# ---- block 1 ----
**Block 1: clock routing**

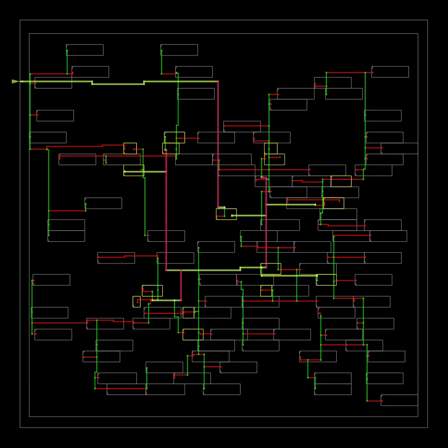
**Block 1: M1 wires**

Supply wires on this layer in gray. Cells faint in the background.
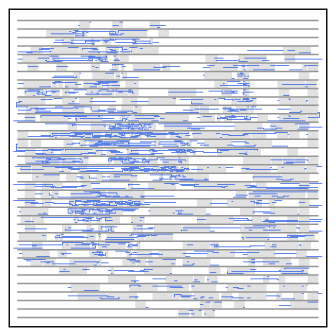
## src/rtl/vga_text_sequencer.sv

```systemverilog
// -----------------------------------------------------------------------------
// vga_text_sequencer
//   Generates 640x480 VGA timing and turns an 80x30 character buffer plus an
//   8x16 font ROM into a per-pixel foreground/background select, with a
//   blinking underline cursor. Four-stage pipeline:
//     stage 0: cell address to the text buffer, timing/cursor sampled
//     stage 1: character code to the font ROM, colours captured
//     stage 2: pixel bit picked out of the glyph row (combinational)
//     stage 3: all pixel-side outputs registered together
//   Counter position to pixel outputs is exactly 3 clocks.
//
// Ports
//   clk, rst        pixel clock, asynchronous active-high reset
//   text_addr       text buffer address = row*80 + col (data back next cycle)
//   text_data       {char[15:8], fg[7:4], bg[3:0]}
//   font_addr       {char, glyph_row}  (data back next cycle)
//   font_data       glyph row bitmap, bit 7 = leftmost pixel
//   cursor_x/y/en   cursor cell and enable, sampled per cell at stage 0
//   hsync, vsync    active-low syncs
//   de              display enable
//   fb              1 = foreground colour, 0 = background colour
//   fg_color        foreground colour index
//   bg_color        background colour index
//   frame_start     one-cycle pulse on the pixel derived from h=0, v=0
// -----------------------------------------------------------------------------
module vga_text_sequencer #(
  parameter int H_ACTIVE     = 640,
  parameter int H_FP         = 16,
  parameter int H_SYNC       = 96,
  parameter int H_BP         = 48,
  parameter int V_ACTIVE     = 480,
  parameter int V_FP         = 10,
  parameter int V_SYNC       = 2,
  parameter int V_BP         = 33,
  parameter int BLINK_FRAMES = 32
) (
  input  logic        clk,
  input  logic        rst,
  output logic [11:0] text_addr,
  input  logic [15:0] text_data,
  output logic [11:0] font_addr,
  input  logic [7:0]  font_data,
  input  logic [6:0]  cursor_x,
  input  logic [4:0]  cursor_y,
  input  logic        cursor_en,
  output logic        hsync,
  output logic        vsync,
  output logic        de,
  output logic        fb,
  output logic [3:0]  fg_color,
  output logic [3:0]  bg_color,
  output logic        frame_start
);

  localparam int H_TOTAL = H_ACTIVE + H_FP + H_SYNC + H_BP;
  localparam int V_TOTAL = V_ACTIVE + V_FP + V_SYNC + V_BP;
  localparam int HS_BEG  = H_ACTIVE + H_FP;
  localparam int HS_END  = HS_BEG + H_SYNC;
  localparam int VS_BEG  = V_ACTIVE + V_FP;
  localparam int VS_END  = VS_BEG + V_SYNC;
  localparam int FC_W    = (BLINK_FRAMES > 1) ? $clog2(BLINK_FRAMES) : 1;

  // Raster counters
  logic [9:0] r_h_cnt, r_v_cnt;
  // Stage 0 -> 1
  logic [11:0] r_text_addr;
  logic [2:0]  r_h_d1;
  logic [3:0]  r_v_d1;
  logic        r_de_d1, r_hs_d1, r_vs_d1, r_cur_d1, r_fs_d1;
  // Stage 1 -> 2
  logic [11:0] r_font_addr;
  logic [3:0]  r_fg_d2, r_bg_d2;
  logic [2:0]  r_h_d2;
  logic        r_de_d2, r_hs_d2, r_vs_d2, r_cur_d2, r_fs_d2;
  // Stage 3 outputs
  logic        r_hsync, r_vsync, r_de, r_fb, r_frame_start;
  logic [3:0]  r_fg, r_bg;
  // Cursor blink
  logic [FC_W-1:0] r_frame_cnt;
  logic            r_blink_on;

  logic        w_h_last, w_v_last, w_active, w_hs, w_vs, w_cur_hit, w_pix;
  logic [6:0]  w_col;
  logic [5:0]  w_row;
  logic [11:0] w_addr;

  always_comb begin
    w_h_last  = (r_h_cnt == 10'(H_TOTAL - 1));
    w_v_last  = (r_v_cnt == 10'(V_TOTAL - 1));
    w_active  = (r_h_cnt < 10'(H_ACTIVE)) && (r_v_cnt < 10'(V_ACTIVE));
    w_hs      = !((r_h_cnt >= 10'(HS_BEG)) && (r_h_cnt < 10'(HS_END)));
    w_vs      = !((r_v_cnt >= 10'(VS_BEG)) && (r_v_cnt < 10'(VS_END)));
    w_col     = r_h_cnt[9:3];
    w_row     = r_v_cnt[9:4];
    w_addr    = 12'(w_row) * 12'd80 + 12'(w_col);
    // Underline cursor: bottom two glyph rows (14, 15) of the cursor cell.
    w_cur_hit = cursor_en && r_blink_on && (w_col == cursor_x) &&
                (w_row == {1'b0, cursor_y}) && (r_v_cnt[3:1] == 3'b111);
  end

  // Stage 2: font_data belongs to the cell whose h low bits sit in r_h_d2.
  assign w_pix = font_data[3'd7 - r_h_d2];

  // NOTE: every register here resets asynchronously and is updated with
  // non-blocking assignments so all stages see the previous-cycle values.
  always_ff @(posedge clk or posedge rst) begin
    if (rst) begin
      r_h_cnt <= '0;
      r_v_cnt <= '0;
    end else if (w_h_last) begin
      r_h_cnt <= '0;
      r_v_cnt <= w_v_last ? 10'd0 : r_v_cnt + 10'd1;
    end else begin
      r_h_cnt <= r_h_cnt + 10'd1;
    end
  end

  always_ff @(posedge clk or posedge rst) begin
    if (rst) begin
      r_text_addr <= '0;
      r_h_d1 <= '0;  r_v_d1 <= '0;
      r_de_d1 <= 1'b0; r_hs_d1 <= 1'b1; r_vs_d1 <= 1'b1;
      r_cur_d1 <= 1'b0; r_fs_d1 <= 1'b0;
      r_font_addr <= '0;
      r_fg_d2 <= '0; r_bg_d2 <= '0; r_h_d2 <= '0;
      r_de_d2 <= 1'b0; r_hs_d2 <= 1'b1; r_vs_d2 <= 1'b1;
      r_cur_d2 <= 1'b0; r_fs_d2 <= 1'b0;
      r_hsync <= 1'b1; r_vsync <= 1'b1; r_de <= 1'b0; r_fb <= 1'b0;
      r_fg <= '0; r_bg <= '0; r_frame_start <= 1'b0;
    end else begin
      // Stage 0: the address only moves inside the visible area.
      if (w_active) r_text_addr <= w_addr;
      r_h_d1   <= r_h_cnt[2:0];
      r_v_d1   <= r_v_cnt[3:0];
      r_de_d1  <= w_active;
      r_hs_d1  <= w_hs;
      r_vs_d1  <= w_vs;
      r_cur_d1 <= w_cur_hit;
      r_fs_d1  <= (r_h_cnt == 10'd0) && (r_v_cnt == 10'd0);
      // Stage 1
      r_font_addr <= {text_data[15:8], r_v_d1};
      r_fg_d2  <= text_data[7:4];
      r_bg_d2  <= text_data[3:0];
      r_h_d2   <= r_h_d1;
      r_de_d2  <= r_de_d1;
      r_hs_d2  <= r_hs_d1;
      r_vs_d2  <= r_vs_d1;
      r_cur_d2 <= r_cur_d1;
      r_fs_d2  <= r_fs_d1;
      // Stage 3: colour fields are blanked outside the visible area.
      r_hsync <= r_hs_d2;
      r_vsync <= r_vs_d2;
      r_de    <= r_de_d2;
      r_fb    <= r_de_d2 & (w_pix | r_cur_d2);
      r_fg    <= r_de_d2 ? r_fg_d2 : 4'd0;
      r_bg    <= r_de_d2 ? r_bg_d2 : 4'd0;
      r_frame_start <= r_fs_d2;
    end
  end

  // Blink phase advances on the registered frame_start pulse.
  always_ff @(posedge clk or posedge rst) begin
    if (rst) begin
      r_frame_cnt <= '0;
      r_blink_on  <= 1'b1;
    end else if (r_frame_start) begin
      if (r_frame_cnt == FC_W'(BLINK_FRAMES - 1)) begin
        r_frame_cnt <= '0;
        r_blink_on  <= ~r_blink_on;
      end else begin
        r_frame_cnt <= r_frame_cnt + 1'b1;
      end
    end
  end

  assign text_addr   = r_text_addr;
  assign font_addr   = r_font_addr;
  assign hsync       = r_hsync;
  assign vsync       = r_vsync;
  assign de          = r_de;
  assign fb          = r_fb;
  assign fg_color    = r_fg;
  assign bg_color    = r_bg;
  assign frame_start = r_frame_start;

endmodule

```

## config.mk

```make
export PLATFORM = sky130hd
export DESIGN_NAME = vga_text_sequencer
export DESIGN_NICKNAME = d
export VERILOG_FILES = /design/src/rtl/vga_text_sequencer.sv
export SDC_FILE = /design/constraint.sdc
export NUM_CORES = 1
export LEC_CHECK = 0
export CAP_MARGIN = 20
export CORE_MARGIN = 2
export CORE_UTILIZATION = 40
export DETAILED_ROUTE_END_ITERATION = 10
export HOLD_SLACK_MARGIN = 0.08
export PLACE_DENSITY = 0.64
export SYNTH_ARGS = -nofsm -noshare
export SYNTH_HDL_FRONTEND = slang
export SYNTH_SLANG_ARGS = --single-unit
```

## constraint.sdc

```tcl
create_clock -name clk -period 3.64 [get_ports clk]
set_clock_uncertainty 0.05 [all_clocks]
set_input_delay 0.728 -clock clk [delete_from_list [all_inputs] [get_ports clk]]
set_output_delay 0.728 -clock clk [all_outputs]
set_load 0.01 [all_outputs]
```

==> results.txt <==
The synthesis and PnR run went through. Number of clock buffers inserted by TritonCTS landed at 9. Per the post-place timing report, worst setup slack is 1.057 ns. Number of buffers inserted to repair setup after CTS landed at 0. Global routing used 15.05% of the available tracks across all layers. The flow ran to the end, and the final reports show no timing, DRC or antenna violations. The flow reported a cell area power density of 364.1 mW/mm2.

In this run, flip-flops and latches consume 58.4% of the power. The tree is rooted in a sky130_fd_sc_hd__clkbuf_8. For reference, the top cells by area after synthesis are sky130_fd_sc_hd__dfrtp_1, sky130_fd_sc_hd__ha_1, sky130_fd_sc_hd__xnor2_1. The longest incremental delay of any stage on the critical path is reported as 0.51 ns. Leakage dissipation landed at 0.002127 uW.

Estimated wirelength of the detail-placed design landed at 4.960 mm. Net switching power of the design landed at 399.1 uW. Per report_power, the combinational group accounts for 5.7% of the total.

The most common cell in the synthesized netlist is sky130_fd_sc_hd__dfrtp_1. Per STA, the startpoint of the critical path is r_v_cnt[5]$_DFFE_PP0N_. Total number of H-tree levels landed at 3. Die height landed at 101.3 um.

Switching power as a fraction of the total was reported as 22.68%. Internal power comes to 1361 uW. Count of placed standard cells in the final layout, fillers left out landed at 490. For reference, compound AND-OR and OR-AND cells occupy 4.825% of the area reported after synthesis. The group that draws the most power in this run is registers. Via count of the first global-routing pass landed at 2535. The worst hold path terminates at font_addr[1]$_DFF_PP0_.

Entering global routing, the biggest net connects 44 pins. Initial detailed-routing violation count landed at 92. The startpoint identified for the worst hold timing path is r_v_d1[1]$_DFF_PP0_.

Instance area at placement landed at 0.004647 mm2. The max-slew check reports its worst relative slack as 51.34%. The flow reports power dissipated in sequential cells as 1030 uW. The global router reports that the layer with the highest usage is met2. Total number of yosys warnings landed at 0.

Met2 routed wirelength landed at 3.133 mm. For reference, the top cells by count after synthesis are sky130_fd_sc_hd__dfrtp_1, sky130_fd_sc_hd__xnor2_1, sky130_fd_sc_hd__nor2_1, sky130_fd_sc_hd__ha_1, sky130_fd_sc_hd__a21oi_1. For met1 alone, demand over resource in global routing was 20.25%. Simple-gate share of the synthesized area landed at 13.58%.

By instance count after routing, the leading logic cell type is sky130_fd_sc_hd__dfrtp_1.
About 'clock routing' of block 1:
count of clock buffers in the final design: 10
power attributed to the clock group: 632 uW
clk sink count: 91
Clk Latency, worst-skew pair: 0.36 ns

About 'M1 wires' of block 1:
The wires run mostly horizontal. The layer holds 46% of the routed length. The longest straight run is 37.3 um. The layer carries 3210 um of wire.

## critical path, delay by kind of cell (launching register included)
kind                     cells  cell delay, ns
AND-OR/OR-AND                1            0.08
XOR/XNOR                     2            0.44
adder cells (fa/ha/maj)      3            1.00
flip-flops                   1            0.51
AND/OR/NAND/NOR              2            0.36
## cell type report
cell class              instances  area (um2)  area share, %
flip-flops and latches         91        2286          47.29
clock buffers                  10       137.6          2.848
repair buffers                 78       785.8          16.26
clock inverters                 6       48.80          1.010
well taps                     111       138.9          2.873
multi-input cells             184        1398          28.92
inverters                      10       38.79         0.8025

# ---- block 2 ----
**Block 2: cells by drive strength**

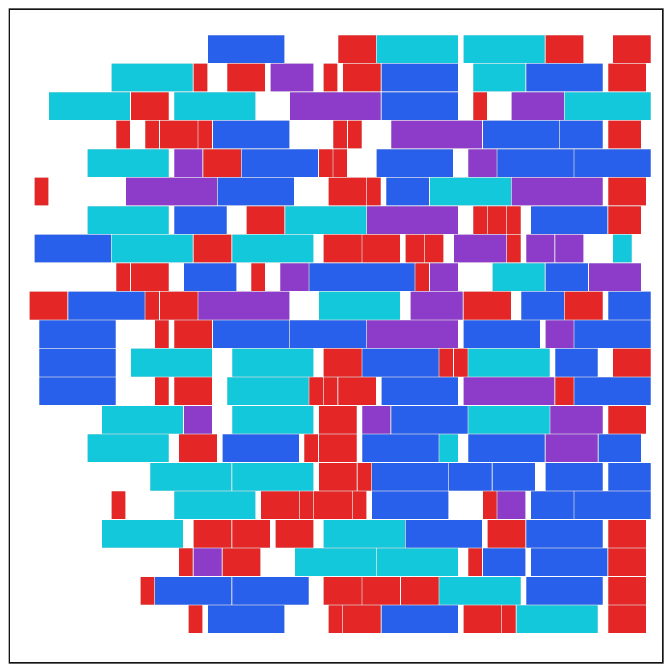
**Block 2: clock routing**

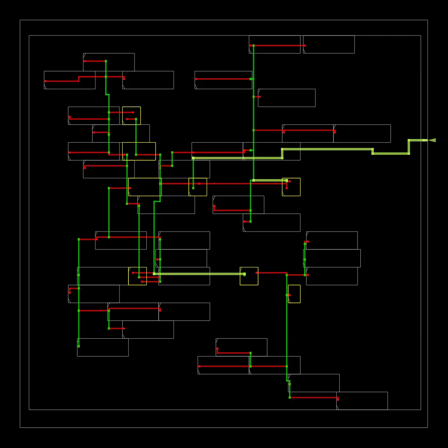
**src/rtl/demux_pkg.sv**
```systemverilog
// Shared constants and helpers for the decoupled 1-to-N demux.
package demux_pkg;

    localparam int N_DEFAULT = 4;
    localparam int W_DEFAULT = 8;
    localparam logic [7:0] DROP_CNT_MAX = 8'd255;

    function automatic int clog2(input int n);
        int r;
        r = 0;
        while ((1 << r) < n) begin
            r = r + 1;
        end
        return r;
    endfunction

    // Width of the destination field for an N-port demux.
    function automatic int dest_width(input int n);
        return clog2(n);
    endfunction

endpackage

```
**src/rtl/demux_slot.sv**
```systemverilog
// One-entry ready/valid holding register; accepts a new beat while its current one drains.
module demux_slot
    import demux_pkg::*;
#(
    parameter int W = W_DEFAULT
) (
    input  logic         clk,
    input  logic         reset,
    input  logic         load,
    input  logic [W-1:0] load_bits,
    output logic         out_valid,
    input  logic         out_ready,
    output logic [W-1:0] out_bits,
    output logic         can_load
);

    logic         full_q, full_d;
    logic [W-1:0] data_q, data_d;

    always_comb begin
        full_d = full_q;
        data_d = data_q;
        if (load) begin
            full_d = 1'b1;
            data_d = load_bits;
        end else if (full_q && out_ready) begin
            // Drain leaves the data in place; only the valid flag drops.
            full_d = 1'b0;
        end
    end

    always_ff @(posedge clk) begin
        if (reset) begin
            full_q <= 1'b0;
            data_q <= '0;
        end else begin
            full_q <= full_d;
            data_q <= data_d;
        end
    end

    assign out_valid = full_q;
    assign out_bits  = data_q;
    assign can_load  = !full_q || out_ready;

endmodule

```
**src/rtl/decoupled_demux.sv**
```systemverilog
// 1-to-N ready/valid router with one holding slot per output and a drop pulse for bad destinations.
// Optional drop counter enabled by DECOUPLED_DEMUX_DROP_CNT_EN.
module decoupled_demux
    import demux_pkg::*;
#(
    parameter int  N  = N_DEFAULT,
    parameter int  W  = W_DEFAULT,
    localparam int DW = dest_width(N)
) (
    input  logic                clk,
    input  logic                reset,
    input  logic                io_in_valid,
    output logic                io_in_ready,
    input  logic [W-1:0]        io_in_bits,
    input  logic [DW-1:0]       io_in_dest,
    output logic [N-1:0]        io_out_valid,
    input  logic [N-1:0]        io_out_ready,
    output logic [N-1:0][W-1:0] io_out_bits,
`ifdef DECOUPLED_DEMUX_DROP_CNT_EN
    output logic [7:0]          io_drop_count,
`endif
    output logic                io_drop
);

    logic [N-1:0] dest_hit;
    logic [N-1:0] can_load;
    logic [N-1:0] load;
    logic         in_range;
    logic         drop_q, drop_d;

    genvar gi;
    generate
        for (gi = 0; gi < N; gi++) begin : g_slot
            assign dest_hit[gi] = (io_in_dest == DW'(gi));
            assign load[gi]     = io_in_valid && dest_hit[gi] && can_load[gi];

            demux_slot #(.W(W)) u_slot (
                .clk       (clk),
                .reset     (reset),
                .load      (load[gi]),
                .load_bits (io_in_bits),
                .out_valid (io_out_valid[gi]),
                .out_ready (io_out_ready[gi]),
                .out_bits  (io_out_bits[gi]),
                .can_load  (can_load[gi])
            );
        end
    endgenerate

    // No one-hot hit means the destination is past the last port: accept and discard.
    assign in_range    = |dest_hit;
    assign io_in_ready = !in_range || |(dest_hit & can_load);
    assign drop_d      = io_in_valid && !in_range;

    always_ff @(posedge clk) begin
        if (reset) begin
            drop_q <= 1'b0;
        end else begin
            drop_q <= drop_d;
        end
    end

    assign io_drop = drop_q;

`ifdef DECOUPLED_DEMUX_DROP_CNT_EN
    logic [7:0] drop_cnt_q, drop_cnt_d;

    always_comb begin
        drop_cnt_d = drop_cnt_q;
        if (drop_d && drop_cnt_q != DROP_CNT_MAX) begin
            drop_cnt_d = drop_cnt_q + 8'd1;
        end
    end

    always_ff @(posedge clk) begin
        if (reset) begin
            drop_cnt_q <= 8'd0;
        end else begin
            drop_cnt_q <= drop_cnt_d;
        end
    end

    assign io_drop_count = drop_cnt_q;
`endif

endmodule

```
**config.mk**
```make
export PLATFORM = sky130hd
export DESIGN_NAME = decoupled_demux
export DESIGN_NICKNAME = d
export VERILOG_FILES = /design/src/rtl/demux_pkg.sv /design/src/rtl/demux_slot.sv /design/src/rtl/decoupled_demux.sv
export SDC_FILE = /design/constraint.sdc
export NUM_CORES = 1
export LEC_CHECK = 0
export CORE_UTILIZATION = 38
export CTS_CLUSTER_SIZE = 20
export DETAILED_ROUTE_END_ITERATION = 12
export PLACE_DENSITY = 0.82
export RECOVER_POWER = 100
export REMOVE_ABC_BUFFERS = 1
export SYNTH_ARGS = -nofsm -noshare
export SYNTH_HDL_FRONTEND = slang
export SYNTH_HIERARCHICAL = 1
export SYNTH_SLANG_ARGS = --single-unit
```
**constraint.sdc**
```tcl
create_clock -name clk -period 1.4 [get_ports clk]
set_clock_uncertainty 0.1 [all_clocks]
set_input_delay 0.42 -clock clk [delete_from_list [all_inputs] [get_ports clk]]
set_output_delay 0.42 -clock clk [all_outputs]
set_load 0.05 [all_outputs]
```
==> results.txt <==
The synthesis and PnR run went through. The checks that failed: setup timing. Yosys reports a chip area of 0.001378 mm2. Final-stage net count landed at 220. Post-placement cell count landed at 234.

Total buffers and inverters traversed by the critical path landed at 2. Simple-gate share of the synthesized area landed at 13.81%. Grouping non-sequential cells by family puts the most area in multiplexers.

Initial antenna violation count landed at 0. The overall die size recorded for this design is 0.003870 mm2. During synthesis, Yosys emitted a total of 6 warnings. Listed in order, past its start point the critical path passes dlygate4sd2_1 -> nand2b_4 -> mux4_2 -> buf_8. Among cell families on the critical path, the largest total delay comes from multiplexers. In the detailed route, the total length drawn on met3 is 331 um. After synthesis, the largest area contributor takes up 53.77% of total cell area. After detailed routing, the number of vias per cell comes to 5.228.

In this run, synthesis inferred 0 flip-flops with an integrated enable. The design draws 2302 uW. Instance area at placement landed at 0.002441 mm2. Site row count landed at 21. Overall global routing resource usage landed at 25.46%. Estimated wirelength of the detail-placed design landed at 2.930 mm.

The final layout contains routed wiring with a total length of 5.059 mm. The script extracted a total leakage power of 0.001082 uW. Final hold violation count landed at 0.

Global routing put the most usage on met2. Total number of H-tree levels landed at 2. The flow ran to the end, but the final reports show violations. Ranking logic cells in the layout by count gives the top entries sky130_fd_sc_hd__buf_12, sky130_fd_sc_hd__nor2_1, sky130_fd_sc_hd__mux2i_1, sky130_fd_sc_hd__dfxtp_2, sky130_fd_sc_hd__buf_6. Setup slack of the critical path after layout landed at -0.5979 ns. The repair_antennas step left the layout with diodes totalling 0.

After detailed routing, no signal wire sits above met4. For the worst-skew pair, the clock arrives at the later sink with an insertion delay of 0.33 ns. The startpoint identified for the worst register-to-register timing path is g_slot[3].u_slot/out_valid$_SDFFE_PP0P_. The critical path starts at io_out_ready[1]. According to the I/O placement log, the pin count is 55.

The critical path's slowest stage uses the library cell sky130_fd_sc_hd__mux4_2. Power density relative to cell area landed at 844.5 mW/mm2. At the placement stage, the worst setup path has a slack of -0.8273 ns. As logged by OpenROAD, the buffers inserted on ports number 54. Sequential-to-total area share from yosys stat landed at 53.77%. For the finished layout, the period the worst path requires is 1.998 ns. The routed design shows a wire length per standard cell of 20.24 um. The commonest register cell is sky130_fd_sc_hd__dfxtp_1. The end-of-flow timing check tallies setup violations at 26.
Notes on 'cells by drive strength' of block 2 above:
_6 and larger: marked blue, cells 55. _2 cells: marked cyan, cells 34. _0 and _1 cells: marked red, cells 89. _3 and _4 cells: marked purple, cells 26.

Notes on 'clock routing' of block 2 above:
sequential cell count: 37
count of clock buffers in the final design: 7
Inserted Clock Buffers: 5
power attributed to the clock group: 630 uW

cell type report:
| cell class | instances | area, um2 |
|---|---|---|
| fillers | 177 | 689.4 |
| clock inverters | 1 | 5.005 |
| well taps | 46 | 57.56 |
| clock buffers | 7 | 65.06 |
| flip-flops and latches | 37 | 807.0 |
| repair buffers | 75 | 1156 |
| inverters | 4 | 15.01 |
| multi-input cells | 80 | 620.6 |
report_power, final:
group / switching, uW / leakage (uW) / internal (uW) / total (uW)
Clock: 339 / 0.0000413 / 291 / 630
Sequential: 43.7 / 0.000320 / 1090 / 1130
Combinational: 267 / 0.000721 / 275 / 543

# ---- block 3 ----
`config.mk`:
```
export PLATFORM = sky130hd
export DESIGN_NAME = sat_counter
export DESIGN_NICKNAME = d
export VERILOG_FILES = /design/src/rtl/sat_counter.sv
export SDC_FILE = /design/constraint.sdc
export NUM_CORES = 1
export LEC_CHECK = 0
export CORE_AREA = 5 5 42 44
export CTS_BUF_LIST = sky130_fd_sc_hd__clkbuf_2
export CTS_CLUSTER_DIAMETER = 100
export CTS_CLUSTER_SIZE = 12
export DETAILED_ROUTE_END_ITERATION = 10
export DIE_AREA = 0 0 47 49
export SLEW_MARGIN = 40
export SYNTH_ARGS = -nofsm -noshare
export SYNTH_HDL_FRONTEND = slang
export SYNTH_SLANG_ARGS = --single-unit
```
`constraint.sdc`:
```
create_clock -name clk -period 3.3 [get_ports clk]
set_clock_uncertainty 0.2 [all_clocks]
set_input_delay 0.33 -clock clk [delete_from_list [all_inputs] [get_ports clk]]
set_output_delay 0.33 -clock clk [all_outputs]
set_load 0.03 [all_outputs]
```
`src/rtl/sat_counter.sv`:
```
// Saturating incrementer with synchronous clear; clear plus increment loads 1.
module sat_counter #(
    parameter int W = 8
) (
    input  logic         clk,
    input  logic         rst,
    input  logic         clr,
    input  logic         inc,
    output logic [W-1:0] cnt
);

    always_ff @(posedge clk or negedge rst) begin
        if (!rst) begin
            cnt <= '0;
        end else if (clr) begin
            cnt <= inc ? W'(1) : '0;
        end else if (inc && (cnt != {W{1'b1}})) begin
            cnt <= cnt + W'(1);
        end
    end

endmodule

```
**Block 3: M1 wires**

Supply wires on this layer in gray. Cells faint in the background.
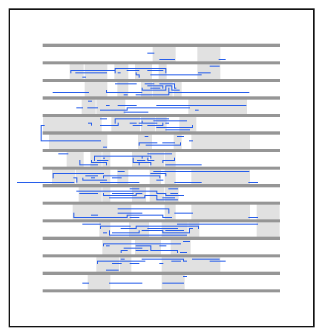
The layer carries 512 um of wire. 59 nets have wire on it. The longest straight run is 14.7 um. The wires run mostly horizontal.

**Block 3: cells by drive strength**

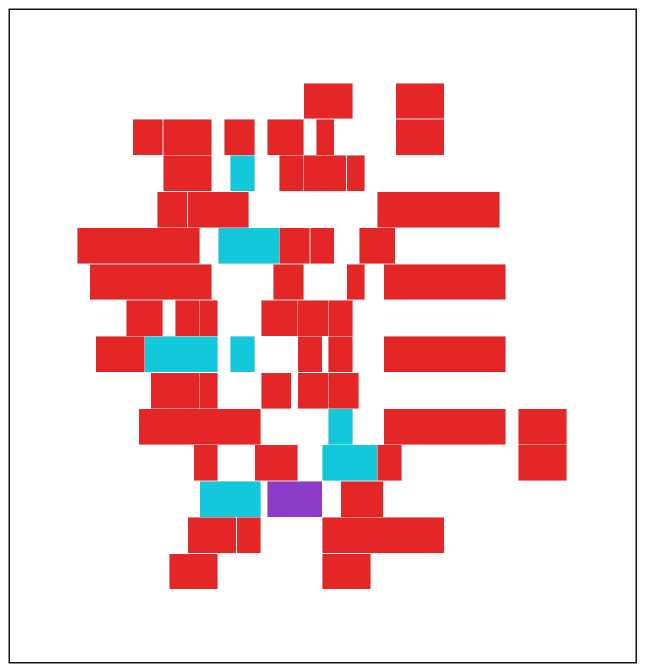
_2 cells: marked cyan, cells 7. _3 and _4 cells: marked purple, cells 1. _0 and _1 cells: marked red, cells 51.
post-synthesis to final-layout area growth: 28.31%
summed area of non-filler cells in the final layout: 606.8 um2
Non-CTS buffers: 11
Setup WS post-layout: 1.299 ns

==> results.txt <==
The synthesis and PnR run went through. The run finished with clean final reports. In this run, the synthesized area fraction spent on and/or/nand/nor cells is recorded as 25.66%. In the synthesized netlist, the number of instances is 47. Die height landed at 49 um. The floorplan has 14 rows. Met2 routed wirelength landed at 485 um. The flow reports that combinational logic draws 16.7% of the design power.

Number of buffers inserted to repair setup after CTS landed at 0. Internal power landed at 141.2 uW. Power share of the clock group landed at 29.2%. In the synthesized netlist the dominant register cell turns out to be sky130_fd_sc_hd__dfrtp_1. The first global-routing pass estimated 1.718 mm of wire. Power drawn by the clock network landed at 57.6 uW.

The die covers 0.002303 mm2. Per the timing report, the most critical flop-to-flop path originates at cnt[0]$_DFFE_PN0P_. Among all stages on the critical path, the largest delay is contributed by sky130_fd_sc_hd__clkdlybuf4s50_1. The report lists the cells along the critical path as clkdlybuf4s50_1. The largest part of the power goes to registers. STA classifies the critical path startpoint as a register.

On the critical path the largest part of the delay comes from buffers and inverters. Per the TritonCTS log, the buffer count is 3. Final core utilization landed at 43.30%. In the synthesized netlist, the dominant kind of combinational cell is simple AND/OR/NAND/NOR gates.

Wire length per cell landed at 13.81 um. Including well taps, the total number of placed cells is 72. A synthesized cell averages 10.06 um2. Initial antenna violation count landed at 0.

Sequential-to-total area share from yosys stat landed at 42.33%. Area share of and-or/or-and cells after synthesis landed at 23.28%. According to the dpl log, the detail-placed design has an HPWL of 775.5 um. For reference, the most critical setup path is categorized as reg -> out. The synthesized design contains 8 register bits. Final-stage net count landed at 66. Together, buffers and inverters on the worst path number 1. Sequential cells consume a total of 107 uW.

In the layout the commonest cells are sky130_fd_sc_hd__clkdlybuf4s50_1, sky130_fd_sc_hd__dfrtp_1, sky130_fd_sc_hd__a21oi_1, sky130_fd_sc_hd__nand2b_1.
==> synthesized netlist by cell type (all sizes together) (2+ instances only) <==
cell    n  area (um2)
dfrtp   8       200.2
o21ai   2       10.01
or3     2       12.51
a21oi   5       25.02
and3    2       12.51
nand2b  4       25.02
nand4   2       18.77
nand2   3       11.26
inv     2       7.510
==> cell type report <==
type	instances	area, um2
Fill cell	156	794.5
Multi-Input combinational cell	35	254.0
Sequential cell	8	200.2
Timing Repair Buffer	11	110.1
Tap cell	16	20.02
Clock buffer	3	15.01
Inverter	2	7.507

# ---- block 4 ----
<file path="src/rtl/axis_width_downsizer.sv">
// AXI-Stream width downsizer: splits each SLAVE_WIDTH-byte word into RATIO narrow beats.
// Define AXIS_DOWNSIZER_BIG_ENDIAN_EN to emit the most-significant lane first.
module axis_width_downsizer #(
    parameter int SLAVE_WIDTH  = 4,
    parameter int MASTER_WIDTH = 2
) (
    input  logic                      aclk,
    input  logic                      arst,
    input  logic [SLAVE_WIDTH*8-1:0]  s_axis_tdata,
    input  logic [SLAVE_WIDTH-1:0]    s_axis_tkeep,
    input  logic                      s_axis_tlast,
    input  logic                      s_axis_tvalid,
    output logic                      s_axis_tready,
    output logic [MASTER_WIDTH*8-1:0] m_axis_tdata,
    output logic [MASTER_WIDTH-1:0]   m_axis_tkeep,
    output logic                      m_axis_tlast,
    output logic                      m_axis_tvalid,
    input  logic                      m_axis_tready
);

    localparam int RATIO   = SLAVE_WIDTH / MASTER_WIDTH;
    localparam int IDX_W   = (RATIO > 1) ? $clog2(RATIO) : 1;
    localparam int MW_BITS = MASTER_WIDTH * 8;
    localparam int SW_BITS = SLAVE_WIDTH * 8;
    localparam logic [IDX_W-1:0] LAST_IDX = IDX_W'(RATIO - 1);

    generate
        if ((SLAVE_WIDTH < MASTER_WIDTH) || ((SLAVE_WIDTH % MASTER_WIDTH) != 0)) begin : g_bad_ratio
            $error("axis_width_downsizer: SLAVE_WIDTH must be an integer multiple of MASTER_WIDTH");
        end
    endgenerate

    logic [SW_BITS-1:0]     data_r;
    logic [SLAVE_WIDTH-1:0] keep_r;
    logic                   last_r;
    logic                   full_r;
    logic [IDX_W-1:0]       idx_r;
    logic                   en_r;
    logic [IDX_W-1:0]       lane_s;
    logic                   at_last_s;
    logic                   in_xfer_s;
    logic                   out_xfer_s;

    // en_r holds ready low through reset and releases it on the first edge afterwards
    always_ff @(posedge aclk or posedge arst) begin
        if (arst) begin
            en_r <= 1'b0;
        end else begin
            en_r <= 1'b1;
        end
    end

`ifdef AXIS_DOWNSIZER_BIG_ENDIAN_EN
    assign lane_s = LAST_IDX - idx_r;
`else
    assign lane_s = idx_r;
`endif

    // Handshake qualifiers; a new word may enter as the final lane of the old one leaves
    always_comb begin
        at_last_s     = (idx_r == LAST_IDX);
        s_axis_tready = en_r && (!full_r || (m_axis_tready && at_last_s));
        in_xfer_s     = s_axis_tvalid && s_axis_tready;
        out_xfer_s    = full_r && m_axis_tready;
    end

    // Output lane selection straight from the stored word, so it is stable under backpressure
    always_comb begin
        m_axis_tvalid = full_r;
        m_axis_tdata  = data_r[int'(lane_s) * MW_BITS +: MW_BITS];
        m_axis_tkeep  = keep_r[int'(lane_s) * MASTER_WIDTH +: MASTER_WIDTH];
        m_axis_tlast  = last_r && at_last_s;
    end

    // Word register, occupancy flag and lane counter
    always_ff @(posedge aclk or posedge arst) begin
        if (arst) begin
            data_r <= '0;
            keep_r <= '0;
            last_r <= 1'b0;
            full_r <= 1'b0;
            idx_r  <= '0;
        end else if (in_xfer_s) begin
            data_r <= s_axis_tdata;
            keep_r <= s_axis_tkeep;
            last_r <= s_axis_tlast;
            full_r <= 1'b1;
            idx_r  <= '0;
        end else if (out_xfer_s) begin
            if (at_last_s) begin
                full_r <= 1'b0;
                idx_r  <= '0;
            end else begin
                idx_r  <= idx_r + IDX_W'(1);
            end
        end
    end

endmodule

</file>
<file path="config.mk">
export PLATFORM = sky130hd
export DESIGN_NAME = axis_width_downsizer
export DESIGN_NICKNAME = d
export VERILOG_FILES = /design/src/rtl/axis_width_downsizer.sv
export SDC_FILE = /design/constraint.sdc
export NUM_CORES = 1
export LEC_CHECK = 0
export CAP_MARGIN = 30
export CELL_PAD_IN_SITES_DETAIL_PLACEMENT = 1
export CELL_PAD_IN_SITES_GLOBAL_PLACEMENT = 1
export CORE_MARGIN = 2
export CORE_UTILIZATION = 35
export DETAILED_ROUTE_END_ITERATION = 8
export GPL_TIMING_DRIVEN = 0
export PLACE_DENSITY_LB_ADDON = 0.25
export SYNTH_ARGS = -nofsm -noshare
export SYNTH_HDL_FRONTEND = slang
export SYNTH_SLANG_ARGS = --single-unit
</file>
<file path="constraint.sdc">
create_clock -name aclk -period 1.8 [get_ports aclk]
set_clock_uncertainty 0.05 [all_clocks]
set_input_delay 0.18 -clock aclk [delete_from_list [all_inputs] [get_ports aclk]]
set_output_delay 0.18 -clock aclk [all_outputs]
set_load 0.02 [all_outputs]
</file>
**Block 4: clock distribution**

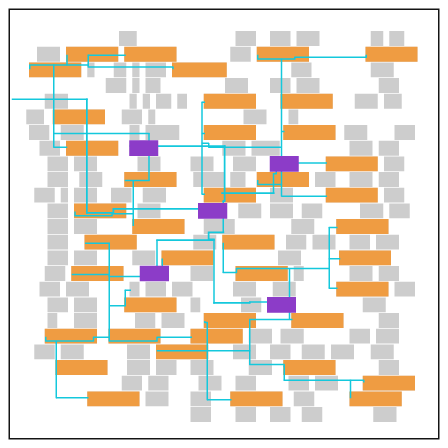
clock drivers: marked purple, count 5. clock wires: marked cyan, length 553 um. flip-flops: marked orange, count 40.
Position of the flops: all over the die. There are 6 routed clock nets.

**Block 4: cells colored by class**

Bar = 20 um.
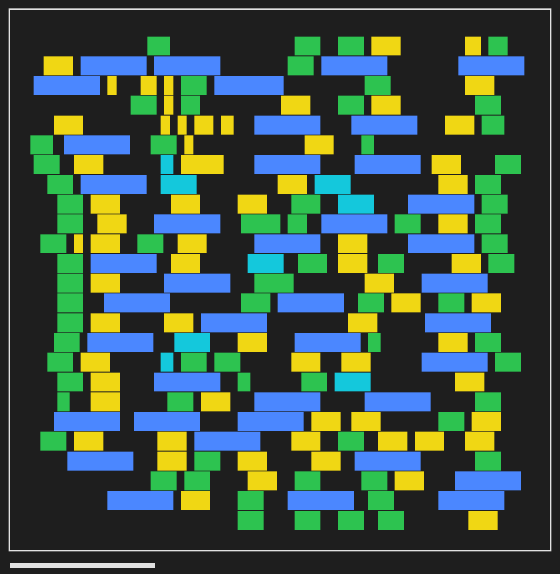
sequential cells: marked blue, cells 40. remaining buffers and delay cells: marked green, cells 69. combinational and other logic: marked yellow, cells 67. clock drivers and dummy loads: marked cyan, cells 8.
num rows: 25
sequential share of cell area: 39.48%

**Block 4: cells by drive strength**

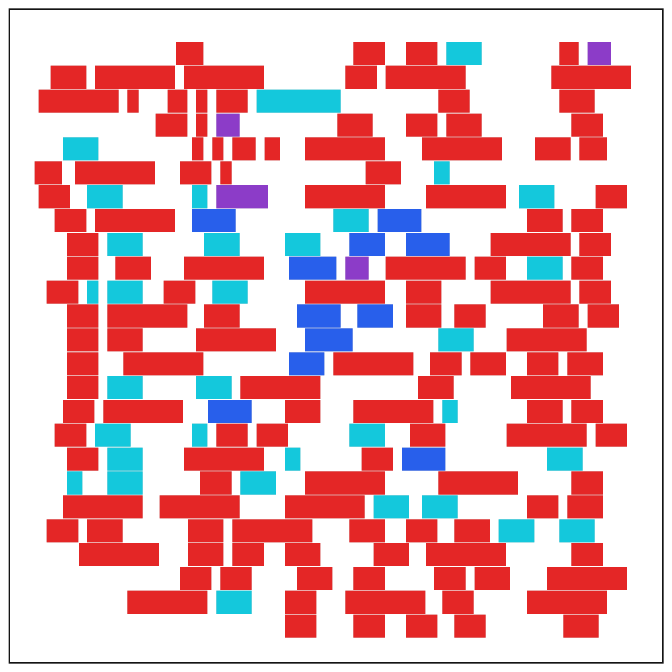
_3 and _4 cells: marked purple, cells 4. _2 cells: marked cyan, cells 33. _6 and larger: marked blue, cells 11. _0 and _1 cells: marked red, cells 136.

==> results.txt <==
The synthesis and PnR run went through. The flow ran to the end, and the final reports show no timing, DRC or antenna violations. The share of total power dissipated in combinational logic is 48.1%. Initial antenna violation count landed at 0. Floorplan net count landed at 153. Clock network contribution to total cell area landed at 3.647%. The cell family contributing the most delay on the critical path is buffers and inverters. Setup slack of the critical path after layout landed at 0.05084 ns. Wire length per cell landed at 15.88 um. Cell internal power was estimated by the tool at 2736 uW. The timing report gives the clock slew at the launch and capture registers of the worst setup and hold paths as 0.08 ns. Sequential cells account for 37.2% of the total power. Number of cells produced by synthesis landed at 112. Share of final-layout standard cells stronger than drive strength 1 landed at 26.09%. Arrival time at the worst endpoint landed at 1.52 ns.

Total power normalized to cell area comes to 1674 mW/mm2. The iteration count recorded for the first detailed-route pass is 4. Switching portion of total power landed at 35.63%. Number of clock buffers inserted by TritonCTS landed at 5. Instance area at placement landed at 0.002425 mm2. The timing report lists the critical path depth as 3 cells. Number of pins with negative max-slew slack in the final report landed at 0. The H-tree was split into 2 levels. Based on the critical path, the design can be clocked at up to 571.7 MHz. Summed over all nets, the switching power comes to 1514 uW. Per STA, the highest per-stage delay on the worst path measures 0.43 ns. In the post-synthesis netlist, the cell with the most instances is sky130_fd_sc_hd__dfrtp_1. Met3 wirelength from detailed routing landed at 244 um. Relative slew slack landed at 44.30%. Actual slew at the worst max-slew pin landed at 0.8343 ns.
-- repair_timing --
| action | 4_1_cts | 5_1_grt |
|---|---|---|
| pin swaps | 0 | 0 |
| gates cloned | 0 | 0 |
| setup buffers | 1 | 2 |
| endpoints found under the setup margin | 20 | 17 |
| hold endpoints to repair | 0 | 0 |
| gates resized | 28 | 21 |
-- kinds of logic (layout without fill, tap and decap cells) --
group / count (synthesis) / count (layout) / share of synthesized area (%)
other cells: 1 / 1 / 0.2167
compound gates: 3 / 3 / 1.663
buf+inv: 6 / 78 / 2.675
flops: 40 / 40 / 57.85
simple gates: 7 / 7 / 1.808
mux: 55 / 55 / 35.79

# ---- block 5 ----
## src/rtl/lfsr_reg_bank_pkg.sv

```systemverilog
// Shared constants, LED mode/direction types and LFSR helpers for lfsr_reg_bank.
package lfsr_reg_bank_pkg;

  // Galois LFSR feedback taps applied when the shifted-out bit is 1.
  localparam logic [31:0] LfsrPoly     = 32'h8020_0003;
  localparam logic [31:0] IdBase       = 32'h1F5B_0000;
  localparam logic [31:0] UnmappedData = 32'hDEAD_BEEF;
  localparam logic [31:0] ResetData    = 32'hFEE1_DEAD;
  // An all-zero LFSR state never leaves zero, so zero seeds become this.
  localparam logic [31:0] SeedFallback = 32'h0000_0001;

  typedef enum logic [1:0] {
    LedStatic = 2'b00,
    LedRotate = 2'b01,
    LedBounce = 2'b10,
    LedHold   = 2'b11
  } led_mode_e;

  typedef enum logic {
    DirUp   = 1'b0,
    DirDown = 1'b1
  } led_dir_e;

  function automatic logic [31:0] lfsr_next(input logic [31:0] v);
    return (v >> 1) ^ ({32{v[0]}} & LfsrPoly);
  endfunction

  function automatic logic [31:0] be_merge(input logic [31:0] old_v, input logic [31:0] new_v,
                                           input logic [3:0] be);
    logic [31:0] m;
    for (int b = 0; b < 4; b++) begin
      m[8*b +: 8] = be[b] ? new_v[8*b +: 8] : old_v[8*b +: 8];
    end
    return m;
  endfunction

  function automatic logic [31:0] lfsr_seed(input logic [31:0] old_v, input logic [31:0] new_v,
                                            input logic [3:0] be);
    logic [31:0] m;
    m = be_merge(old_v, new_v, be);
    return (m == 32'h0) ? SeedFallback : m;
  endfunction

endpackage

```

## src/rtl/lfsr_reg_bank_led_walker.sv

```systemverilog
// LED pattern holder with prescaled rotate/bounce stepping and a registered LED copy.
module led_walker
  import lfsr_reg_bank_pkg::*;
#(
  parameter int unsigned LED_W = 8
) (
  input  logic             clk,
  input  logic             rst_n,
  input  led_mode_e        mode,
  input  logic [15:0]      period,
  input  logic             clear,
  input  logic             load,
  input  logic [LED_W-1:0] load_value,
  output logic [LED_W-1:0] pattern,
  output logic [LED_W-1:0] led_out
);

  logic [15:0]      cnt_q, cnt_d;
  logic [LED_W-1:0] pat_q, pat_d;
  led_dir_e         dir_q, dir_d;
  logic             stepping;
  logic             tick;

  // Prescaler, step logic and direction; a load beats a coincident step.
  always_comb begin
    cnt_d    = cnt_q;
    pat_d    = pat_q;
    dir_d    = dir_q;
    tick     = 1'b0;
    stepping = (mode == LedRotate) || (mode == LedBounce);

    if (stepping) begin
      if (cnt_q == period) begin
        cnt_d = 16'h0;
        tick  = 1'b1;
      end else begin
        cnt_d = cnt_q + 16'h1;
      end
    end else begin
      cnt_d = 16'h0;
    end

    if (tick) begin
      case (mode)
        LedRotate: pat_d = {pat_q[LED_W-2:0], pat_q[LED_W-1]};
        LedBounce: begin
          if (dir_q == DirUp) begin
            if (pat_q[LED_W-1]) begin
              dir_d = DirDown;
              pat_d = pat_q >> 1;
            end else begin
              pat_d = pat_q << 1;
            end
          end else begin
            if (pat_q[0]) begin
              dir_d = DirUp;
              pat_d = pat_q << 1;
            end else begin
              pat_d = pat_q >> 1;
            end
          end
        end
        default: pat_d = pat_q;
      endcase
    end

    if (clear) begin
      cnt_d = 16'h0;
      dir_d = DirUp;
    end

    if (load) begin
      pat_d = load_value;
      cnt_d = 16'h0;
    end
  end

  // Walker state and the one-cycle LED copy.
  always_ff @(posedge clk or negedge rst_n) begin
    if (!rst_n) begin
      cnt_q <= 16'h0;
      pat_q <= LED_W'(1);
      dir_q <= DirUp;
      led_out <= '0;
    end else begin
      cnt_q <= cnt_d;
      pat_q <= pat_d;
      dir_q <= dir_d;
      led_out <= pat_q;
    end
  end

  assign pattern = pat_q;

endmodule

```

## src/rtl/lfsr_reg_bank.sv

```systemverilog
// Bus-mapped bank of 32-bit Galois LFSR channels plus an LED walker.
// Optional LFSR_FREERUN_EN: every channel advances each clock instead of on its own reads.
module lfsr_reg_bank
  import lfsr_reg_bank_pkg::*;
#(
  parameter int unsigned NUM_RAND = 4,
  parameter int unsigned LED_W    = 8,
  parameter int unsigned ADDR_W   = 24
) (
  input  logic              clk,
  input  logic              rst_n,
  input  logic [ADDR_W-1:0] address,
  input  logic [31:0]       data_in,
  output logic [31:0]       data_out,
  input  logic              ws_n,
  input  logic              rs_n,
  input  logic [3:0]        be,
  input  logic              as,
  output logic [LED_W-1:0]  led_out
);

  localparam int unsigned WordW = ADDR_W - 2;
  localparam logic [WordW-1:0] CtrlWord = WordW'(NUM_RAND);
  localparam logic [WordW-1:0] PatWord  = WordW'(NUM_RAND + 1);
  localparam logic [WordW-1:0] IdWord   = WordW'(NUM_RAND + 2);
  localparam logic [31:0] IdValue = IdBase | (32'(NUM_RAND) << 8) | 32'(LED_W);

  logic [WordW-1:0] word;
  logic             unused_byte_addr;

  logic             busy_q, busy_d;
  logic             accept, rd_acc, wr_acc;

  logic [31:0]      rand_q [NUM_RAND];
  logic [31:0]      rand_d [NUM_RAND];

  led_mode_e        mode_q, mode_d;
  logic [15:0]      period_q, period_d;
  logic             ctrl_wr, pat_wr;
  logic [LED_W-1:0] pat, pat_wdata;

  logic [31:0]      rdata;

  assign word             = address[ADDR_W-1:2];
  assign unused_byte_addr = ^address[1:0];

  // One access per chip-select assertion; read wins when both strobes are low.
  always_comb begin
    accept = as && !busy_q && (!rs_n || !ws_n);
    rd_acc = accept && !rs_n;
    wr_acc = accept && rs_n && !ws_n;
    busy_d = as ? (busy_q | accept) : 1'b0;
  end

  assign ctrl_wr = wr_acc && (word == CtrlWord);
  assign pat_wr  = wr_acc && (word == PatWord);

  // LFSR channel next state: advance on read (or every clock), seed on write.
  always_comb begin
    for (int i = 0; i < NUM_RAND; i++) begin
      rand_d[i] = rand_q[i];
`ifdef LFSR_FREERUN_EN
      rand_d[i] = lfsr_next(rand_q[i]);
`else
      if (rd_acc && (word == WordW'(i))) begin
        rand_d[i] = lfsr_next(rand_q[i]);
      end
`endif
      if (wr_acc && (word == WordW'(i))) begin
        rand_d[i] = lfsr_seed(rand_q[i], data_in, be);
      end
    end
  end

  // LED control: only mode bits and period are stored, merged per byte lane.
  always_comb begin
    mode_d   = mode_q;
    period_d = period_q;
    if (ctrl_wr) begin
      mode_d   = led_mode_e'(be[0] ? data_in[1:0] : mode_q);
      period_d = {be[3] ? data_in[31:24] : period_q[15:8],
                  be[2] ? data_in[23:16] : period_q[7:0]};
    end
  end

  // Byte-enable merge of the LED pattern write against the live pattern.
  always_comb begin
    pat_wdata = pat;
    for (int b = 0; b < LED_W; b++) begin
      pat_wdata[b] = be[b/8] ? data_in[b] : pat[b];
    end
  end

  // Read data selection for the addressed word.
  always_comb begin
    rdata = UnmappedData;
    for (int i = 0; i < NUM_RAND; i++) begin
      if (word == WordW'(i)) begin
        rdata = rand_q[i];
      end
    end
    if (word == CtrlWord) rdata = {period_q, 14'h0, mode_q};
    if (word == PatWord)  rdata = 32'(pat);
    if (word == IdWord)   rdata = IdValue;
  end

  // Bus-side state: busy flag, registered read data, LFSR channels, LED control.
  always_ff @(posedge clk or negedge rst_n) begin
    if (!rst_n) begin
      busy_q   <= 1'b0;
      data_out <= ResetData;
      for (int i = 0; i < NUM_RAND; i++) begin
        rand_q[i] <= 32'(i + 1);
      end
      mode_q   <= LedStatic;
      period_q <= 16'h0;
    end else begin
      busy_q <= busy_d;
      if (rd_acc) begin
        data_out <= rdata;
      end
      for (int i = 0; i < NUM_RAND; i++) begin
        rand_q[i] <= rand_d[i];
      end
      mode_q   <= mode_d;
      period_q <= period_d;
    end
  end

  led_walker #(
    .LED_W(LED_W)
  ) u_led_walker (
    .clk        (clk),
    .rst_n      (rst_n),
    .mode       (mode_q),
    .period     (period_q),
    .clear      (ctrl_wr),
    .load       (pat_wr),
    .load_value (pat_wdata),
    .pattern    (pat),
    .led_out    (led_out)
  );

endmodule

```

## config.mk

```make
export PLATFORM = sky130hd
export DESIGN_NAME = lfsr_reg_bank
export DESIGN_NICKNAME = d
export VERILOG_FILES = /design/src/rtl/lfsr_reg_bank_pkg.sv /design/src/rtl/lfsr_reg_bank_led_walker.sv /design/src/rtl/lfsr_reg_bank.sv
export SDC_FILE = /design/constraint.sdc
export NUM_CORES = 1
export LEC_CHECK = 0
export ABC_CLOCK_PERIOD_IN_PS = 5800
export CAP_MARGIN = 10
export CORE_AREA = 3 3 126 159
export CTS_CLUSTER_SIZE = 12
export DETAILED_ROUTE_END_ITERATION = 10
export DIE_AREA = 0 0 129 162
export DONT_BUFFER_PORTS = 1
export PLACE_DENSITY = 0.8
export SLEW_MARGIN = 20
export SYNTH_ARGS = -nofsm -noshare
export SYNTH_HDL_FRONTEND = slang
export SYNTH_SLANG_ARGS = --single-unit
```

## constraint.sdc

```tcl
create_clock -name clk -period 5.8 [get_ports clk]
set_clock_uncertainty 0.05 [all_clocks]
set_input_delay 1.16 -clock clk [delete_from_list [all_inputs] [get_ports clk]]
set_output_delay 1.16 -clock clk [all_outputs]
set_load 0.02 [all_outputs]
```

**Block 5: clock routing**

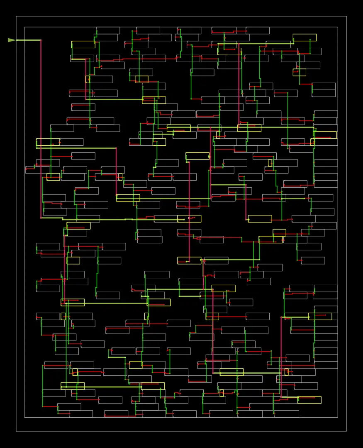
sequential cell count: 212
power attributed to the clock group: 1430 uW
Clk Latency, worst-skew pair: 0.52 ns
Inserted Clock Buffers: 23
clk sink count: 212

**Block 5: clock distribution**

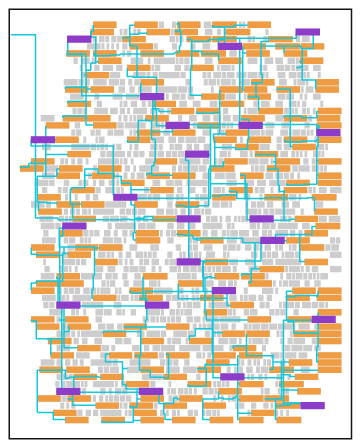
clock drivers: marked purple, count 23. clock wires: marked cyan, length 2760 um. flip-flops: marked orange, count 212.
There are 24 routed clock nets.

==> results.txt <==
The synthesis and PnR run went through. The flow ran to the end, and the final reports show no timing, DRC or antenna violations. Post-synthesis cell count from yosys landed at 1209. Final hold violation count landed at 0. The share of total power dissipated in sequential elements is 48.7%.

Largest driver fanout on the critical path landed at 19. At the worst endpoint, the arrival time is 3.81 ns. In this run the count of I/O pins placed on the die edge is 105.

Per the timing report, the most critical flop-to-flop path finishes at rand_q[21]$_DFFE_PN0P_. The critical path starts at address[9]. First-pass detailed-route iteration total landed at 5.

Looking at the gate-level netlist, the highest instance count belongs to sky130_fd_sc_hd__dfrtp_1. The signal on the critical path passes through nor4_2 -> and4_1 -> nand2_1 -> nor3_2 -> buf_4 -> o32ai_1. After Yosys synthesis, full adders, half adders and majority gates account for 0.3118% of the synthesized area. Summed over all sequential cells, the power is 1510 uW. Routed wire length landed at 37.05 mm.

Counting the fill cells in the layout gives 1420. The initial antenna violation count came to 0. The worst setup path is launched from an input port. The net switching power in the latest report is 707.6 uW. Setup slack of the critical path after layout landed at 2.308 ns. Count of cells along the worst register-to-register path landed at 5.

Final-stage net count landed at 1214. Count of unique library cells instantiated by Yosys landed at 74. The critical path endpoint has a required time of 6.12 ns. Per the CTS log, the buffer count on the longest clock path is 3. The launch point of the worst register-to-register path is recorded as busy_q$_DFF_PN0_. Global route summary, busiest routing layer listed as met2. Per the synthesis report, the dominant area consumer among library cells is sky130_fd_sc_hd__dfrtp_1. Instance area at placement landed at 0.01203 mm2. The post-route report lists met1 wire length as 13.95 mm. Among all flip-flop cells after synthesis, the most frequent one is sky130_fd_sc_hd__dfrtp_1. OpenROAD reports that the post-layout worst path occupies 60.21% of the period. Number of buffers inserted to repair setup after CTS landed at 0. Power density relative to cell area landed at 242.6 mW/mm2. Yosys printed 0 warnings. The finished cells cover 0.01277 mm2. Checking hold timing, the worst path is listed with class in -> async. Floorplan net count landed at 1277.
**Block 5: cells by drive strength**

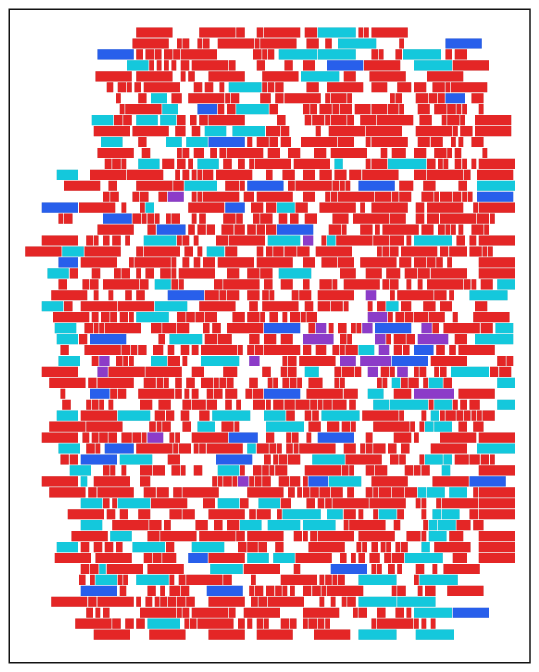
_2 cells: marked cyan, cells 124. _3 and _4 cells: marked purple, cells 21. _6 and larger: marked blue, cells 35. _0 and _1 cells: marked red, cells 982.

-- final cells by class --
cell class                      instances  area, um2  area share, %
Timing Repair Buffer                   13      97.59         0.7643
Sequential cell                       212       5340          41.82
Inverter                               14      52.55         0.4116
Clock buffer                           39      715.7          5.605
Tap cell                              232      290.3          2.273
Multi-Input combinational cell        882       6262          49.04
Clock inverter                          2      10.01        0.07839
-- flip-flops by register name, summed over array words and instances (netlist names) --
register,cells
rand_q,128
data_out,32
period_q,16
u_led_walker.cnt_q,16
u_led_walker.led_out,8
u_led_walker.pattern,8
mode_q,2
busy_q,1
u_led_walker.dir_q,1

# ---- block 6 ----
<file path="src/rtl/op_dispatch.sv">
// Command-issue stage: buffers CPU commands, decodes them in order, strobes
// the matching arithmetic unit and tracks issued opcodes until the result
// stage retires them.
module op_dispatch #(
  parameter int DEPTH = 8,
  parameter int DW    = 32,
  parameter int OPW   = 3
) (
  input  logic           clk,
  input  logic           n_rst,
  input  logic           cpu_push,
  input  logic [OPW-1:0] cpu_opcode,
  input  logic [DW-1:0]  cpu_op_a,
  input  logic [DW-1:0]  cpu_op_b,
  input  logic           op_fifo_pop,
  input  logic           add_busy,
  input  logic           mul_busy,
  input  logic           sine_busy,
  output logic           cmd_full,
  output logic           cmd_empty,
  output logic           cmd_err,
  output logic [DW-1:0]  op_a,
  output logic [DW-1:0]  op_b,
  output logic           add_start,
  output logic           mul_start,
  output logic           sine_start,
  output logic           sub_sel,
  output logic           cos_sel,
  output logic [OPW-1:0] fifo_out,
  output logic           inflight_full
);
  localparam int AW = $clog2(DEPTH);
  localparam int CW = AW + 1;

  localparam logic [OPW-1:0] OP_NOP = OPW'(0);
  localparam logic [OPW-1:0] OP_ADD = OPW'(1);
  localparam logic [OPW-1:0] OP_SUB = OPW'(2);
  localparam logic [OPW-1:0] OP_MUL = OPW'(3);
  localparam logic [OPW-1:0] OP_SIN = OPW'(4);
  localparam logic [OPW-1:0] OP_COS = OPW'(5);

  typedef struct packed {
    logic [OPW-1:0] op;
    logic [DW-1:0]  a;
    logic [DW-1:0]  b;
  } cmd_t;

  typedef enum logic [1:0] {IDLE, DECODE, ISSUE} state_t;

  // command FIFO
  cmd_t          cq_mem [DEPTH];
  logic [AW-1:0] cq_wr, cq_rd;
  logic [CW-1:0] cq_cnt;
  logic          cq_push, cq_pop;

  // in-flight opcode queue
  logic [OPW-1:0] iq_mem [DEPTH];
  logic [AW-1:0]  iq_wr, iq_rd;
  logic [CW-1:0]  iq_cnt;
  logic           iq_pop;

  state_t         state;
  cmd_t           head;
  logic           head_bad, tgt_busy, dec_ok, drop, issue;

  assign cmd_full      = (cq_cnt == CW'(DEPTH));
  assign cmd_empty     = (cq_cnt == '0);
  assign inflight_full = (iq_cnt == CW'(DEPTH));
  assign fifo_out      = (iq_cnt == '0) ? '0 : iq_mem[iq_rd];

  assign cq_push  = cpu_push && !cmd_full;
  assign head     = cq_mem[cq_rd];
  assign head_bad = (head.op == OP_NOP) || (head.op > OP_COS);
  assign dec_ok   = (state == DECODE) && !cmd_empty;
  assign drop     = dec_ok && head_bad;
  assign issue    = dec_ok && !head_bad && !tgt_busy && !inflight_full;
  assign cq_pop   = drop || issue;
  assign iq_pop   = op_fifo_pop && (iq_cnt != '0);

  // route the head opcode to the busy flag of the unit it targets
  always_comb begin
    tgt_busy = 1'b1;
    case (head.op)
      OP_ADD, OP_SUB: tgt_busy = add_busy;
      OP_MUL:         tgt_busy = mul_busy;
      OP_SIN, OP_COS: tgt_busy = sine_busy;
      default:        tgt_busy = 1'b1;
    endcase
  end

  // storage writes; contents are never visible while the count says empty
  always_ff @(posedge clk) begin
    if (cq_push) cq_mem[cq_wr] <= {cpu_opcode, cpu_op_a, cpu_op_b};
    if (issue)   iq_mem[iq_wr] <= head.op;
  end

  // pointers and counts for both queues; power-of-2 depth wraps for free
  always_ff @(posedge clk or negedge n_rst) begin
    if (!n_rst) begin
      cq_wr  <= '0;
      cq_rd  <= '0;
      cq_cnt <= '0;
      iq_wr  <= '0;
      iq_rd  <= '0;
      iq_cnt <= '0;
    end else begin
      if (cq_push) cq_wr <= cq_wr + 1'b1;
      if (cq_pop)  cq_rd <= cq_rd + 1'b1;
      cq_cnt <= cq_cnt + CW'(cq_push) - CW'(cq_pop);
      if (issue)   iq_wr <= iq_wr + 1'b1;
      if (iq_pop)  iq_rd <= iq_rd + 1'b1;
      iq_cnt <= iq_cnt + CW'(issue) - CW'(iq_pop);
    end
  end

  // decode/issue FSM with registered operands, selects, strobes and error pulse
  always_ff @(posedge clk or negedge n_rst) begin
    if (!n_rst) begin
      state      <= IDLE;
      op_a       <= '0;
      op_b       <= '0;
      sub_sel    <= 1'b0;
      cos_sel    <= 1'b0;
      add_start  <= 1'b0;
      mul_start  <= 1'b0;
      sine_start <= 1'b0;
      cmd_err    <= 1'b0;
    end else begin
      add_start  <= 1'b0;
      mul_start  <= 1'b0;
      sine_start <= 1'b0;
      cmd_err    <= (cpu_push && cmd_full) || drop;
      case (state)
        IDLE: if (!cmd_empty) state <= DECODE;
        DECODE: begin
          if (cmd_empty) begin
            state <= IDLE;
          end else if (drop) begin
            // leave only if this pop drains the FIFO
            if (cq_cnt == CW'(1) && !cq_push) state <= IDLE;
          end else if (issue) begin
            op_a       <= head.a;
            op_b       <= head.b;
            sub_sel    <= (head.op == OP_SUB);
            cos_sel    <= (head.op == OP_COS);
            add_start  <= (head.op == OP_ADD) || (head.op == OP_SUB);
            mul_start  <= (head.op == OP_MUL);
            sine_start <= (head.op == OP_SIN) || (head.op == OP_COS);
            state      <= ISSUE;
          end
        end
        ISSUE:   state <= cmd_empty ? IDLE : DECODE;
        default: state <= IDLE;
      endcase
    end
  end
endmodule

</file>
<file path="config.mk">
export PLATFORM = sky130hd
export DESIGN_NAME = op_dispatch
export DESIGN_NICKNAME = d
export VERILOG_FILES = /design/src/rtl/op_dispatch.sv
export SDC_FILE = /design/constraint.sdc
export NUM_CORES = 1
export LEC_CHECK = 0
export CORE_ASPECT_RATIO = 1.75
export CORE_MARGIN = 1.5
export CORE_UTILIZATION = 59
export DETAILED_ROUTE_END_ITERATION = 10
export GPL_TIMING_DRIVEN = 0
export PLACE_DENSITY = 0.79
export SETUP_SLACK_MARGIN = 0.5
export SYNTH_ARGS = -nofsm -noshare
export SYNTH_HDL_FRONTEND = slang
export SYNTH_SLANG_ARGS = --single-unit
</file>
<file path="constraint.sdc">
create_clock -name clk -period 8.3 [get_ports clk]
set_input_delay 1.245 -clock clk [delete_from_list [all_inputs] [get_ports clk]]
set_output_delay 1.245 -clock clk [all_outputs]
set_load 0.05 [all_outputs]
</file>
**Block 6: M1 wires**

Supply wires on this layer in gray. Cells faint in the background.
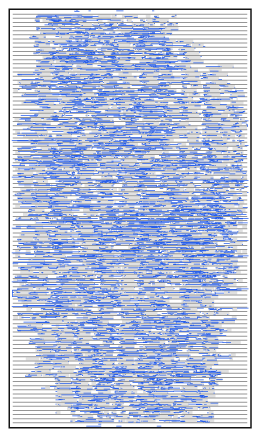
The layer holds 34% of the routed length. 1506 nets have wire on it. The wires run mostly horizontal.

**Block 6: clock distribution**

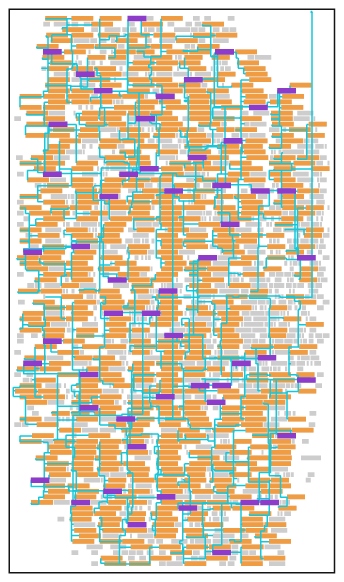
clock drivers: marked purple, count 54. clock wires: marked cyan, length 6700 um. flip-flops: marked orange, count 652.
There are 55 routed clock nets.
power attributed to the clock group: 2560 uW
Clk Latency, worst-skew pair: 0.59 ns
Clock Power Share: 21.6%
worst clock skew on the final layout: 0.02483 ns

**Block 6: cells by drive strength**

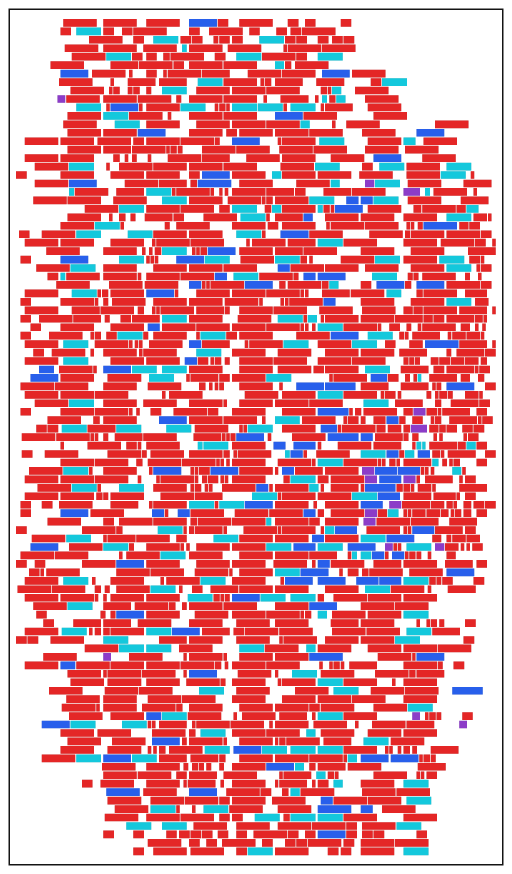
_0 and _1 cells: marked red, cells 1236. _2 cells: marked cyan, cells 181. _3 and _4 cells: marked purple, cells 16. _6 and larger: marked blue, cells 110.
Non-CTS buffers: 253
Setup WS post-layout: 4.195 ns
summed area of non-filler cells in the final layout: 0.02947 mm2
post-synthesis to final-layout area growth: 18.35%

[cell type report]
| type | instances | area (um2) |
|---|---|---|
| Timing Repair Buffer | 181 | 2034 |
| Inverter | 22 | 82.58 |
| Buffer | 72 | 371.6 |
| Clock inverter | 33 | 321.6 |
| Multi-Input combinational cell | 515 | 5386 |
| Antenna cell | 4 | 10.01 |
| Tap cell | 555 | 694.4 |
| Clock buffer | 68 | 1455 |
| Sequential cell | 652 | 19120 |
| Fill cell | 2500 | 12150 |
==> results.txt <==
The synthesis and PnR run went through. The critical path maximum fanout is 7. Subtracting the final worst setup slack from the clock period gives 4.105 ns. STA classifies the critical path endpoint as an output pin. After detailed placement, the total cell area comes to 0.02769 mm2. STA reports the tightest min-delay check as being of type reg -> reg. OpenSTA lists the critical path endpoint as fifo_out[1].

The finished layout reports a core utilization of 70.82%. The run finished with clean final reports. STA lists the startpoint of the worst hold path as iq_cnt[0]$_DFF_PN0_. Number of nets with antenna violations after detailed routing landed at 0. Wire length per cell landed at 26.42 um.

Share of final-layout standard cells stronger than drive strength 1 landed at 19.90%. Overall global routing resource usage landed at 26.41%. The flow reported a cell area power density of 402.1 mW/mm2.

After Yosys synthesis, and, or, nand and nor cells account for 3.205% of the synthesized area. Per the synth stats, the flop cell with the highest instance count is sky130_fd_sc_hd__edfxtp_1. Global-route met1 utilization landed at 30.57%. In the setup report, the worst path falls into the class reg -> out. Site row count landed at 99.

# ---- block 7 ----
**Block 7: cells colored by class**

Bar = 20 um.
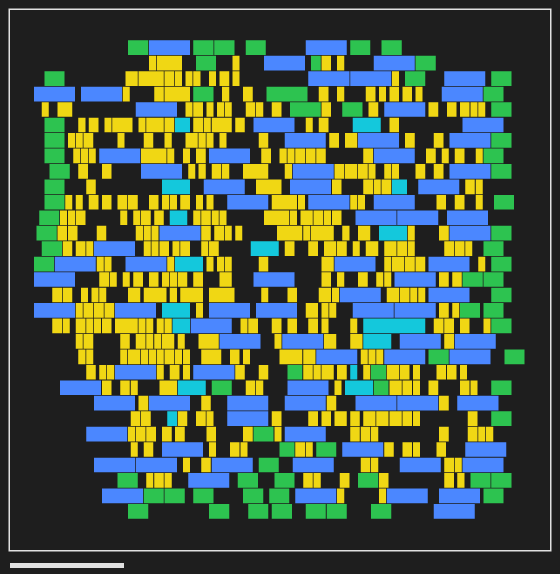
**Block 7: M1 wires**

Supply wires on this layer in gray. Cells faint in the background.
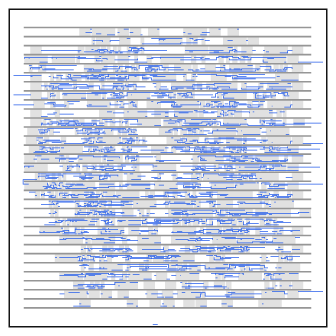
==> src/rtl/imem_loader.sv <==
// Byte-stream loader for the instruction memory. Packs bytes little-endian into
// 32-bit words, writes them to sequential addresses and holds the core in reset until done.
module imem_loader #(
   parameter int ADDR_W = 8
) (
   input  logic              clk,
   input  logic              reset,
   input  logic              start,
   input  logic [ADDR_W:0]   len_words,
   input  logic              s_valid,
   input  logic [7:0]        s_data,
   output logic              s_ready,
   output logic              imem_we,
   output logic [ADDR_W-1:0] imem_addr,
   output logic [31:0]       imem_wdata,
   output logic              core_reset,
   output logic              busy,
   output logic              done,
   output logic              err
);

   localparam logic [1:0] S_IDLE  = 2'd0;
   localparam logic [1:0] S_LOAD  = 2'd1;
   localparam logic [1:0] S_WRITE = 2'd2;
   localparam logic [1:0] S_DONE  = 2'd3;

   localparam logic [ADDR_W:0] CAP = {1'b1, {ADDR_W{1'b0}}};
   localparam logic [ADDR_W:0] ONE = {{ADDR_W{1'b0}}, 1'b1};

   logic [1:0]        state_q, state_d;
   logic [ADDR_W:0]   len_q, len_d;
   logic [ADDR_W:0]   word_cnt_q, word_cnt_d;
   logic [1:0]        byte_cnt_q, byte_cnt_d;
   logic [31:0]       word_q, word_d;
   logic [ADDR_W-1:0] addr_q, addr_d;
   logic [31:0]       wdata_q, wdata_d;
   logic              err_q, err_d;
   logic              len_ok;

   assign len_ok = (len_words != '0) && (len_words <= CAP);

   always_comb begin
      state_d    = state_q;
      len_d      = len_q;
      word_cnt_d = word_cnt_q;
      byte_cnt_d = byte_cnt_q;
      word_d     = word_q;
      addr_d     = addr_q;
      wdata_d    = wdata_q;
      err_d      = err_q;
      case (state_q)
         S_IDLE, S_DONE: begin
            if (start) begin
               if (len_ok) begin
                  len_d      = len_words;
                  word_cnt_d = '0;
                  byte_cnt_d = '0;
                  err_d      = 1'b0;
                  state_d    = S_LOAD;
               end else begin
                  err_d   = 1'b1;
                  state_d = S_DONE;
               end
            end
         end
         S_LOAD: begin
            if (start) err_d = 1'b1;
            // s_ready is high throughout LOAD, so s_valid alone means a transfer
            if (s_valid) begin
               word_d[8*byte_cnt_q +: 8] = s_data;
               byte_cnt_d = byte_cnt_q + 2'd1;
               if (byte_cnt_q == 2'd3) begin
                  wdata_d = {s_data, word_q[23:0]};
                  addr_d  = word_cnt_q[ADDR_W-1:0];
                  state_d = S_WRITE;
               end
            end
         end
         default: begin
            if (start) err_d = 1'b1;
            word_cnt_d = word_cnt_q + ONE;
            state_d    = (word_cnt_q + ONE == len_q) ? S_DONE : S_LOAD;
         end
      endcase
   end

   always_ff @(posedge clk) begin
      if (reset) begin
         state_q    <= S_IDLE;
         len_q      <= '0;
         word_cnt_q <= '0;
         byte_cnt_q <= '0;
         word_q     <= '0;
         addr_q     <= '0;
         wdata_q    <= '0;
         err_q      <= 1'b0;
      end else begin
         state_q    <= state_d;
         len_q      <= len_d;
         word_cnt_q <= word_cnt_d;
         byte_cnt_q <= byte_cnt_d;
         word_q     <= word_d;
         addr_q     <= addr_d;
         wdata_q    <= wdata_d;
         err_q      <= err_d;
      end
   end

   assign s_ready    = (state_q == S_LOAD);
   assign imem_we    = (state_q == S_WRITE);
   assign busy       = (state_q == S_LOAD) || (state_q == S_WRITE);
   assign done       = (state_q == S_DONE);
   assign core_reset = (state_q != S_DONE);
   assign imem_addr  = addr_q;
   assign imem_wdata = wdata_q;
   assign err        = err_q;

endmodule
==> config.mk <==
export PLATFORM = sky130hd
export DESIGN_NAME = imem_loader
export DESIGN_NICKNAME = d
export VERILOG_FILES = /design/src/rtl/imem_loader.sv
export SDC_FILE = /design/constraint.sdc
export NUM_CORES = 1
export LEC_CHECK = 0
export ABC_AREA = 1
export CAP_MARGIN = 40
export CORE_MARGIN = 4
export CORE_UTILIZATION = 50
export DETAILED_ROUTE_END_ITERATION = 6
export PLACE_DENSITY_LB_ADDON = 0.2
export SLEW_MARGIN = 25
export SYNTH_ARGS = -nofsm -noshare
export SYNTH_HDL_FRONTEND = slang
export SYNTH_SLANG_ARGS = --single-unit
==> constraint.sdc <==
create_clock -name clk -period 4.1 [get_ports clk]
set_clock_uncertainty 0.1 [all_clocks]
set_input_delay 1.025 -clock clk [delete_from_list [all_inputs] [get_ports clk]]
set_output_delay 1.025 -clock clk [all_outputs]
set_load 0.05 [all_outputs]
==> results.txt <==
The synthesis and PnR run went through. Clock edge transition at the registers on the reported setup and hold paths landed at 0.09 ns. Registers represent a cell area share of 36.95%. Non-clock buffering overhead in the final layout landed at 15.29%.

Total die size landed at 0.009032 mm2. The worst setup path is captured at an output pin. The Yosys step of the flow raised 0 warnings. Sequential-to-total area share from yosys stat landed at 45.99%.

Largest buffer count on any clock path landed at 2. Number of enable flip-flop cells landed at 0. Setup slack of the critical path after layout landed at 0.9086 ns.

Power drawn by the combinational cells landed at 607 uW. Per report_power, the clock group accounts for 28.0% of the total. Looking at the global route congestion table, the highest-usage layer is met2. Power attributed to sequential cells is 945 uW. Relative slew slack landed at 50.56%.

The worst setup path is launched from a register. The flow ran to the end, and the final reports show no timing, DRC or antenna violations. Final-stage net count landed at 597. STA shows the worst min-delay path finishing at imem_wdata[21]$_SDFFE_PP0P_. The chip area line in the Yosys stat output reads 0.003787 mm2. The count of nets left with antenna violations once routing finished came out at 0.

Largest driver fanout on the critical path landed at 5. Leakage dissipation landed at 0.001667 uW. The longest incremental delay of any stage on the critical path is reported as 0.79 ns. The mapped netlist covers 0.003787 mm2.

Last weighted congestion value of the routability-driven placer landed at 0.8432. Cell depth of the worst setup path landed at 4. In the detailed route, the total length drawn on met3 is 368 um. VDD sags by at most 0.2419 mV. Looking at the setup timing report, the critical path kind is reg -> out. The capture point of the worst register-to-register path is recorded as word_q[4]$_SDFFE_PP0P_. The worst register-to-register path begins at state_q[0]$_SDFFE_PP0P_. OpenSTA lists the critical path startpoint as state_q[0]$_SDFFE_PP0P_.

The worst hold path begins at imem_wdata[21]$_SDFFE_PP0P_. The worst hold path belongs to the class reg -> reg. A synthesized cell averages 7.441 um2. The detailed placer reported the number of placed instances as 652. Entering global routing, the biggest net connects 47 pins. Once iteration 0 of detailed routing completed, the report listed 138 DRC markers. Per the post-synthesis report, the number of cells in the design is 509. In the finished design the tool counted flip-flops and latches totalling 87. Power comes to 2155 uW. First-pass detailed-route iteration total landed at 4.

Number of pins with negative max-slew slack in the final report landed at 0.
About 'cells colored by class' of block 7:
combinational and other logic: marked yellow, cells 396. clock drivers and dummy loads: marked cyan, cells 16. remaining buffers and delay cells: marked green, cells 72. sequential cells: marked blue, cells 87.

About 'M1 wires' of block 7:
The layer holds 41% of the routed length. The layer carries 3770 um of wire. The longest straight run is 26.0 um. 535 nets have wire on it. The wires run mostly horizontal.
met1 routing resource usage after global routing: 24.62%
Post-Route WL: 9.116 mm

## kinds of logic (layout without fill, tap and decap cells)
kind of cell / count (synthesis) / after routing / synth area share (%)
buffers and inverters: 62 / 124 / 6.574
flip-flops: 87 / 87 / 45.99
AND/OR/NAND/NOR: 240 / 240 / 29.01
AND-OR/OR-AND: 110 / 110 / 15.13
adder cells (fa/ha/maj): 10 / 10 / 3.304
## sequential cells by signal, summed over array words and instances (netlist names)
register / count
state_q: 2
byte_cnt_q: 2
word_q: 24
imem_wdata: 32
len_q: 9
imem_addr: 8
err: 1
word_cnt_q: 9

# ---- block 8 ----
**Block 8: clock distribution**

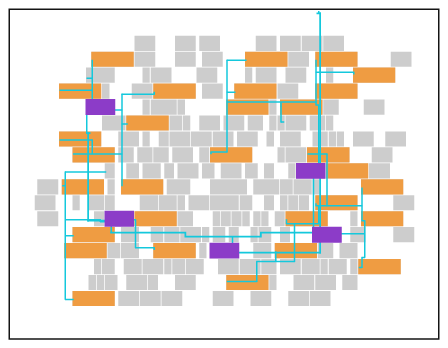
[src/rtl/spi_register_controller.sv]
// Register-access sequencer behind simple_spi_slave: the first word of each frame is a
// command (direction + start address), later words are data with auto-incrementing address.
module spi_register_controller #(
  parameter int              WIDTH       = 8,
  parameter int              ADDR_BITS   = 4,
  parameter logic [WIDTH-1:0] STATUS_WORD = 8'hA5
) (
  input  logic                 system_clk,
  input  logic                 rst,
  input  logic [WIDTH-1:0]     value_mosi,
  input  logic                 value_valid,
  input  logic                 cs_start,
  input  logic                 cs_stop,
  output logic [WIDTH-1:0]     value_miso,
  output logic [ADDR_BITS-1:0] reg_addr,
  output logic [WIDTH-1:0]     reg_wdata,
  output logic                 reg_write,
  output logic                 reg_read,
  input  logic [WIDTH-1:0]     reg_rdata,
  output logic                 in_frame
);

  // ISSUE is the cycle reg_read is on the bus; read data only arrives the cycle after,
  // which is when FETCH captures it.
  typedef enum logic [2:0] {
    IDLE,
    CMD,
    ISSUE,
    FETCH,
    WDATA,
    RDATA
  } state_t;

  state_t                 state, state_n;
  logic [ADDR_BITS-1:0]   addr, addr_n;
  logic [WIDTH-1:0]       miso_n;
  logic [ADDR_BITS-1:0]   reg_addr_n;
  logic [WIDTH-1:0]       wdata_n;
  logic                   write_n;
  logic                   read_n;
  logic                   frame_n;
  logic [ADDR_BITS-1:0]   cmd_addr;

  assign cmd_addr = value_mosi[ADDR_BITS-1:0];

  always_ff @(posedge system_clk) begin
    if (rst) begin
      state      <= IDLE;
      addr       <= '0;
      value_miso <= STATUS_WORD;
      reg_addr   <= '0;
      reg_wdata  <= '0;
      reg_write  <= 1'b0;
      reg_read   <= 1'b0;
      in_frame   <= 1'b0;
    end else begin
      state      <= state_n;
      addr       <= addr_n;
      value_miso <= miso_n;
      reg_addr   <= reg_addr_n;
      reg_wdata  <= wdata_n;
      reg_write  <= write_n;
      reg_read   <= read_n;
      in_frame   <= frame_n;
    end
  end

  always_comb begin
    state_n    = state;
    addr_n     = addr;
    miso_n     = value_miso;
    reg_addr_n = reg_addr;
    wdata_n    = reg_wdata;
    write_n    = 1'b0;
    read_n     = 1'b0;
    frame_n    = in_frame;

    if (cs_start) begin
      // A start outside IDLE means the stop was missed: abandon the frame and await a command.
      state_n = CMD;
      frame_n = 1'b1;
      miso_n  = STATUS_WORD;
    end else begin
      case (state)
        IDLE: begin
          miso_n = STATUS_WORD;
        end
        CMD: begin
          if (value_valid) begin
            addr_n = cmd_addr;
            if (value_mosi[WIDTH-1]) begin
              state_n = WDATA;
            end else begin
              reg_addr_n = cmd_addr;
              read_n     = 1'b1;
              state_n    = ISSUE;
            end
          end
        end
        ISSUE: begin
          state_n = FETCH;
        end
        FETCH: begin
          miso_n  = reg_rdata;
          addr_n  = addr + 1'b1;
          state_n = RDATA;
        end
        WDATA: begin
          if (value_valid) begin
            reg_addr_n = addr;
            wdata_n    = value_mosi;
            write_n    = 1'b1;
            addr_n     = addr + 1'b1;
          end
        end
        RDATA: begin
          if (value_valid) begin
            reg_addr_n = addr;
            read_n     = 1'b1;
            state_n    = ISSUE;
          end
        end
        default: begin
          state_n = IDLE;
        end
      endcase

      // The word arriving with a stop is handled above first; a pending fetch is dropped here.
      if (cs_stop) begin
        state_n = IDLE;
        frame_n = 1'b0;
        miso_n  = STATUS_WORD;
      end
    end
  end

endmodule

[config.mk]
export PLATFORM = sky130hd
export DESIGN_NAME = spi_register_controller
export DESIGN_NICKNAME = d
export VERILOG_FILES = /design/src/rtl/spi_register_controller.sv
export SDC_FILE = /design/constraint.sdc
export NUM_CORES = 1
export LEC_CHECK = 0
export CORE_AREA = 4 4 69 52
export DETAILED_ROUTE_END_ITERATION = 6
export DIE_AREA = 0 0 73 56
export HOLD_SLACK_MARGIN = 0.08
export PLACE_DENSITY = 0.81
export SETUP_SLACK_MARGIN = 0.2
export SYNTH_ARGS = -nofsm -noshare
export SYNTH_HDL_FRONTEND = slang
export SYNTH_SLANG_ARGS = --single-unit
[constraint.sdc]
create_clock -name system_clk -period 2.8 [get_ports system_clk]
set_input_delay 0.42 -clock system_clk [delete_from_list [all_inputs] [get_ports system_clk]]
set_output_delay 0.42 -clock system_clk [all_outputs]
set_load 0.005 [all_outputs]
==> results.txt <==
The synthesis and PnR run went through. The run finished with clean final reports. Final-layout clock buffer total landed at 7. Summing over the stages, the warning tally comes to 26. Number of buffer cells added on primary ports landed at 43.

Filler cell count landed at 244. The plain and repair buffers instantiated in the layout total 44. Source-to-sink clock delay at the later pin of the worst-skew pair landed at 0.28 ns. After detailed routing, the number of remaining DRC violations is 0. Setup repair after global routing left no endpoint under its margin. For this run, the post-layout net count is 214. According to the timing report, the data required time at the worst endpoint equals 2.96 ns. Initial antenna violation count landed at 0.

Instance area at placement landed at 0.001819 mm2. Post-synthesis cell count from yosys landed at 148. Worst hold margin landed at 0.5063 ns. After synthesis, flip-flops and latches occupy 44.04% of the total area. In the synthesis report, Yosys lists the chip area as 0.001364 mm2. Per the detail_route report, routed wire per instance is 14.24 um. Pins over their slew limit in the final report were tallied at 0.

Met2 routed wirelength landed at 1.520 mm. The worst hold path was traced through 2 stages. Signal nets in the final route climb as high as met4. In this run the number of cells on the critical path is 4. For the worst reg-to-reg path, the endpoint reported by OpenROAD is addr[1]$_SDFFE_PP0P_. Largest driver fanout on the critical path landed at 12. Fraction of registers with async set or reset after synthesis landed at 0%. The overall die size recorded for this design is 0.004088 mm2. The floorplan step records an initial core utilization of 45.47%. Arrival time at the worst endpoint landed at 2.03 ns.

The routed design has 3.290 mm of wire. Clock-pin slew was measured on the worst setup and hold paths at 0.06 ns. In the synthesized netlist, the cells that appear most often are sky130_fd_sc_hd__dfxtp_1, sky130_fd_sc_hd__nor2_1, sky130_fd_sc_hd__mux2i_1, sky130_fd_sc_hd__a21oi_1, sky130_fd_sc_hd__nand2_1. For flop-to-flop paths, the worst setup slack is 1.00 ns. In this run, the synthesized area fraction spent on adder and majority cells is recorded as 0.9174%. Per the CTS log, the maximum H-tree level is 2.

The power report attributes to the combinational group a share of 9.0%. Of the total standard cell area in the layout, the multi-input combinational portion is 37.20%.
About 'clock distribution' of block 8:
flip-flops: marked orange, count 30. clock drivers: marked purple, count 5. clock wires: marked cyan, length 391 um.
There are 6 routed clock nets.

==> flip-flops by register name, summed over array words and instances, names as in the netlist <==
| name | count |
|---|---|
| in_frame | 1 |
| state | 3 |
| reg_read | 1 |
| reg_wdata | 8 |
| addr | 4 |
| reg_addr | 4 |
| value_miso | 8 |
| reg_write | 1 |
==> power groups by stage <==
stage	sequential, uW	clock (uW)	combinational (uW)
2_1_floorplan	446	0	34.1
3_3_place_gp	449	0	76.2
3_5_place_dp	449	0	77.7
4_1_cts	440	362	78.0
5_1_grt	441	377	84.7
6_report	440	352	78.2

# ---- block 9 ----
**src/rtl/clock_pkg.sv**
```systemverilog
// Shared types, BCD limits and digit helpers for the time-of-day counter.
package clock_pkg;

  typedef enum logic [0:0] {
    ST_RUN,
    ST_CHECK
  } state_t;

  localparam logic [7:0] SEC_MAX  = 8'h59;
  localparam logic [7:0] MIN_MAX  = 8'h59;
  localparam logic [7:0] HOUR_MAX = 8'h23;

  // With both nibbles <= 9 a packed-BCD compare orders like a decimal compare.
  function automatic logic bcd_valid(input logic [7:0] value, input logic [7:0] max);
    return (value[3:0] <= 4'd9) && (value[7:4] <= 4'd9) && (value <= max);
  endfunction

  function automatic logic [7:0] bcd_next(input logic [7:0] value, input logic [7:0] max);
    logic [7:0] result;
    result = value;
    if (value == max) begin
      result = 8'h00;
    end else if (value[3:0] == 4'd9) begin
      result = {value[7:4] + 4'd1, 4'd0};
    end else begin
      result = {value[7:4], value[3:0] + 4'd1};
    end
    return result;
  endfunction

endpackage

```
**src/rtl/time_of_day_counter_if.sv**
```systemverilog
// Valid/ready load port used to set the time; the slave side is the counter.
interface time_of_day_counter_if;

  logic       LOAD_VALID;
  logic       LOAD_READY;
  logic [7:0] LOAD_HH;
  logic [7:0] LOAD_MM;
  logic [7:0] LOAD_SS;
  logic       LOAD_ACK;
  logic       LOAD_ERR;

  modport master (
    output LOAD_VALID, LOAD_HH, LOAD_MM, LOAD_SS,
    input  LOAD_READY, LOAD_ACK, LOAD_ERR
  );

  modport slave (
    input  LOAD_VALID, LOAD_HH, LOAD_MM, LOAD_SS,
    output LOAD_READY, LOAD_ACK, LOAD_ERR
  );

endinterface

```
**src/rtl/bcd_mod_counter.sv**
```systemverilog
// Two-digit packed-BCD counter wrapping at MAX, with a same-edge carry out.
module bcd_mod_counter
  import clock_pkg::*;
#(
  parameter logic [7:0] MAX = 8'h59
) (
  input  logic       CLK,
  input  logic       RST,
  input  logic       inc,
  input  logic       load,
  input  logic [7:0] load_val,
  output logic [7:0] value,
  output logic       carry
);

  logic [7:0] r_value;

  always_ff @(posedge CLK) begin
    if (RST) begin
      r_value <= 8'h00;
    end else if (load) begin
      r_value <= load_val;
    end else if (inc) begin
      r_value <= bcd_next(r_value, MAX);
    end
  end

  // Carry is combinational so the next digit pair advances on the same edge.
  assign value = r_value;
  assign carry = inc && (r_value == MAX);

endmodule

```
**src/rtl/time_of_day_counter.sv**
```systemverilog
// 24-hour BCD time-of-day counter with a one-second prescaler and a
// validated two-step load path (accept, then check-and-apply).
module time_of_day_counter
  import clock_pkg::*;
#(
  parameter  int TICKS_PER_SEC = 10,
  localparam int PRESC_W       = $clog2(TICKS_PER_SEC)
) (
  input  logic                 CLK,
  input  logic                 RST,
  input  logic                 EN,
  time_of_day_counter_if.slave load_if,
  output logic [7:0]           HH,
  output logic [7:0]           MM,
  output logic [7:0]           SS,
  output logic                 SEC_PULSE,
  output logic                 ROLLOVER
);

  localparam logic [PRESC_W-1:0] PRESC_LAST = PRESC_W'(TICKS_PER_SEC - 1);

  state_t             r_state;
  state_t             w_next;
  logic [PRESC_W-1:0] r_presc;
  logic [7:0]         r_hold_hh;
  logic [7:0]         r_hold_mm;
  logic [7:0]         r_hold_ss;
  logic               r_sec_pulse;
  logic               r_rollover;
  logic               r_ack;
  logic               r_err;

  logic               w_accept;
  logic               w_apply;
  logic               w_reject;
  logic               w_advance;
  logic               w_tick;
  logic               w_hold_ok;
  logic               w_ss_carry;
  logic               w_mm_carry;
  logic               w_hh_carry;

  assign w_hold_ok = bcd_valid(r_hold_hh, HOUR_MAX) &&
                     bcd_valid(r_hold_mm, MIN_MAX)  &&
                     bcd_valid(r_hold_ss, SEC_MAX);

  always_ff @(posedge CLK) begin
    if (RST) begin
      r_state <= ST_RUN;
    end else begin
      r_state <= w_next;
    end
  end

  // An accepted load freezes time on its edge, so a tick due then is dropped.
  always_comb begin
    w_next    = r_state;
    w_accept  = 1'b0;
    w_apply   = 1'b0;
    w_reject  = 1'b0;
    w_advance = 1'b0;
    w_tick    = 1'b0;
    case (r_state)
      ST_RUN: begin
        if (load_if.LOAD_VALID) begin
          w_accept = 1'b1;
          w_next   = ST_CHECK;
        end else if (EN) begin
          w_advance = 1'b1;
          w_tick    = (r_presc == PRESC_LAST);
        end
      end
      ST_CHECK: begin
        w_next = ST_RUN;
        if (w_hold_ok) begin
          w_apply = 1'b1;
        end else begin
          w_reject = 1'b1;
        end
      end
      default: begin
        w_next = ST_RUN;
      end
    endcase
  end

  always_ff @(posedge CLK) begin
    if (RST) begin
      r_presc <= '0;
    end else if (w_apply || w_tick) begin
      r_presc <= '0;
    end else if (w_advance) begin
      r_presc <= r_presc + PRESC_W'(1);
    end
  end

  always_ff @(posedge CLK) begin
    if (RST) begin
      r_hold_hh <= 8'h00;
      r_hold_mm <= 8'h00;
      r_hold_ss <= 8'h00;
    end else if (w_accept) begin
      r_hold_hh <= load_if.LOAD_HH;
      r_hold_mm <= load_if.LOAD_MM;
      r_hold_ss <= load_if.LOAD_SS;
    end
  end

  bcd_mod_counter #(.MAX(SEC_MAX)) u_ss (
    .CLK      (CLK),
    .RST      (RST),
    .inc      (w_tick),
    .load     (w_apply),
    .load_val (r_hold_ss),
    .value    (SS),
    .carry    (w_ss_carry)
  );

  bcd_mod_counter #(.MAX(MIN_MAX)) u_mm (
    .CLK      (CLK),
    .RST      (RST),
    .inc      (w_ss_carry),
    .load     (w_apply),
    .load_val (r_hold_mm),
    .value    (MM),
    .carry    (w_mm_carry)
  );

  bcd_mod_counter #(.MAX(HOUR_MAX)) u_hh (
    .CLK      (CLK),
    .RST      (RST),
    .inc      (w_mm_carry),
    .load     (w_apply),
    .load_val (r_hold_hh),
    .value    (HH),
    .carry    (w_hh_carry)
  );

  always_ff @(posedge CLK) begin
    if (RST) begin
      r_sec_pulse <= 1'b0;
      r_rollover  <= 1'b0;
      r_ack       <= 1'b0;
      r_err       <= 1'b0;
    end else begin
      r_sec_pulse <= w_tick;
      r_rollover  <= w_hh_carry;
      r_ack       <= w_apply;
      r_err       <= w_reject;
    end
  end

  assign SEC_PULSE          = r_sec_pulse;
  assign ROLLOVER           = r_rollover;
  assign load_if.LOAD_ACK   = r_ack;
  assign load_if.LOAD_ERR   = r_err;
  assign load_if.LOAD_READY = (r_state == ST_RUN);

endmodule

```
**src/flat_wrapper.sv**
```systemverilog
// flat-port wrapper written by rule: the top's interface ports become plain ports
module time_of_day_counter_flat import clock_pkg::*;
#(
  parameter  int TICKS_PER_SEC = 10,
  localparam int PRESC_W       = $clog2(TICKS_PER_SEC)
)
  (CLK, RST, EN, HH, MM, SS, SEC_PULSE, ROLLOVER, load_if_LOAD_VALID, load_if_LOAD_HH, load_if_LOAD_MM, load_if_LOAD_SS, load_if_LOAD_READY, load_if_LOAD_ACK, load_if_LOAD_ERR);
  time_of_day_counter_if load_if_i ();
  input  logic CLK;
  input  logic RST;
  input  logic EN;
  output logic [7:0] HH;
  output logic [7:0] MM;
  output logic [7:0] SS;
  output logic SEC_PULSE;
  output logic ROLLOVER;
  input wire logic [$bits(load_if_i.LOAD_VALID)-1:0] load_if_LOAD_VALID;
  input wire logic [$bits(load_if_i.LOAD_HH)-1:0] load_if_LOAD_HH;
  input wire logic [$bits(load_if_i.LOAD_MM)-1:0] load_if_LOAD_MM;
  input wire logic [$bits(load_if_i.LOAD_SS)-1:0] load_if_LOAD_SS;
  output wire logic [$bits(load_if_i.LOAD_READY)-1:0] load_if_LOAD_READY;
  output wire logic [$bits(load_if_i.LOAD_ACK)-1:0] load_if_LOAD_ACK;
  output wire logic [$bits(load_if_i.LOAD_ERR)-1:0] load_if_LOAD_ERR;
  assign load_if_i.LOAD_VALID = load_if_LOAD_VALID;
  assign load_if_i.LOAD_HH = load_if_LOAD_HH;
  assign load_if_i.LOAD_MM = load_if_LOAD_MM;
  assign load_if_i.LOAD_SS = load_if_LOAD_SS;
  assign load_if_LOAD_READY = load_if_i.LOAD_READY;
  assign load_if_LOAD_ACK = load_if_i.LOAD_ACK;
  assign load_if_LOAD_ERR = load_if_i.LOAD_ERR;
  time_of_day_counter #(.TICKS_PER_SEC(TICKS_PER_SEC)) u_core (.CLK(CLK), .RST(RST), .EN(EN), .load_if(load_if_i), .HH(HH), .MM(MM), .SS(SS), .SEC_PULSE(SEC_PULSE), .ROLLOVER(ROLLOVER));
endmodule
```
**config.mk**
```make
export PLATFORM = sky130hd
export DESIGN_NAME = time_of_day_counter_flat
export DESIGN_NICKNAME = d
export VERILOG_FILES = /design/src/rtl/clock_pkg.sv /design/src/rtl/time_of_day_counter_if.sv /design/src/rtl/bcd_mod_counter.sv /design/src/rtl/time_of_day_counter.sv /design/src/flat_wrapper.sv
export SDC_FILE = /design/constraint.sdc
export NUM_CORES = 1
export LEC_CHECK = 0
export CORE_UTILIZATION = 55
export DETAILED_ROUTE_END_ITERATION = 10
export PLACE_DENSITY_LB_ADDON = 0.12
export SYNTH_ARGS = -nofsm -noshare
export SYNTH_HDL_FRONTEND = slang
export SYNTH_SLANG_ARGS = --single-unit
```
**constraint.sdc**
```tcl
create_clock -name CLK -period 3.2 [get_ports CLK]
set_input_delay 0.64 -clock CLK [delete_from_list [all_inputs] [get_ports CLK]]
set_output_delay 0.64 -clock CLK [all_outputs]
set_load 0.02 [all_outputs]
```
**Block 9: cells by drive strength**

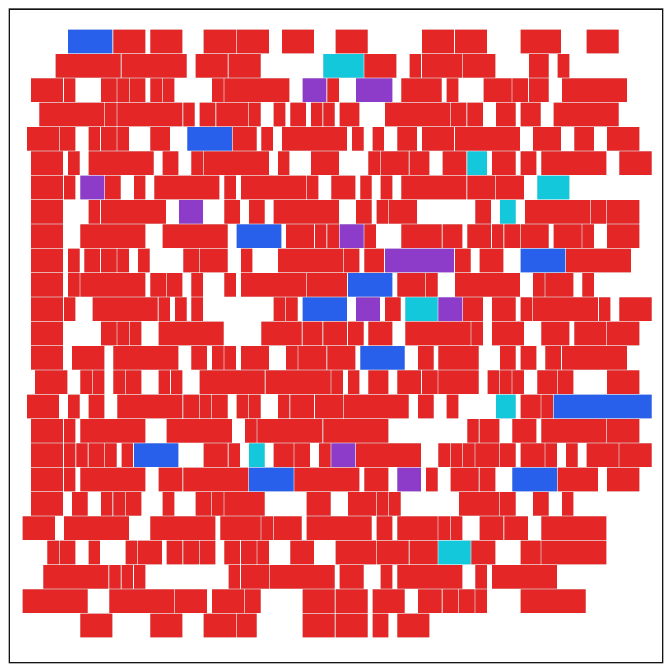
_6 and larger: marked blue, cells 11. _0 and _1 cells: marked red, cells 373. _3 and _4 cells: marked purple, cells 10. _2 cells: marked cyan, cells 8.
Non-CTS buffers: 62
summed area of non-filler cells in the final layout: 0.003562 mm2
Setup WS post-layout: 0.5307 ns
post-synthesis to final-layout area growth: 28.94%

==> results.txt <==
The synthesis and PnR run went through. Count of antenna diodes in the layout landed at 0. The flow ran to the end, and the final reports show no timing, DRC or antenna violations. Total number of yosys warnings landed at 0. Initial detailed-routing violation count landed at 133. By area, the combinational part of the netlist is dominated by simple AND/OR/NAND/NOR gates. Number of multi-input combinational cells landed at 255.

Measured along the x axis, the die boundary spans 72.88 um. In the final layout, the multi-input gates occupy 0.001490 mm2. The longest incremental delay of any stage on the critical path is reported as 0.53 ns. Clock cells make up 5.515% of the layout cell area. The report lists the number of standard-cell rows as 25. The worst hold path begins at u_core.r_hold_mm[7]$_SDFFE_PP0P_. The power report puts the leakage power at 0.001332 uW. The startpoint identified for the worst register-to-register timing path is u_core.r_state$_SDFF_PP0_. Post-route period utilization is reported as 83.42%. Wire length per cell landed at 13.92 um. Looking at the setup timing report, the critical path kind is in -> reg. Initial cell density of the core landed at 57.73%. The final timing report lists a max-slew violation count of 0.

XOR/XNOR share of the synthesized area landed at 0.9511%.
**Block 9: clock distribution**

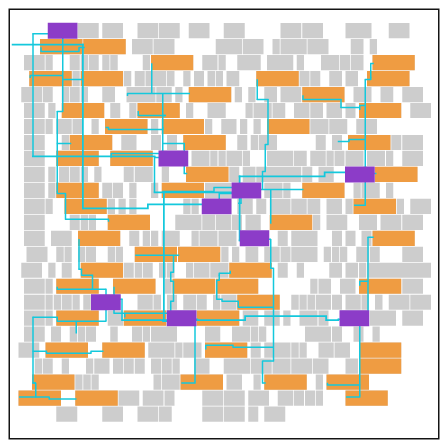
clock drivers: marked purple, count 9. flip-flops: marked orange, count 57. clock wires: marked cyan, length 694 um.
Position of the flops: all over the die.

==> report_power, final <==
| part | internal [uW] | switching, uW |
|---|---|---|
| combinational | 110 | 118 |
| clock | 378 | 286 |
| sequential | 749 | 42.8 |
| total | 1240 | 447 |
==> per-layer routing <==
layer  track usage, %  routed length [um]  vias to the layer above
li1                 -                   -                     1315
met4            10.46                  95                        0
met3            7.735                 415                       10
met2            39.88                2995                       88
met5                0                   0                        -
met1            37.31                3021                     1208

# ---- block 10 ----
### src/rtl/skewer_pkg.sv
// Shared types and helpers for the array input skewer.
// Latency: none (package only).
// Backpressure: none (package only).
package skewer_pkg;

  typedef enum logic [1:0] {
    IDLE  = 2'd0,
    FEED  = 2'd1,
    DRAIN = 2'd2
  } state_t;

  // Drain counter width: enough to hold ROWS-2, never narrower than one bit.
  function automatic int cnt_width(input int rows);
    return (rows > 2) ? $clog2(rows) : 1;
  endfunction

endpackage

### src/rtl/skew_delay_line.sv
// One skew lane: a DEPTH-stage register chain carrying data plus valid.
// Latency: DEPTH cycles from input to output.
// Backpressure: none; shifts every cycle unconditionally.
module skew_delay_line #(
  parameter int DEPTH      = 1,
  parameter int DATA_WIDTH = 8
) (
  input  logic                  clk,
  input  logic                  rst_n,
  input  logic [DATA_WIDTH-1:0] in_data,
  input  logic                  in_valid,
  output logic [DATA_WIDTH-1:0] out_data,
  output logic                  out_valid
);

  logic [DATA_WIDTH-1:0] data_q [DEPTH];
  logic [DEPTH-1:0]      valid_q;

  // Shift data and valid together one stage per cycle.
  always_ff @(posedge clk or negedge rst_n) begin
    if (!rst_n) begin
      for (int i = 0; i < DEPTH; i++) begin
        data_q[i] <= '0;
      end
      valid_q <= '0;
    end else begin
      data_q[0]  <= in_data;
      valid_q[0] <= in_valid;
      for (int i = 1; i < DEPTH; i++) begin
        data_q[i]  <= data_q[i-1];
        valid_q[i] <= valid_q[i-1];
      end
    end
  end

  assign out_data  = data_q[DEPTH-1];
  assign out_valid = valid_q[DEPTH-1];

endmodule

### src/rtl/array_input_skewer.sv
// Diagonal skewer feeding the systolic array: lane r delayed r+1 cycles; tile FSM with drain and done pulse.
// Latency: lane r presents a vector r+1 cycles after accept; done ROWS cycles after the last accept.
// Backpressure: in_ready low only while draining a tile; optional SKEWER_ZERO_BUBBLE_EN zeroes bubble data.
module array_input_skewer
  import skewer_pkg::*;
#(
  parameter int DATA_WIDTH = 8,
  parameter int ROWS       = 4
) (
  input  logic                       clk,
  input  logic                       rst_n,
  input  logic                       in_valid,
  output logic                       in_ready,
  input  logic [ROWS*DATA_WIDTH-1:0] in_data,
  input  logic                       in_last,
  output logic [ROWS*DATA_WIDTH-1:0] skew_data,
  output logic [ROWS-1:0]            skew_valid,
  output logic                       busy,
  output logic                       done
);

  localparam int               CNT_W      = cnt_width(ROWS);
  localparam logic [CNT_W-1:0] DRAIN_LOAD = CNT_W'((ROWS >= 2) ? ROWS - 2 : 0);

  state_t                    state_q, state_d;
  logic [CNT_W-1:0]          cnt_q, cnt_d;
  logic                      done_d;
  logic                      accept;
  logic [ROWS*DATA_WIDTH-1:0] entry_data;

  // Ready depends on state only, so no input-to-output combinational path.
  assign in_ready = (state_q != DRAIN);
  assign accept   = in_valid && in_ready;

  // Next-state, drain counter and done decode.
  always_comb begin
    state_d = state_q;
    cnt_d   = cnt_q;
    done_d  = 1'b0;
    case (state_q)
      IDLE, FEED: begin
        if (accept) begin
          if (in_last) begin
            if (ROWS == 1) begin
              state_d = IDLE;
              done_d  = 1'b1;
            end else begin
              state_d = DRAIN;
              cnt_d   = DRAIN_LOAD;
            end
          end else begin
            state_d = FEED;
          end
        end
      end
      DRAIN: begin
        if (cnt_q == '0) begin
          state_d = IDLE;
          done_d  = 1'b1;
        end else begin
          cnt_d = cnt_q - 1'b1;
        end
      end
      default: state_d = IDLE;
    endcase
  end

  // State, counter, busy and done registers.
  always_ff @(posedge clk or negedge rst_n) begin
    if (!rst_n) begin
      state_q <= IDLE;
      cnt_q   <= '0;
      busy    <= 1'b0;
      done    <= 1'b0;
    end else begin
      state_q <= state_d;
      cnt_q   <= cnt_d;
      busy    <= (state_d != IDLE);
      done    <= done_d;
    end
  end

`ifdef SKEWER_ZERO_BUBBLE_EN
  // Bubbles carry zero data so accumulating PEs see a neutral operand.
  assign entry_data = accept ? in_data : '0;
`else
  // Bubble data is don't-care; skew_valid alone qualifies it.
  assign entry_data = in_data;
`endif

  for (genvar r = 0; r < ROWS; r++) begin : g_lane
    skew_delay_line #(
      .DEPTH      (r + 1),
      .DATA_WIDTH (DATA_WIDTH)
    ) u_lane (
      .clk       (clk),
      .rst_n     (rst_n),
      .in_data   (entry_data[r*DATA_WIDTH +: DATA_WIDTH]),
      .in_valid  (accept),
      .out_data  (skew_data[r*DATA_WIDTH +: DATA_WIDTH]),
      .out_valid (skew_valid[r])
    );
  end

endmodule

### config.mk
export PLATFORM = sky130hd
export DESIGN_NAME = array_input_skewer
export DESIGN_NICKNAME = d
export VERILOG_FILES = /design/src/rtl/skewer_pkg.sv /design/src/rtl/skew_delay_line.sv /design/src/rtl/array_input_skewer.sv
export SDC_FILE = /design/constraint.sdc
export NUM_CORES = 1
export LEC_CHECK = 0
export CORE_MARGIN = 2
export CORE_UTILIZATION = 40
export DETAILED_ROUTE_END_ITERATION = 8
export PLACE_DENSITY = 0.69
export REMOVE_ABC_BUFFERS = 1
export SLEW_MARGIN = 40
export SYNTH_ARGS = -nofsm -noshare
export SYNTH_HDL_FRONTEND = slang
export SYNTH_SLANG_ARGS = --single-unit
### constraint.sdc
create_clock -name clk -period 1.7 [get_ports clk]
set_clock_uncertainty 0.1 [all_clocks]
set_input_delay 0.17 -clock clk [delete_from_list [all_inputs] [get_ports clk]]
set_output_delay 0.17 -clock clk [all_outputs]
set_load 0.02 [all_outputs]
**Block 10: M1 wires**

Supply wires on this layer in gray. Cells faint in the background.
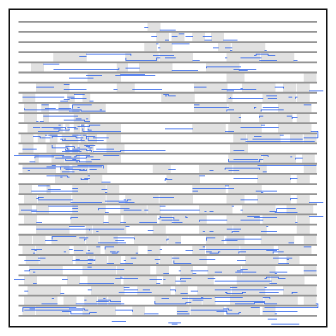
The layer holds 40% of the routed length. 204 nets have wire on it. The layer carries 1510 um of wire. The wires run mostly horizontal. The longest straight run is 25.3 um.

==> results.txt <==
The synthesis and PnR run went through. The run finished with clean final reports. Met2 routed wirelength landed at 1.984 mm. Horizontal die size landed at 84.76 um. The launch point of the critical path was reported as state_q[0]$_DFF_PN0_. The finished layout holds 284 standard cells, fillers aside. For the completed layout, the total cell area is recorded as 0.003480 mm2.

Number of cells traversed by the worst hold path landed at 1. Met3 wirelength from detailed routing landed at 206 um. Ranked by total area, the top cell class in this layout is flip-flops and latches. For this run, the script counts the antenna cells in the layout as 0. Area of the placeable core landed at 0.006314 mm2. Cell internal power was estimated by the tool at 3248 uW.

STA on the placed design reports a worst setup slack of 0.1667 ns. For reference, the critical path is captured by in_ready. Post-cts hold-fix buffer tally landed at 1. Looking at the critical path, the highest net fanout was 7. Counting pins that exceed their max-slew limit in the final report gives 0. Initial cell density of the core landed at 41.32%. Post-route total power landed at 4357 uW. Number of sinks on the clock net landed at 90. Relative slew slack landed at 72.58%. For reference, the top cells by area after synthesis are sky130_fd_sc_hd__dfrtp_1, sky130_fd_sc_hd__buf_4, sky130_fd_sc_hd__o21ai_0. The combinational power reported by the tool is 670 uW.
**Block 10: clock routing**

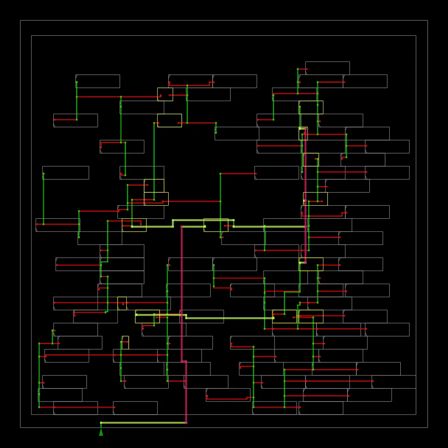
sequential cell count: 90
count of clock buffers in the final design: 11

## layout by cell type (no fill, tap or decap), drive strengths merged
cell,instances
a31oi,1
or2b,1
nor2,2
or3,1
o21ai,3
clkinv,4
a21oi,1
nand2b,2
clkbuf,11
and2,1
inv,4
or3b,1
dfrtp,90
ha,1
a211oi,2
dlygate4sd3,1
and4bb,1
nand2,1
buf,5
dlygate4sd2,1
clkdlybuf4s50,72
and4b,1
## critical path, cell delays in order, from the launching register on
cell                            delay [ns]
sky130_fd_sc_hd__dfrtp_2              0.44
sky130_fd_sc_hd__or2b_1               0.26
sky130_fd_sc_hd__dlygate4sd2_1        0.33

# ---- block 11 ----
==> src/rtl/mic_capture.sv <==
// Periodic 16-bit serial ADC capture: SCK/CSn framing, 12-bit sample strobe and sticky overrun flag.
// Define MICCAP_ZCHECK_EN to reject frames whose upper nibble is nonzero and pulse o_err instead.
module mic_capture #(
  parameter int unsigned CKDIV       = 5,
  parameter int unsigned SAMPLE_CLKS = 2000
) (
  input  logic        i_clk,
  input  logic        i_reset,
  input  logic        i_enable,
  output logic        o_csn,
  output logic        o_sck,
  input  logic        i_miso,
  output logic        o_valid,
  output logic [11:0] o_data,
  output logic        o_ovrun
`ifdef MICCAP_ZCHECK_EN
  ,
  output logic        o_err
`endif
);

  localparam int unsigned TW = $clog2(SAMPLE_CLKS);
  localparam int unsigned PW = $clog2(2 * CKDIV);
  localparam logic [TW-1:0] TMAX  = TW'(SAMPLE_CLKS - 1);
  localparam logic [PW-1:0] PLAST = PW'(2 * CKDIV - 1);
  localparam logic [PW-1:0] PHIGH = PW'(CKDIV - 1);

  // Only the low 12 bits are ever used unless the upper nibble is checked.
`ifdef MICCAP_ZCHECK_EN
  localparam int unsigned SW = 16;
`else
  localparam int unsigned SW = 12;
`endif

  typedef enum logic [1:0] {IDLE, SHIFT, QUIET} state_t;

  state_t        state;
  logic [TW-1:0] timer;
  logic [PW-1:0] phase;
  logic [3:0]    bit_cnt;
  logic [SW-1:0] shift_q;
  logic          tick;

  assign tick = i_enable && (timer == TMAX);

  always_ff @(posedge i_clk) begin
    if (i_reset) begin
      state   <= IDLE;
      timer   <= '0;
      phase   <= '0;
      bit_cnt <= '0;
      shift_q <= '0;
      o_csn   <= 1'b1;
      o_sck   <= 1'b1;
      o_valid <= 1'b0;
      o_data  <= '0;
      o_ovrun <= 1'b0;
`ifdef MICCAP_ZCHECK_EN
      o_err   <= 1'b0;
`endif
    end else begin
      o_valid <= 1'b0;
`ifdef MICCAP_ZCHECK_EN
      o_err   <= 1'b0;
`endif
      if (!i_enable || timer == TMAX) timer <= '0;
      else                            timer <= timer + 1'b1;

      if (tick && state != IDLE) o_ovrun <= 1'b1;

      case (state)
        IDLE: begin
          if (tick) begin
            state   <= SHIFT;
            o_csn   <= 1'b0;
            o_sck   <= 1'b0;
            phase   <= '0;
            bit_cnt <= '0;
          end
        end
        SHIFT: begin
          if (phase == PLAST) begin
            if (bit_cnt == 4'd15) begin
              state <= QUIET;
              phase <= '0;
              o_csn <= 1'b1;
              o_sck <= 1'b1;
`ifdef MICCAP_ZCHECK_EN
              if (|shift_q[15:12]) begin
                o_err <= 1'b1;
              end else begin
                o_valid <= 1'b1;
                o_data  <= shift_q[11:0];
              end
`else
              o_valid <= 1'b1;
              o_data  <= shift_q[11:0];
`endif
            end else begin
              bit_cnt <= bit_cnt + 4'd1;
              phase   <= '0;
              o_sck   <= 1'b0;
            end
          end else begin
            phase <= phase + 1'b1;
            // Data is taken on the edge that raises SCK.
            if (phase == PHIGH) begin
              o_sck   <= 1'b1;
              shift_q <= {shift_q[SW-2:0], i_miso};
            end
          end
        end
        QUIET: begin
          if (phase == PLAST) state <= IDLE;
          else                phase <= phase + 1'b1;
        end
        default: state <= IDLE;
      endcase
    end
  end

endmodule

==> config.mk <==
export PLATFORM = sky130hd
export DESIGN_NAME = mic_capture
export DESIGN_NICKNAME = d
export VERILOG_FILES = /design/src/rtl/mic_capture.sv
export SDC_FILE = /design/constraint.sdc
export NUM_CORES = 1
export LEC_CHECK = 0
export ABC_AREA = 1
export CORE_MARGIN = 2
export CORE_UTILIZATION = 53
export DETAILED_ROUTE_END_ITERATION = 12
export PLACE_DENSITY = 0.75
export SLEW_MARGIN = 15
export SYNTH_ARGS = -nofsm -noshare
export SYNTH_HDL_FRONTEND = slang
export SYNTH_SLANG_ARGS = --single-unit
==> constraint.sdc <==
create_clock -name i_clk -period 1.6 [get_ports i_clk]
set_input_delay 0.32 -clock i_clk [delete_from_list [all_inputs] [get_ports i_clk]]
set_output_delay 0.32 -clock i_clk [all_outputs]
set_load 0.05 [all_outputs]
**Block 11: clock distribution**

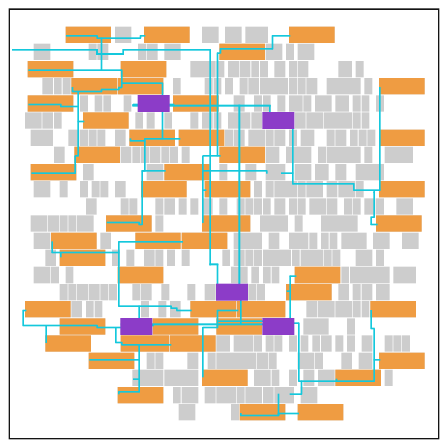
flip-flops: marked orange, count 49. clock wires: marked cyan, length 578 um. clock drivers: marked purple, count 5.
There are 6 routed clock nets.

[worst max-delay path: cells and delay by family (launching register included)]
family / cells / cell delay, ns
flops: 1 / 0.35
simple gates: 8 / 0.81
fa+ha+maj: 1 / 0.21
buf+inv: 1 / 0.09
[timing repair]
| action | 4_1_cts | 5_1_grt |
|---|---|---|
| setup buffers | 0 | 3 |
| pin swaps | 0 | 2 |
| endpoints found under the setup margin | 5 | 35 |
| cloned | 0 | 1 |
| gates resized | 1 | 18 |
==> results.txt <==
The synthesis and PnR run went through. After the last flow step, the layout net total stands at 340. Portion of total power attributed to combinational logic landed at 29.0%. Hold timing on the final database bottoms out at a slack of 0.4622 ns. Per the detail_route report, routed wire per instance is 11.42 um. In the synthesized netlist the dominant register cell turns out to be sky130_fd_sc_hd__dfxtp_1. Fraction of the mapped netlist area in adder cells landed at 5.790%. The run finished with clean final reports.

For hold timing, the worst endpoint is o_csn$_SDFFE_PP1P_. Relative slew slack landed at 76.05%. Via count of the first global-routing pass landed at 1619. Looking at the reg2reg group, the worst path starts from bit_cnt[0]$_SDFFE_PP0P_. In this run the clock root is driven by a sky130_fd_sc_hd__clkbuf_8. The clock period could shrink to 1.519 ns. The highest layer touched by signal routing is met4. Sequential cell count of the final layout landed at 49. Hold analysis shows the worst path with a depth of 2. The final antenna diode tally reported by the flow is 0. The leakage component of the power was reported as 0.001137 uW. Multi-input gate area in the final layout landed at 0.001080 mm2. Total number of yosys warnings landed at 0.

# ---- block 12 ----
**Block 12: cells colored by class**

Bar = 20 um.
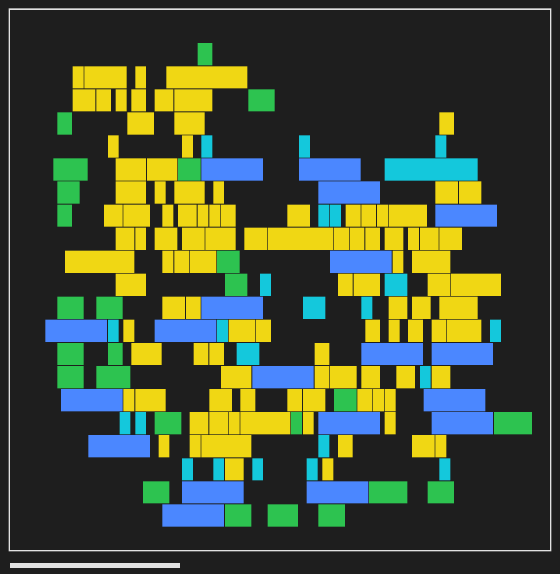
**Block 12: cells by drive strength**

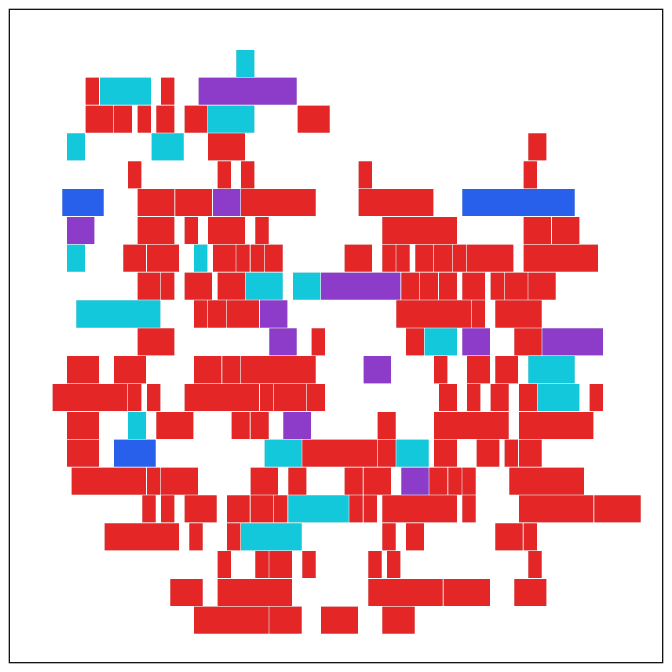
===== src/rtl/rr_ring_arbiter.sv =====
// rr_ring_arbiter: round-robin arbiter sharing one resource among N requesters.
// Priority follows a one-hot rotating pointer. A grant lasts until its requester
// drops req or MAX_HOLD cycles elapse (revoke, with a one-cycle timeout pulse).
// Every grant is followed by GAP_CYCLES grant-free cycles. All state changes
// on the falling clock edge, and every output is registered.
//
// Ports:
//   clk      clock, falling-edge active
//   rst      synchronous active-high reset
//   req      per-requester request levels
//   grant    one-hot grant or zero
//   grant_id binary index of the current/last grant
//   busy     high exactly when grant is non-zero
//   timeout  one-cycle pulse on a revoke at MAX_HOLD
//   ptr      one-hot priority pointer (set bit = highest priority)
module rr_ring_arbiter #(
   parameter int unsigned N          = 4,
   parameter int unsigned MAX_HOLD   = 8,
   parameter int unsigned GAP_CYCLES = 1
) (
   input  logic                 clk,
   input  logic                 rst,
   input  logic [N-1:0]         req,
   output logic [N-1:0]         grant,
   output logic [$clog2(N)-1:0] grant_id,
   output logic                 busy,
   output logic                 timeout,
   output logic [N-1:0]         ptr
);

   localparam int unsigned IdW   = $clog2(N);
   localparam int unsigned HoldW = $clog2(MAX_HOLD + 1);
   localparam int unsigned GapW  = $clog2(GAP_CYCLES + 1);

   localparam logic [HoldW-1:0] HoldMax = HoldW'(MAX_HOLD);
   localparam logic [GapW-1:0]  GapMax  = GapW'(GAP_CYCLES);

   typedef enum logic [1:0] {StIdle, StGrant, StGap} state_e;

   state_e           state_q, state_d;
   logic [N-1:0]     grant_q, grant_d;
   logic [IdW-1:0]   id_q, id_d;
   logic             busy_q, busy_d;
   logic             timeout_q, timeout_d;
   logic [N-1:0]     ptr_q, ptr_d;
   logic [HoldW-1:0] hold_q, hold_d;
   logic [GapW-1:0]  gap_q, gap_d;

   // Selection: first set req bit scanning upward from the ptr bit, with wrap.
   logic           sel_found;
   logic [IdW-1:0] sel_idx;
   logic [N-1:0]   sel_oh;

   always_comb begin
      int p_idx;
      int j;
      p_idx     = 0;
      j         = 0;
      sel_found = 1'b0;
      sel_idx   = '0;
      sel_oh    = '0;
      for (int i = 0; i < N; i++) begin
         if (ptr_q[i]) p_idx = i;
      end
      for (int i = 0; i < N; i++) begin
         j = (p_idx + i) % N;
         if (!sel_found && req[j]) begin
            sel_found = 1'b1;
            sel_idx   = IdW'(j);
         end
      end
      for (int i = 0; i < N; i++) begin
         sel_oh[i] = sel_found && (sel_idx == IdW'(i));
      end
   end

   always_comb begin
      state_d   = state_q;
      grant_d   = grant_q;
      id_d      = id_q;
      ptr_d     = ptr_q;
      hold_d    = hold_q;
      gap_d     = gap_q;
      timeout_d = 1'b0;

      unique case (state_q)
         StIdle: begin
            if (sel_found) begin
               grant_d = sel_oh;
               id_d    = sel_idx;
               hold_d  = HoldW'(1);
               state_d = StGrant;
            end
         end
         StGrant: begin
            // Release takes precedence over revoke when both happen on one edge.
            if (!req[id_q] || (hold_q == HoldMax)) begin
               grant_d   = '0;
               // grant_q is one-hot of id_q, so rotating it rotates the pointer.
               ptr_d     = {grant_q[N-2:0], grant_q[N-1]};
               gap_d     = GapW'(1);
               timeout_d = req[id_q];
               state_d   = StGap;
            end else begin
               hold_d = hold_q + HoldW'(1);
            end
         end
         StGap: begin
            if (gap_q != GapMax) begin
               gap_d = gap_q + GapW'(1);
            end else if (sel_found) begin
               grant_d = sel_oh;
               id_d    = sel_idx;
               hold_d  = HoldW'(1);
               state_d = StGrant;
            end else begin
               state_d = StIdle;
            end
         end
         default: state_d = StIdle;
      endcase

      busy_d = |grant_d;
   end

   always_ff @(negedge clk) begin
      if (rst) begin
         state_q   <= StIdle;
         grant_q   <= '0;
         id_q      <= '0;
         busy_q    <= 1'b0;
         timeout_q <= 1'b0;
         ptr_q     <= N'(1);
         hold_q    <= '0;
         gap_q     <= '0;
      end else begin
         state_q   <= state_d;
         grant_q   <= grant_d;
         id_q      <= id_d;
         busy_q    <= busy_d;
         timeout_q <= timeout_d;
         ptr_q     <= ptr_d;
         hold_q    <= hold_d;
         gap_q     <= gap_d;
      end
   end

   assign grant    = grant_q;
   assign grant_id = id_q;
   assign busy     = busy_q;
   assign timeout  = timeout_q;
   assign ptr      = ptr_q;

endmodule

===== config.mk =====
export PLATFORM = sky130hd
export DESIGN_NAME = rr_ring_arbiter
export DESIGN_NICKNAME = d
export VERILOG_FILES = /design/src/rtl/rr_ring_arbiter.sv
export SDC_FILE = /design/constraint.sdc
export NUM_CORES = 1
export LEC_CHECK = 0
export CAP_MARGIN = 20
export CORE_MARGIN = 2
export CORE_UTILIZATION = 31
export DETAILED_ROUTE_END_ITERATION = 10
export GPL_TIMING_DRIVEN = 0
export PLACE_DENSITY_LB_ADDON = 0.08
export SLEW_MARGIN = 5
export SYNTH_ARGS = -nofsm -noshare
export SYNTH_HDL_FRONTEND = slang
export SYNTH_SLANG_ARGS = --single-unit
export TNS_END_PERCENT = 30

===== constraint.sdc =====
create_clock -name clk -period 4.3 [get_ports clk]
set_input_delay 0.86 -clock clk [delete_from_list [all_inputs] [get_ports clk]]
set_output_delay 0.86 -clock clk [all_outputs]
set_load 0.02 [all_outputs]

==> results.txt <==
The synthesis and PnR run went through. Number of enable flip-flop cells landed at 0. Count of cells along the worst register-to-register path landed at 7. The flow ran to the end, and the final reports show no timing, DRC or antenna violations. After detailed routing, no signal wire sits above met4. Worst supply voltage drop on vdd landed at 0.1598 mV. Instance area at placement landed at 0.001345 mm2. Summing all non-filler instances in the final layout gives an area of 0.001521 mm2. Sorting the synthesis cell report by count puts at the top sky130_fd_sc_hd__dfxtp_1.

Per STA, the worst path is made up of dlygate4sd2_1. Total buffers and inverters traversed by the critical path landed at 1. Post-synthesis area per instance landed at 8.499 um2. Fraction of registers with async set or reset after synthesis landed at 0%. Met1 layer wirelength in the final routing landed at 1.356 mm. Final-layout clock buffer total landed at 3. Post-synthesis cell count from yosys landed at 130. Total number of yosys warnings landed at 0.

Global routing consumed, on the met3 layer, 4.821% of the routing resources. Number of buffer cells added on primary ports landed at 16. Looking at the clock tree report, the maximum root-to-sink buffer count equals 2. Area share of the leading cell type in the synthesized netlist landed at 34.43%. Top-level I/O count landed at 18.

Final hold violation count landed at 0.
Notes on 'cells colored by class' of block 12 above:
remaining buffers and delay cells: marked green, cells 25. clock drivers and dummy loads: marked cyan, cells 23. sequential cells: marked blue, cells 19. combinational and other logic: marked yellow, cells 106.
area of the core: 0.003390 mm2
sequential share of cell area: 25.00%
num rows: 21

Notes on 'cells by drive strength' of block 12 above:
_0 and _1 cells: marked red, cells 141. _3 and _4 cells: marked purple, cells 11. _2 cells: marked cyan, cells 18. _6 and larger: marked blue, cells 3.
Non-CTS buffers: 25
Setup WS post-layout: 0.1156 ns
post-synthesis to final-layout area growth: 37.71%

-- logic make-up (layout without fill, tap and decap cells) --
kind of cell / Yosys count / after routing / synth area share (%)
compound gates: 42 / 43 / 27.18
mux: 7 / 7 / 7.475
simple gates: 43 / 43 / 21.86
buf+inv: 17 / 59 / 6.794
flops: 19 / 19 / 34.43
fa+ha+maj: 2 / 2 / 2.265
-- report_power, final --
group          internal (uW)  leakage, uW  switching, uW
Sequential               197     0.000156           17.8
Combinational           68.0     0.000407           95.8
Clock                    117     0.000129            111
Total                    382     0.000692            225


==> layout pictures side by side <==
Clock distribution.
shot_01.png
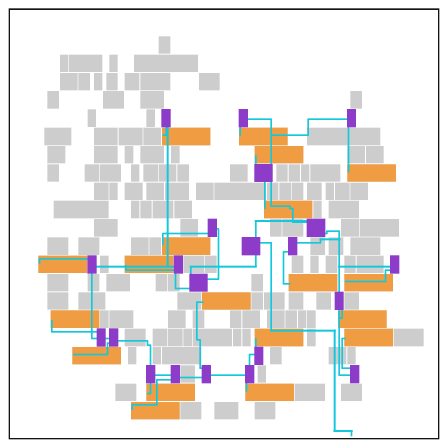
shot_02.png
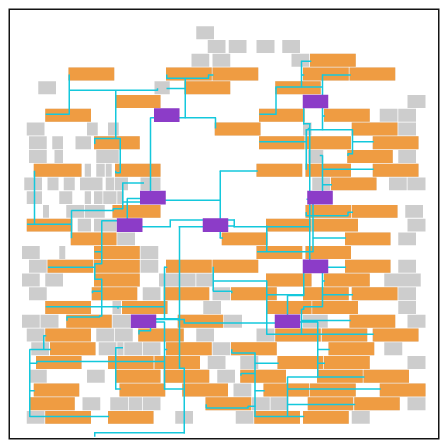
shot_03.png
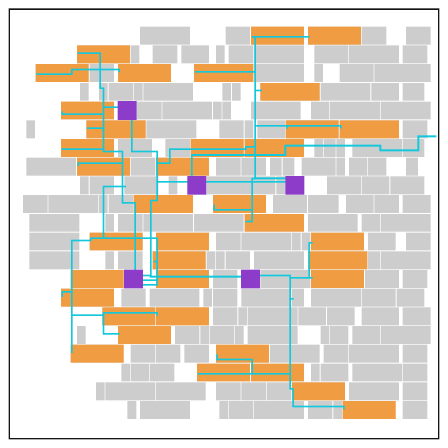
shot_04.png
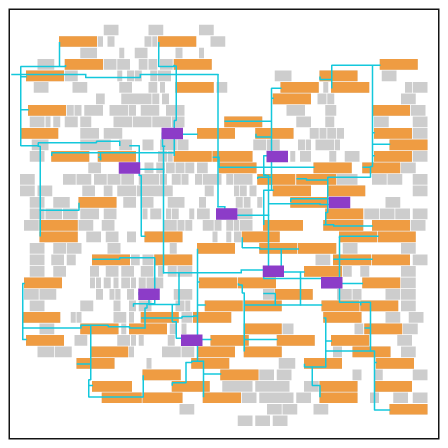
shot_05.png
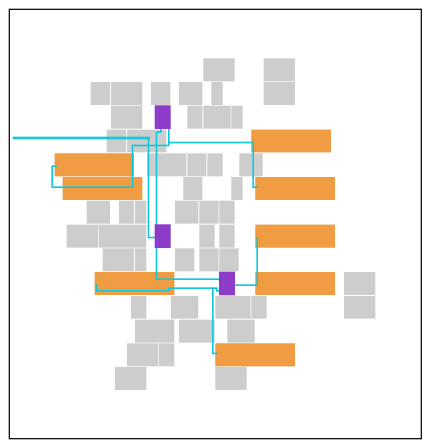
shot_06.png
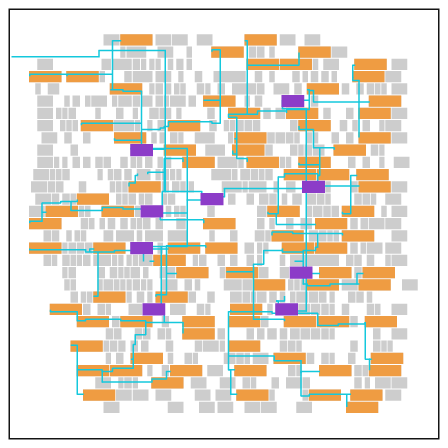
block 3: shot_05.png
block 7: shot_06.png
block 10: shot_02.png
block 1: shot_04.png
block 2: shot_03.png
block 12: shot_01.png
Of these, fewest sequential cells: shot_05.png


==> gallery <==
M1 wires.
Supply wires on this layer in gray. Cells faint in the background.
panel A
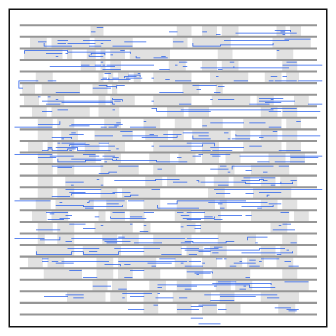
panel B
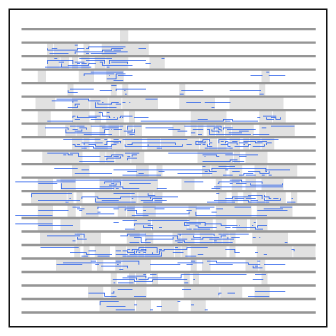
panel C
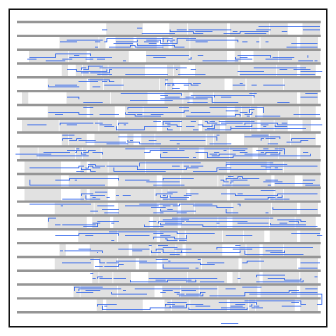
panel D
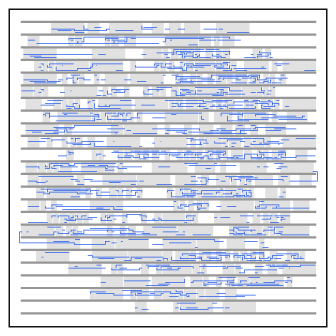
panel E
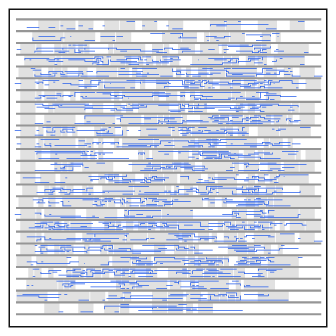
panel F
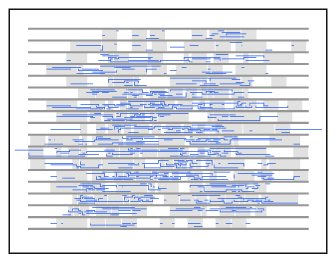
| from | picture |
|---|---|
| block 4 | panel A |
| block 2 | panel C |
| block 11 | panel D |
| block 12 | panel B |
| block 8 | panel F |
| block 9 | panel E |

Key to panel E:
The layer carries 3020 um of wire. The layer holds 46% of the routed length.

No activity file was given, so power comes from the tool's default toggle rates.
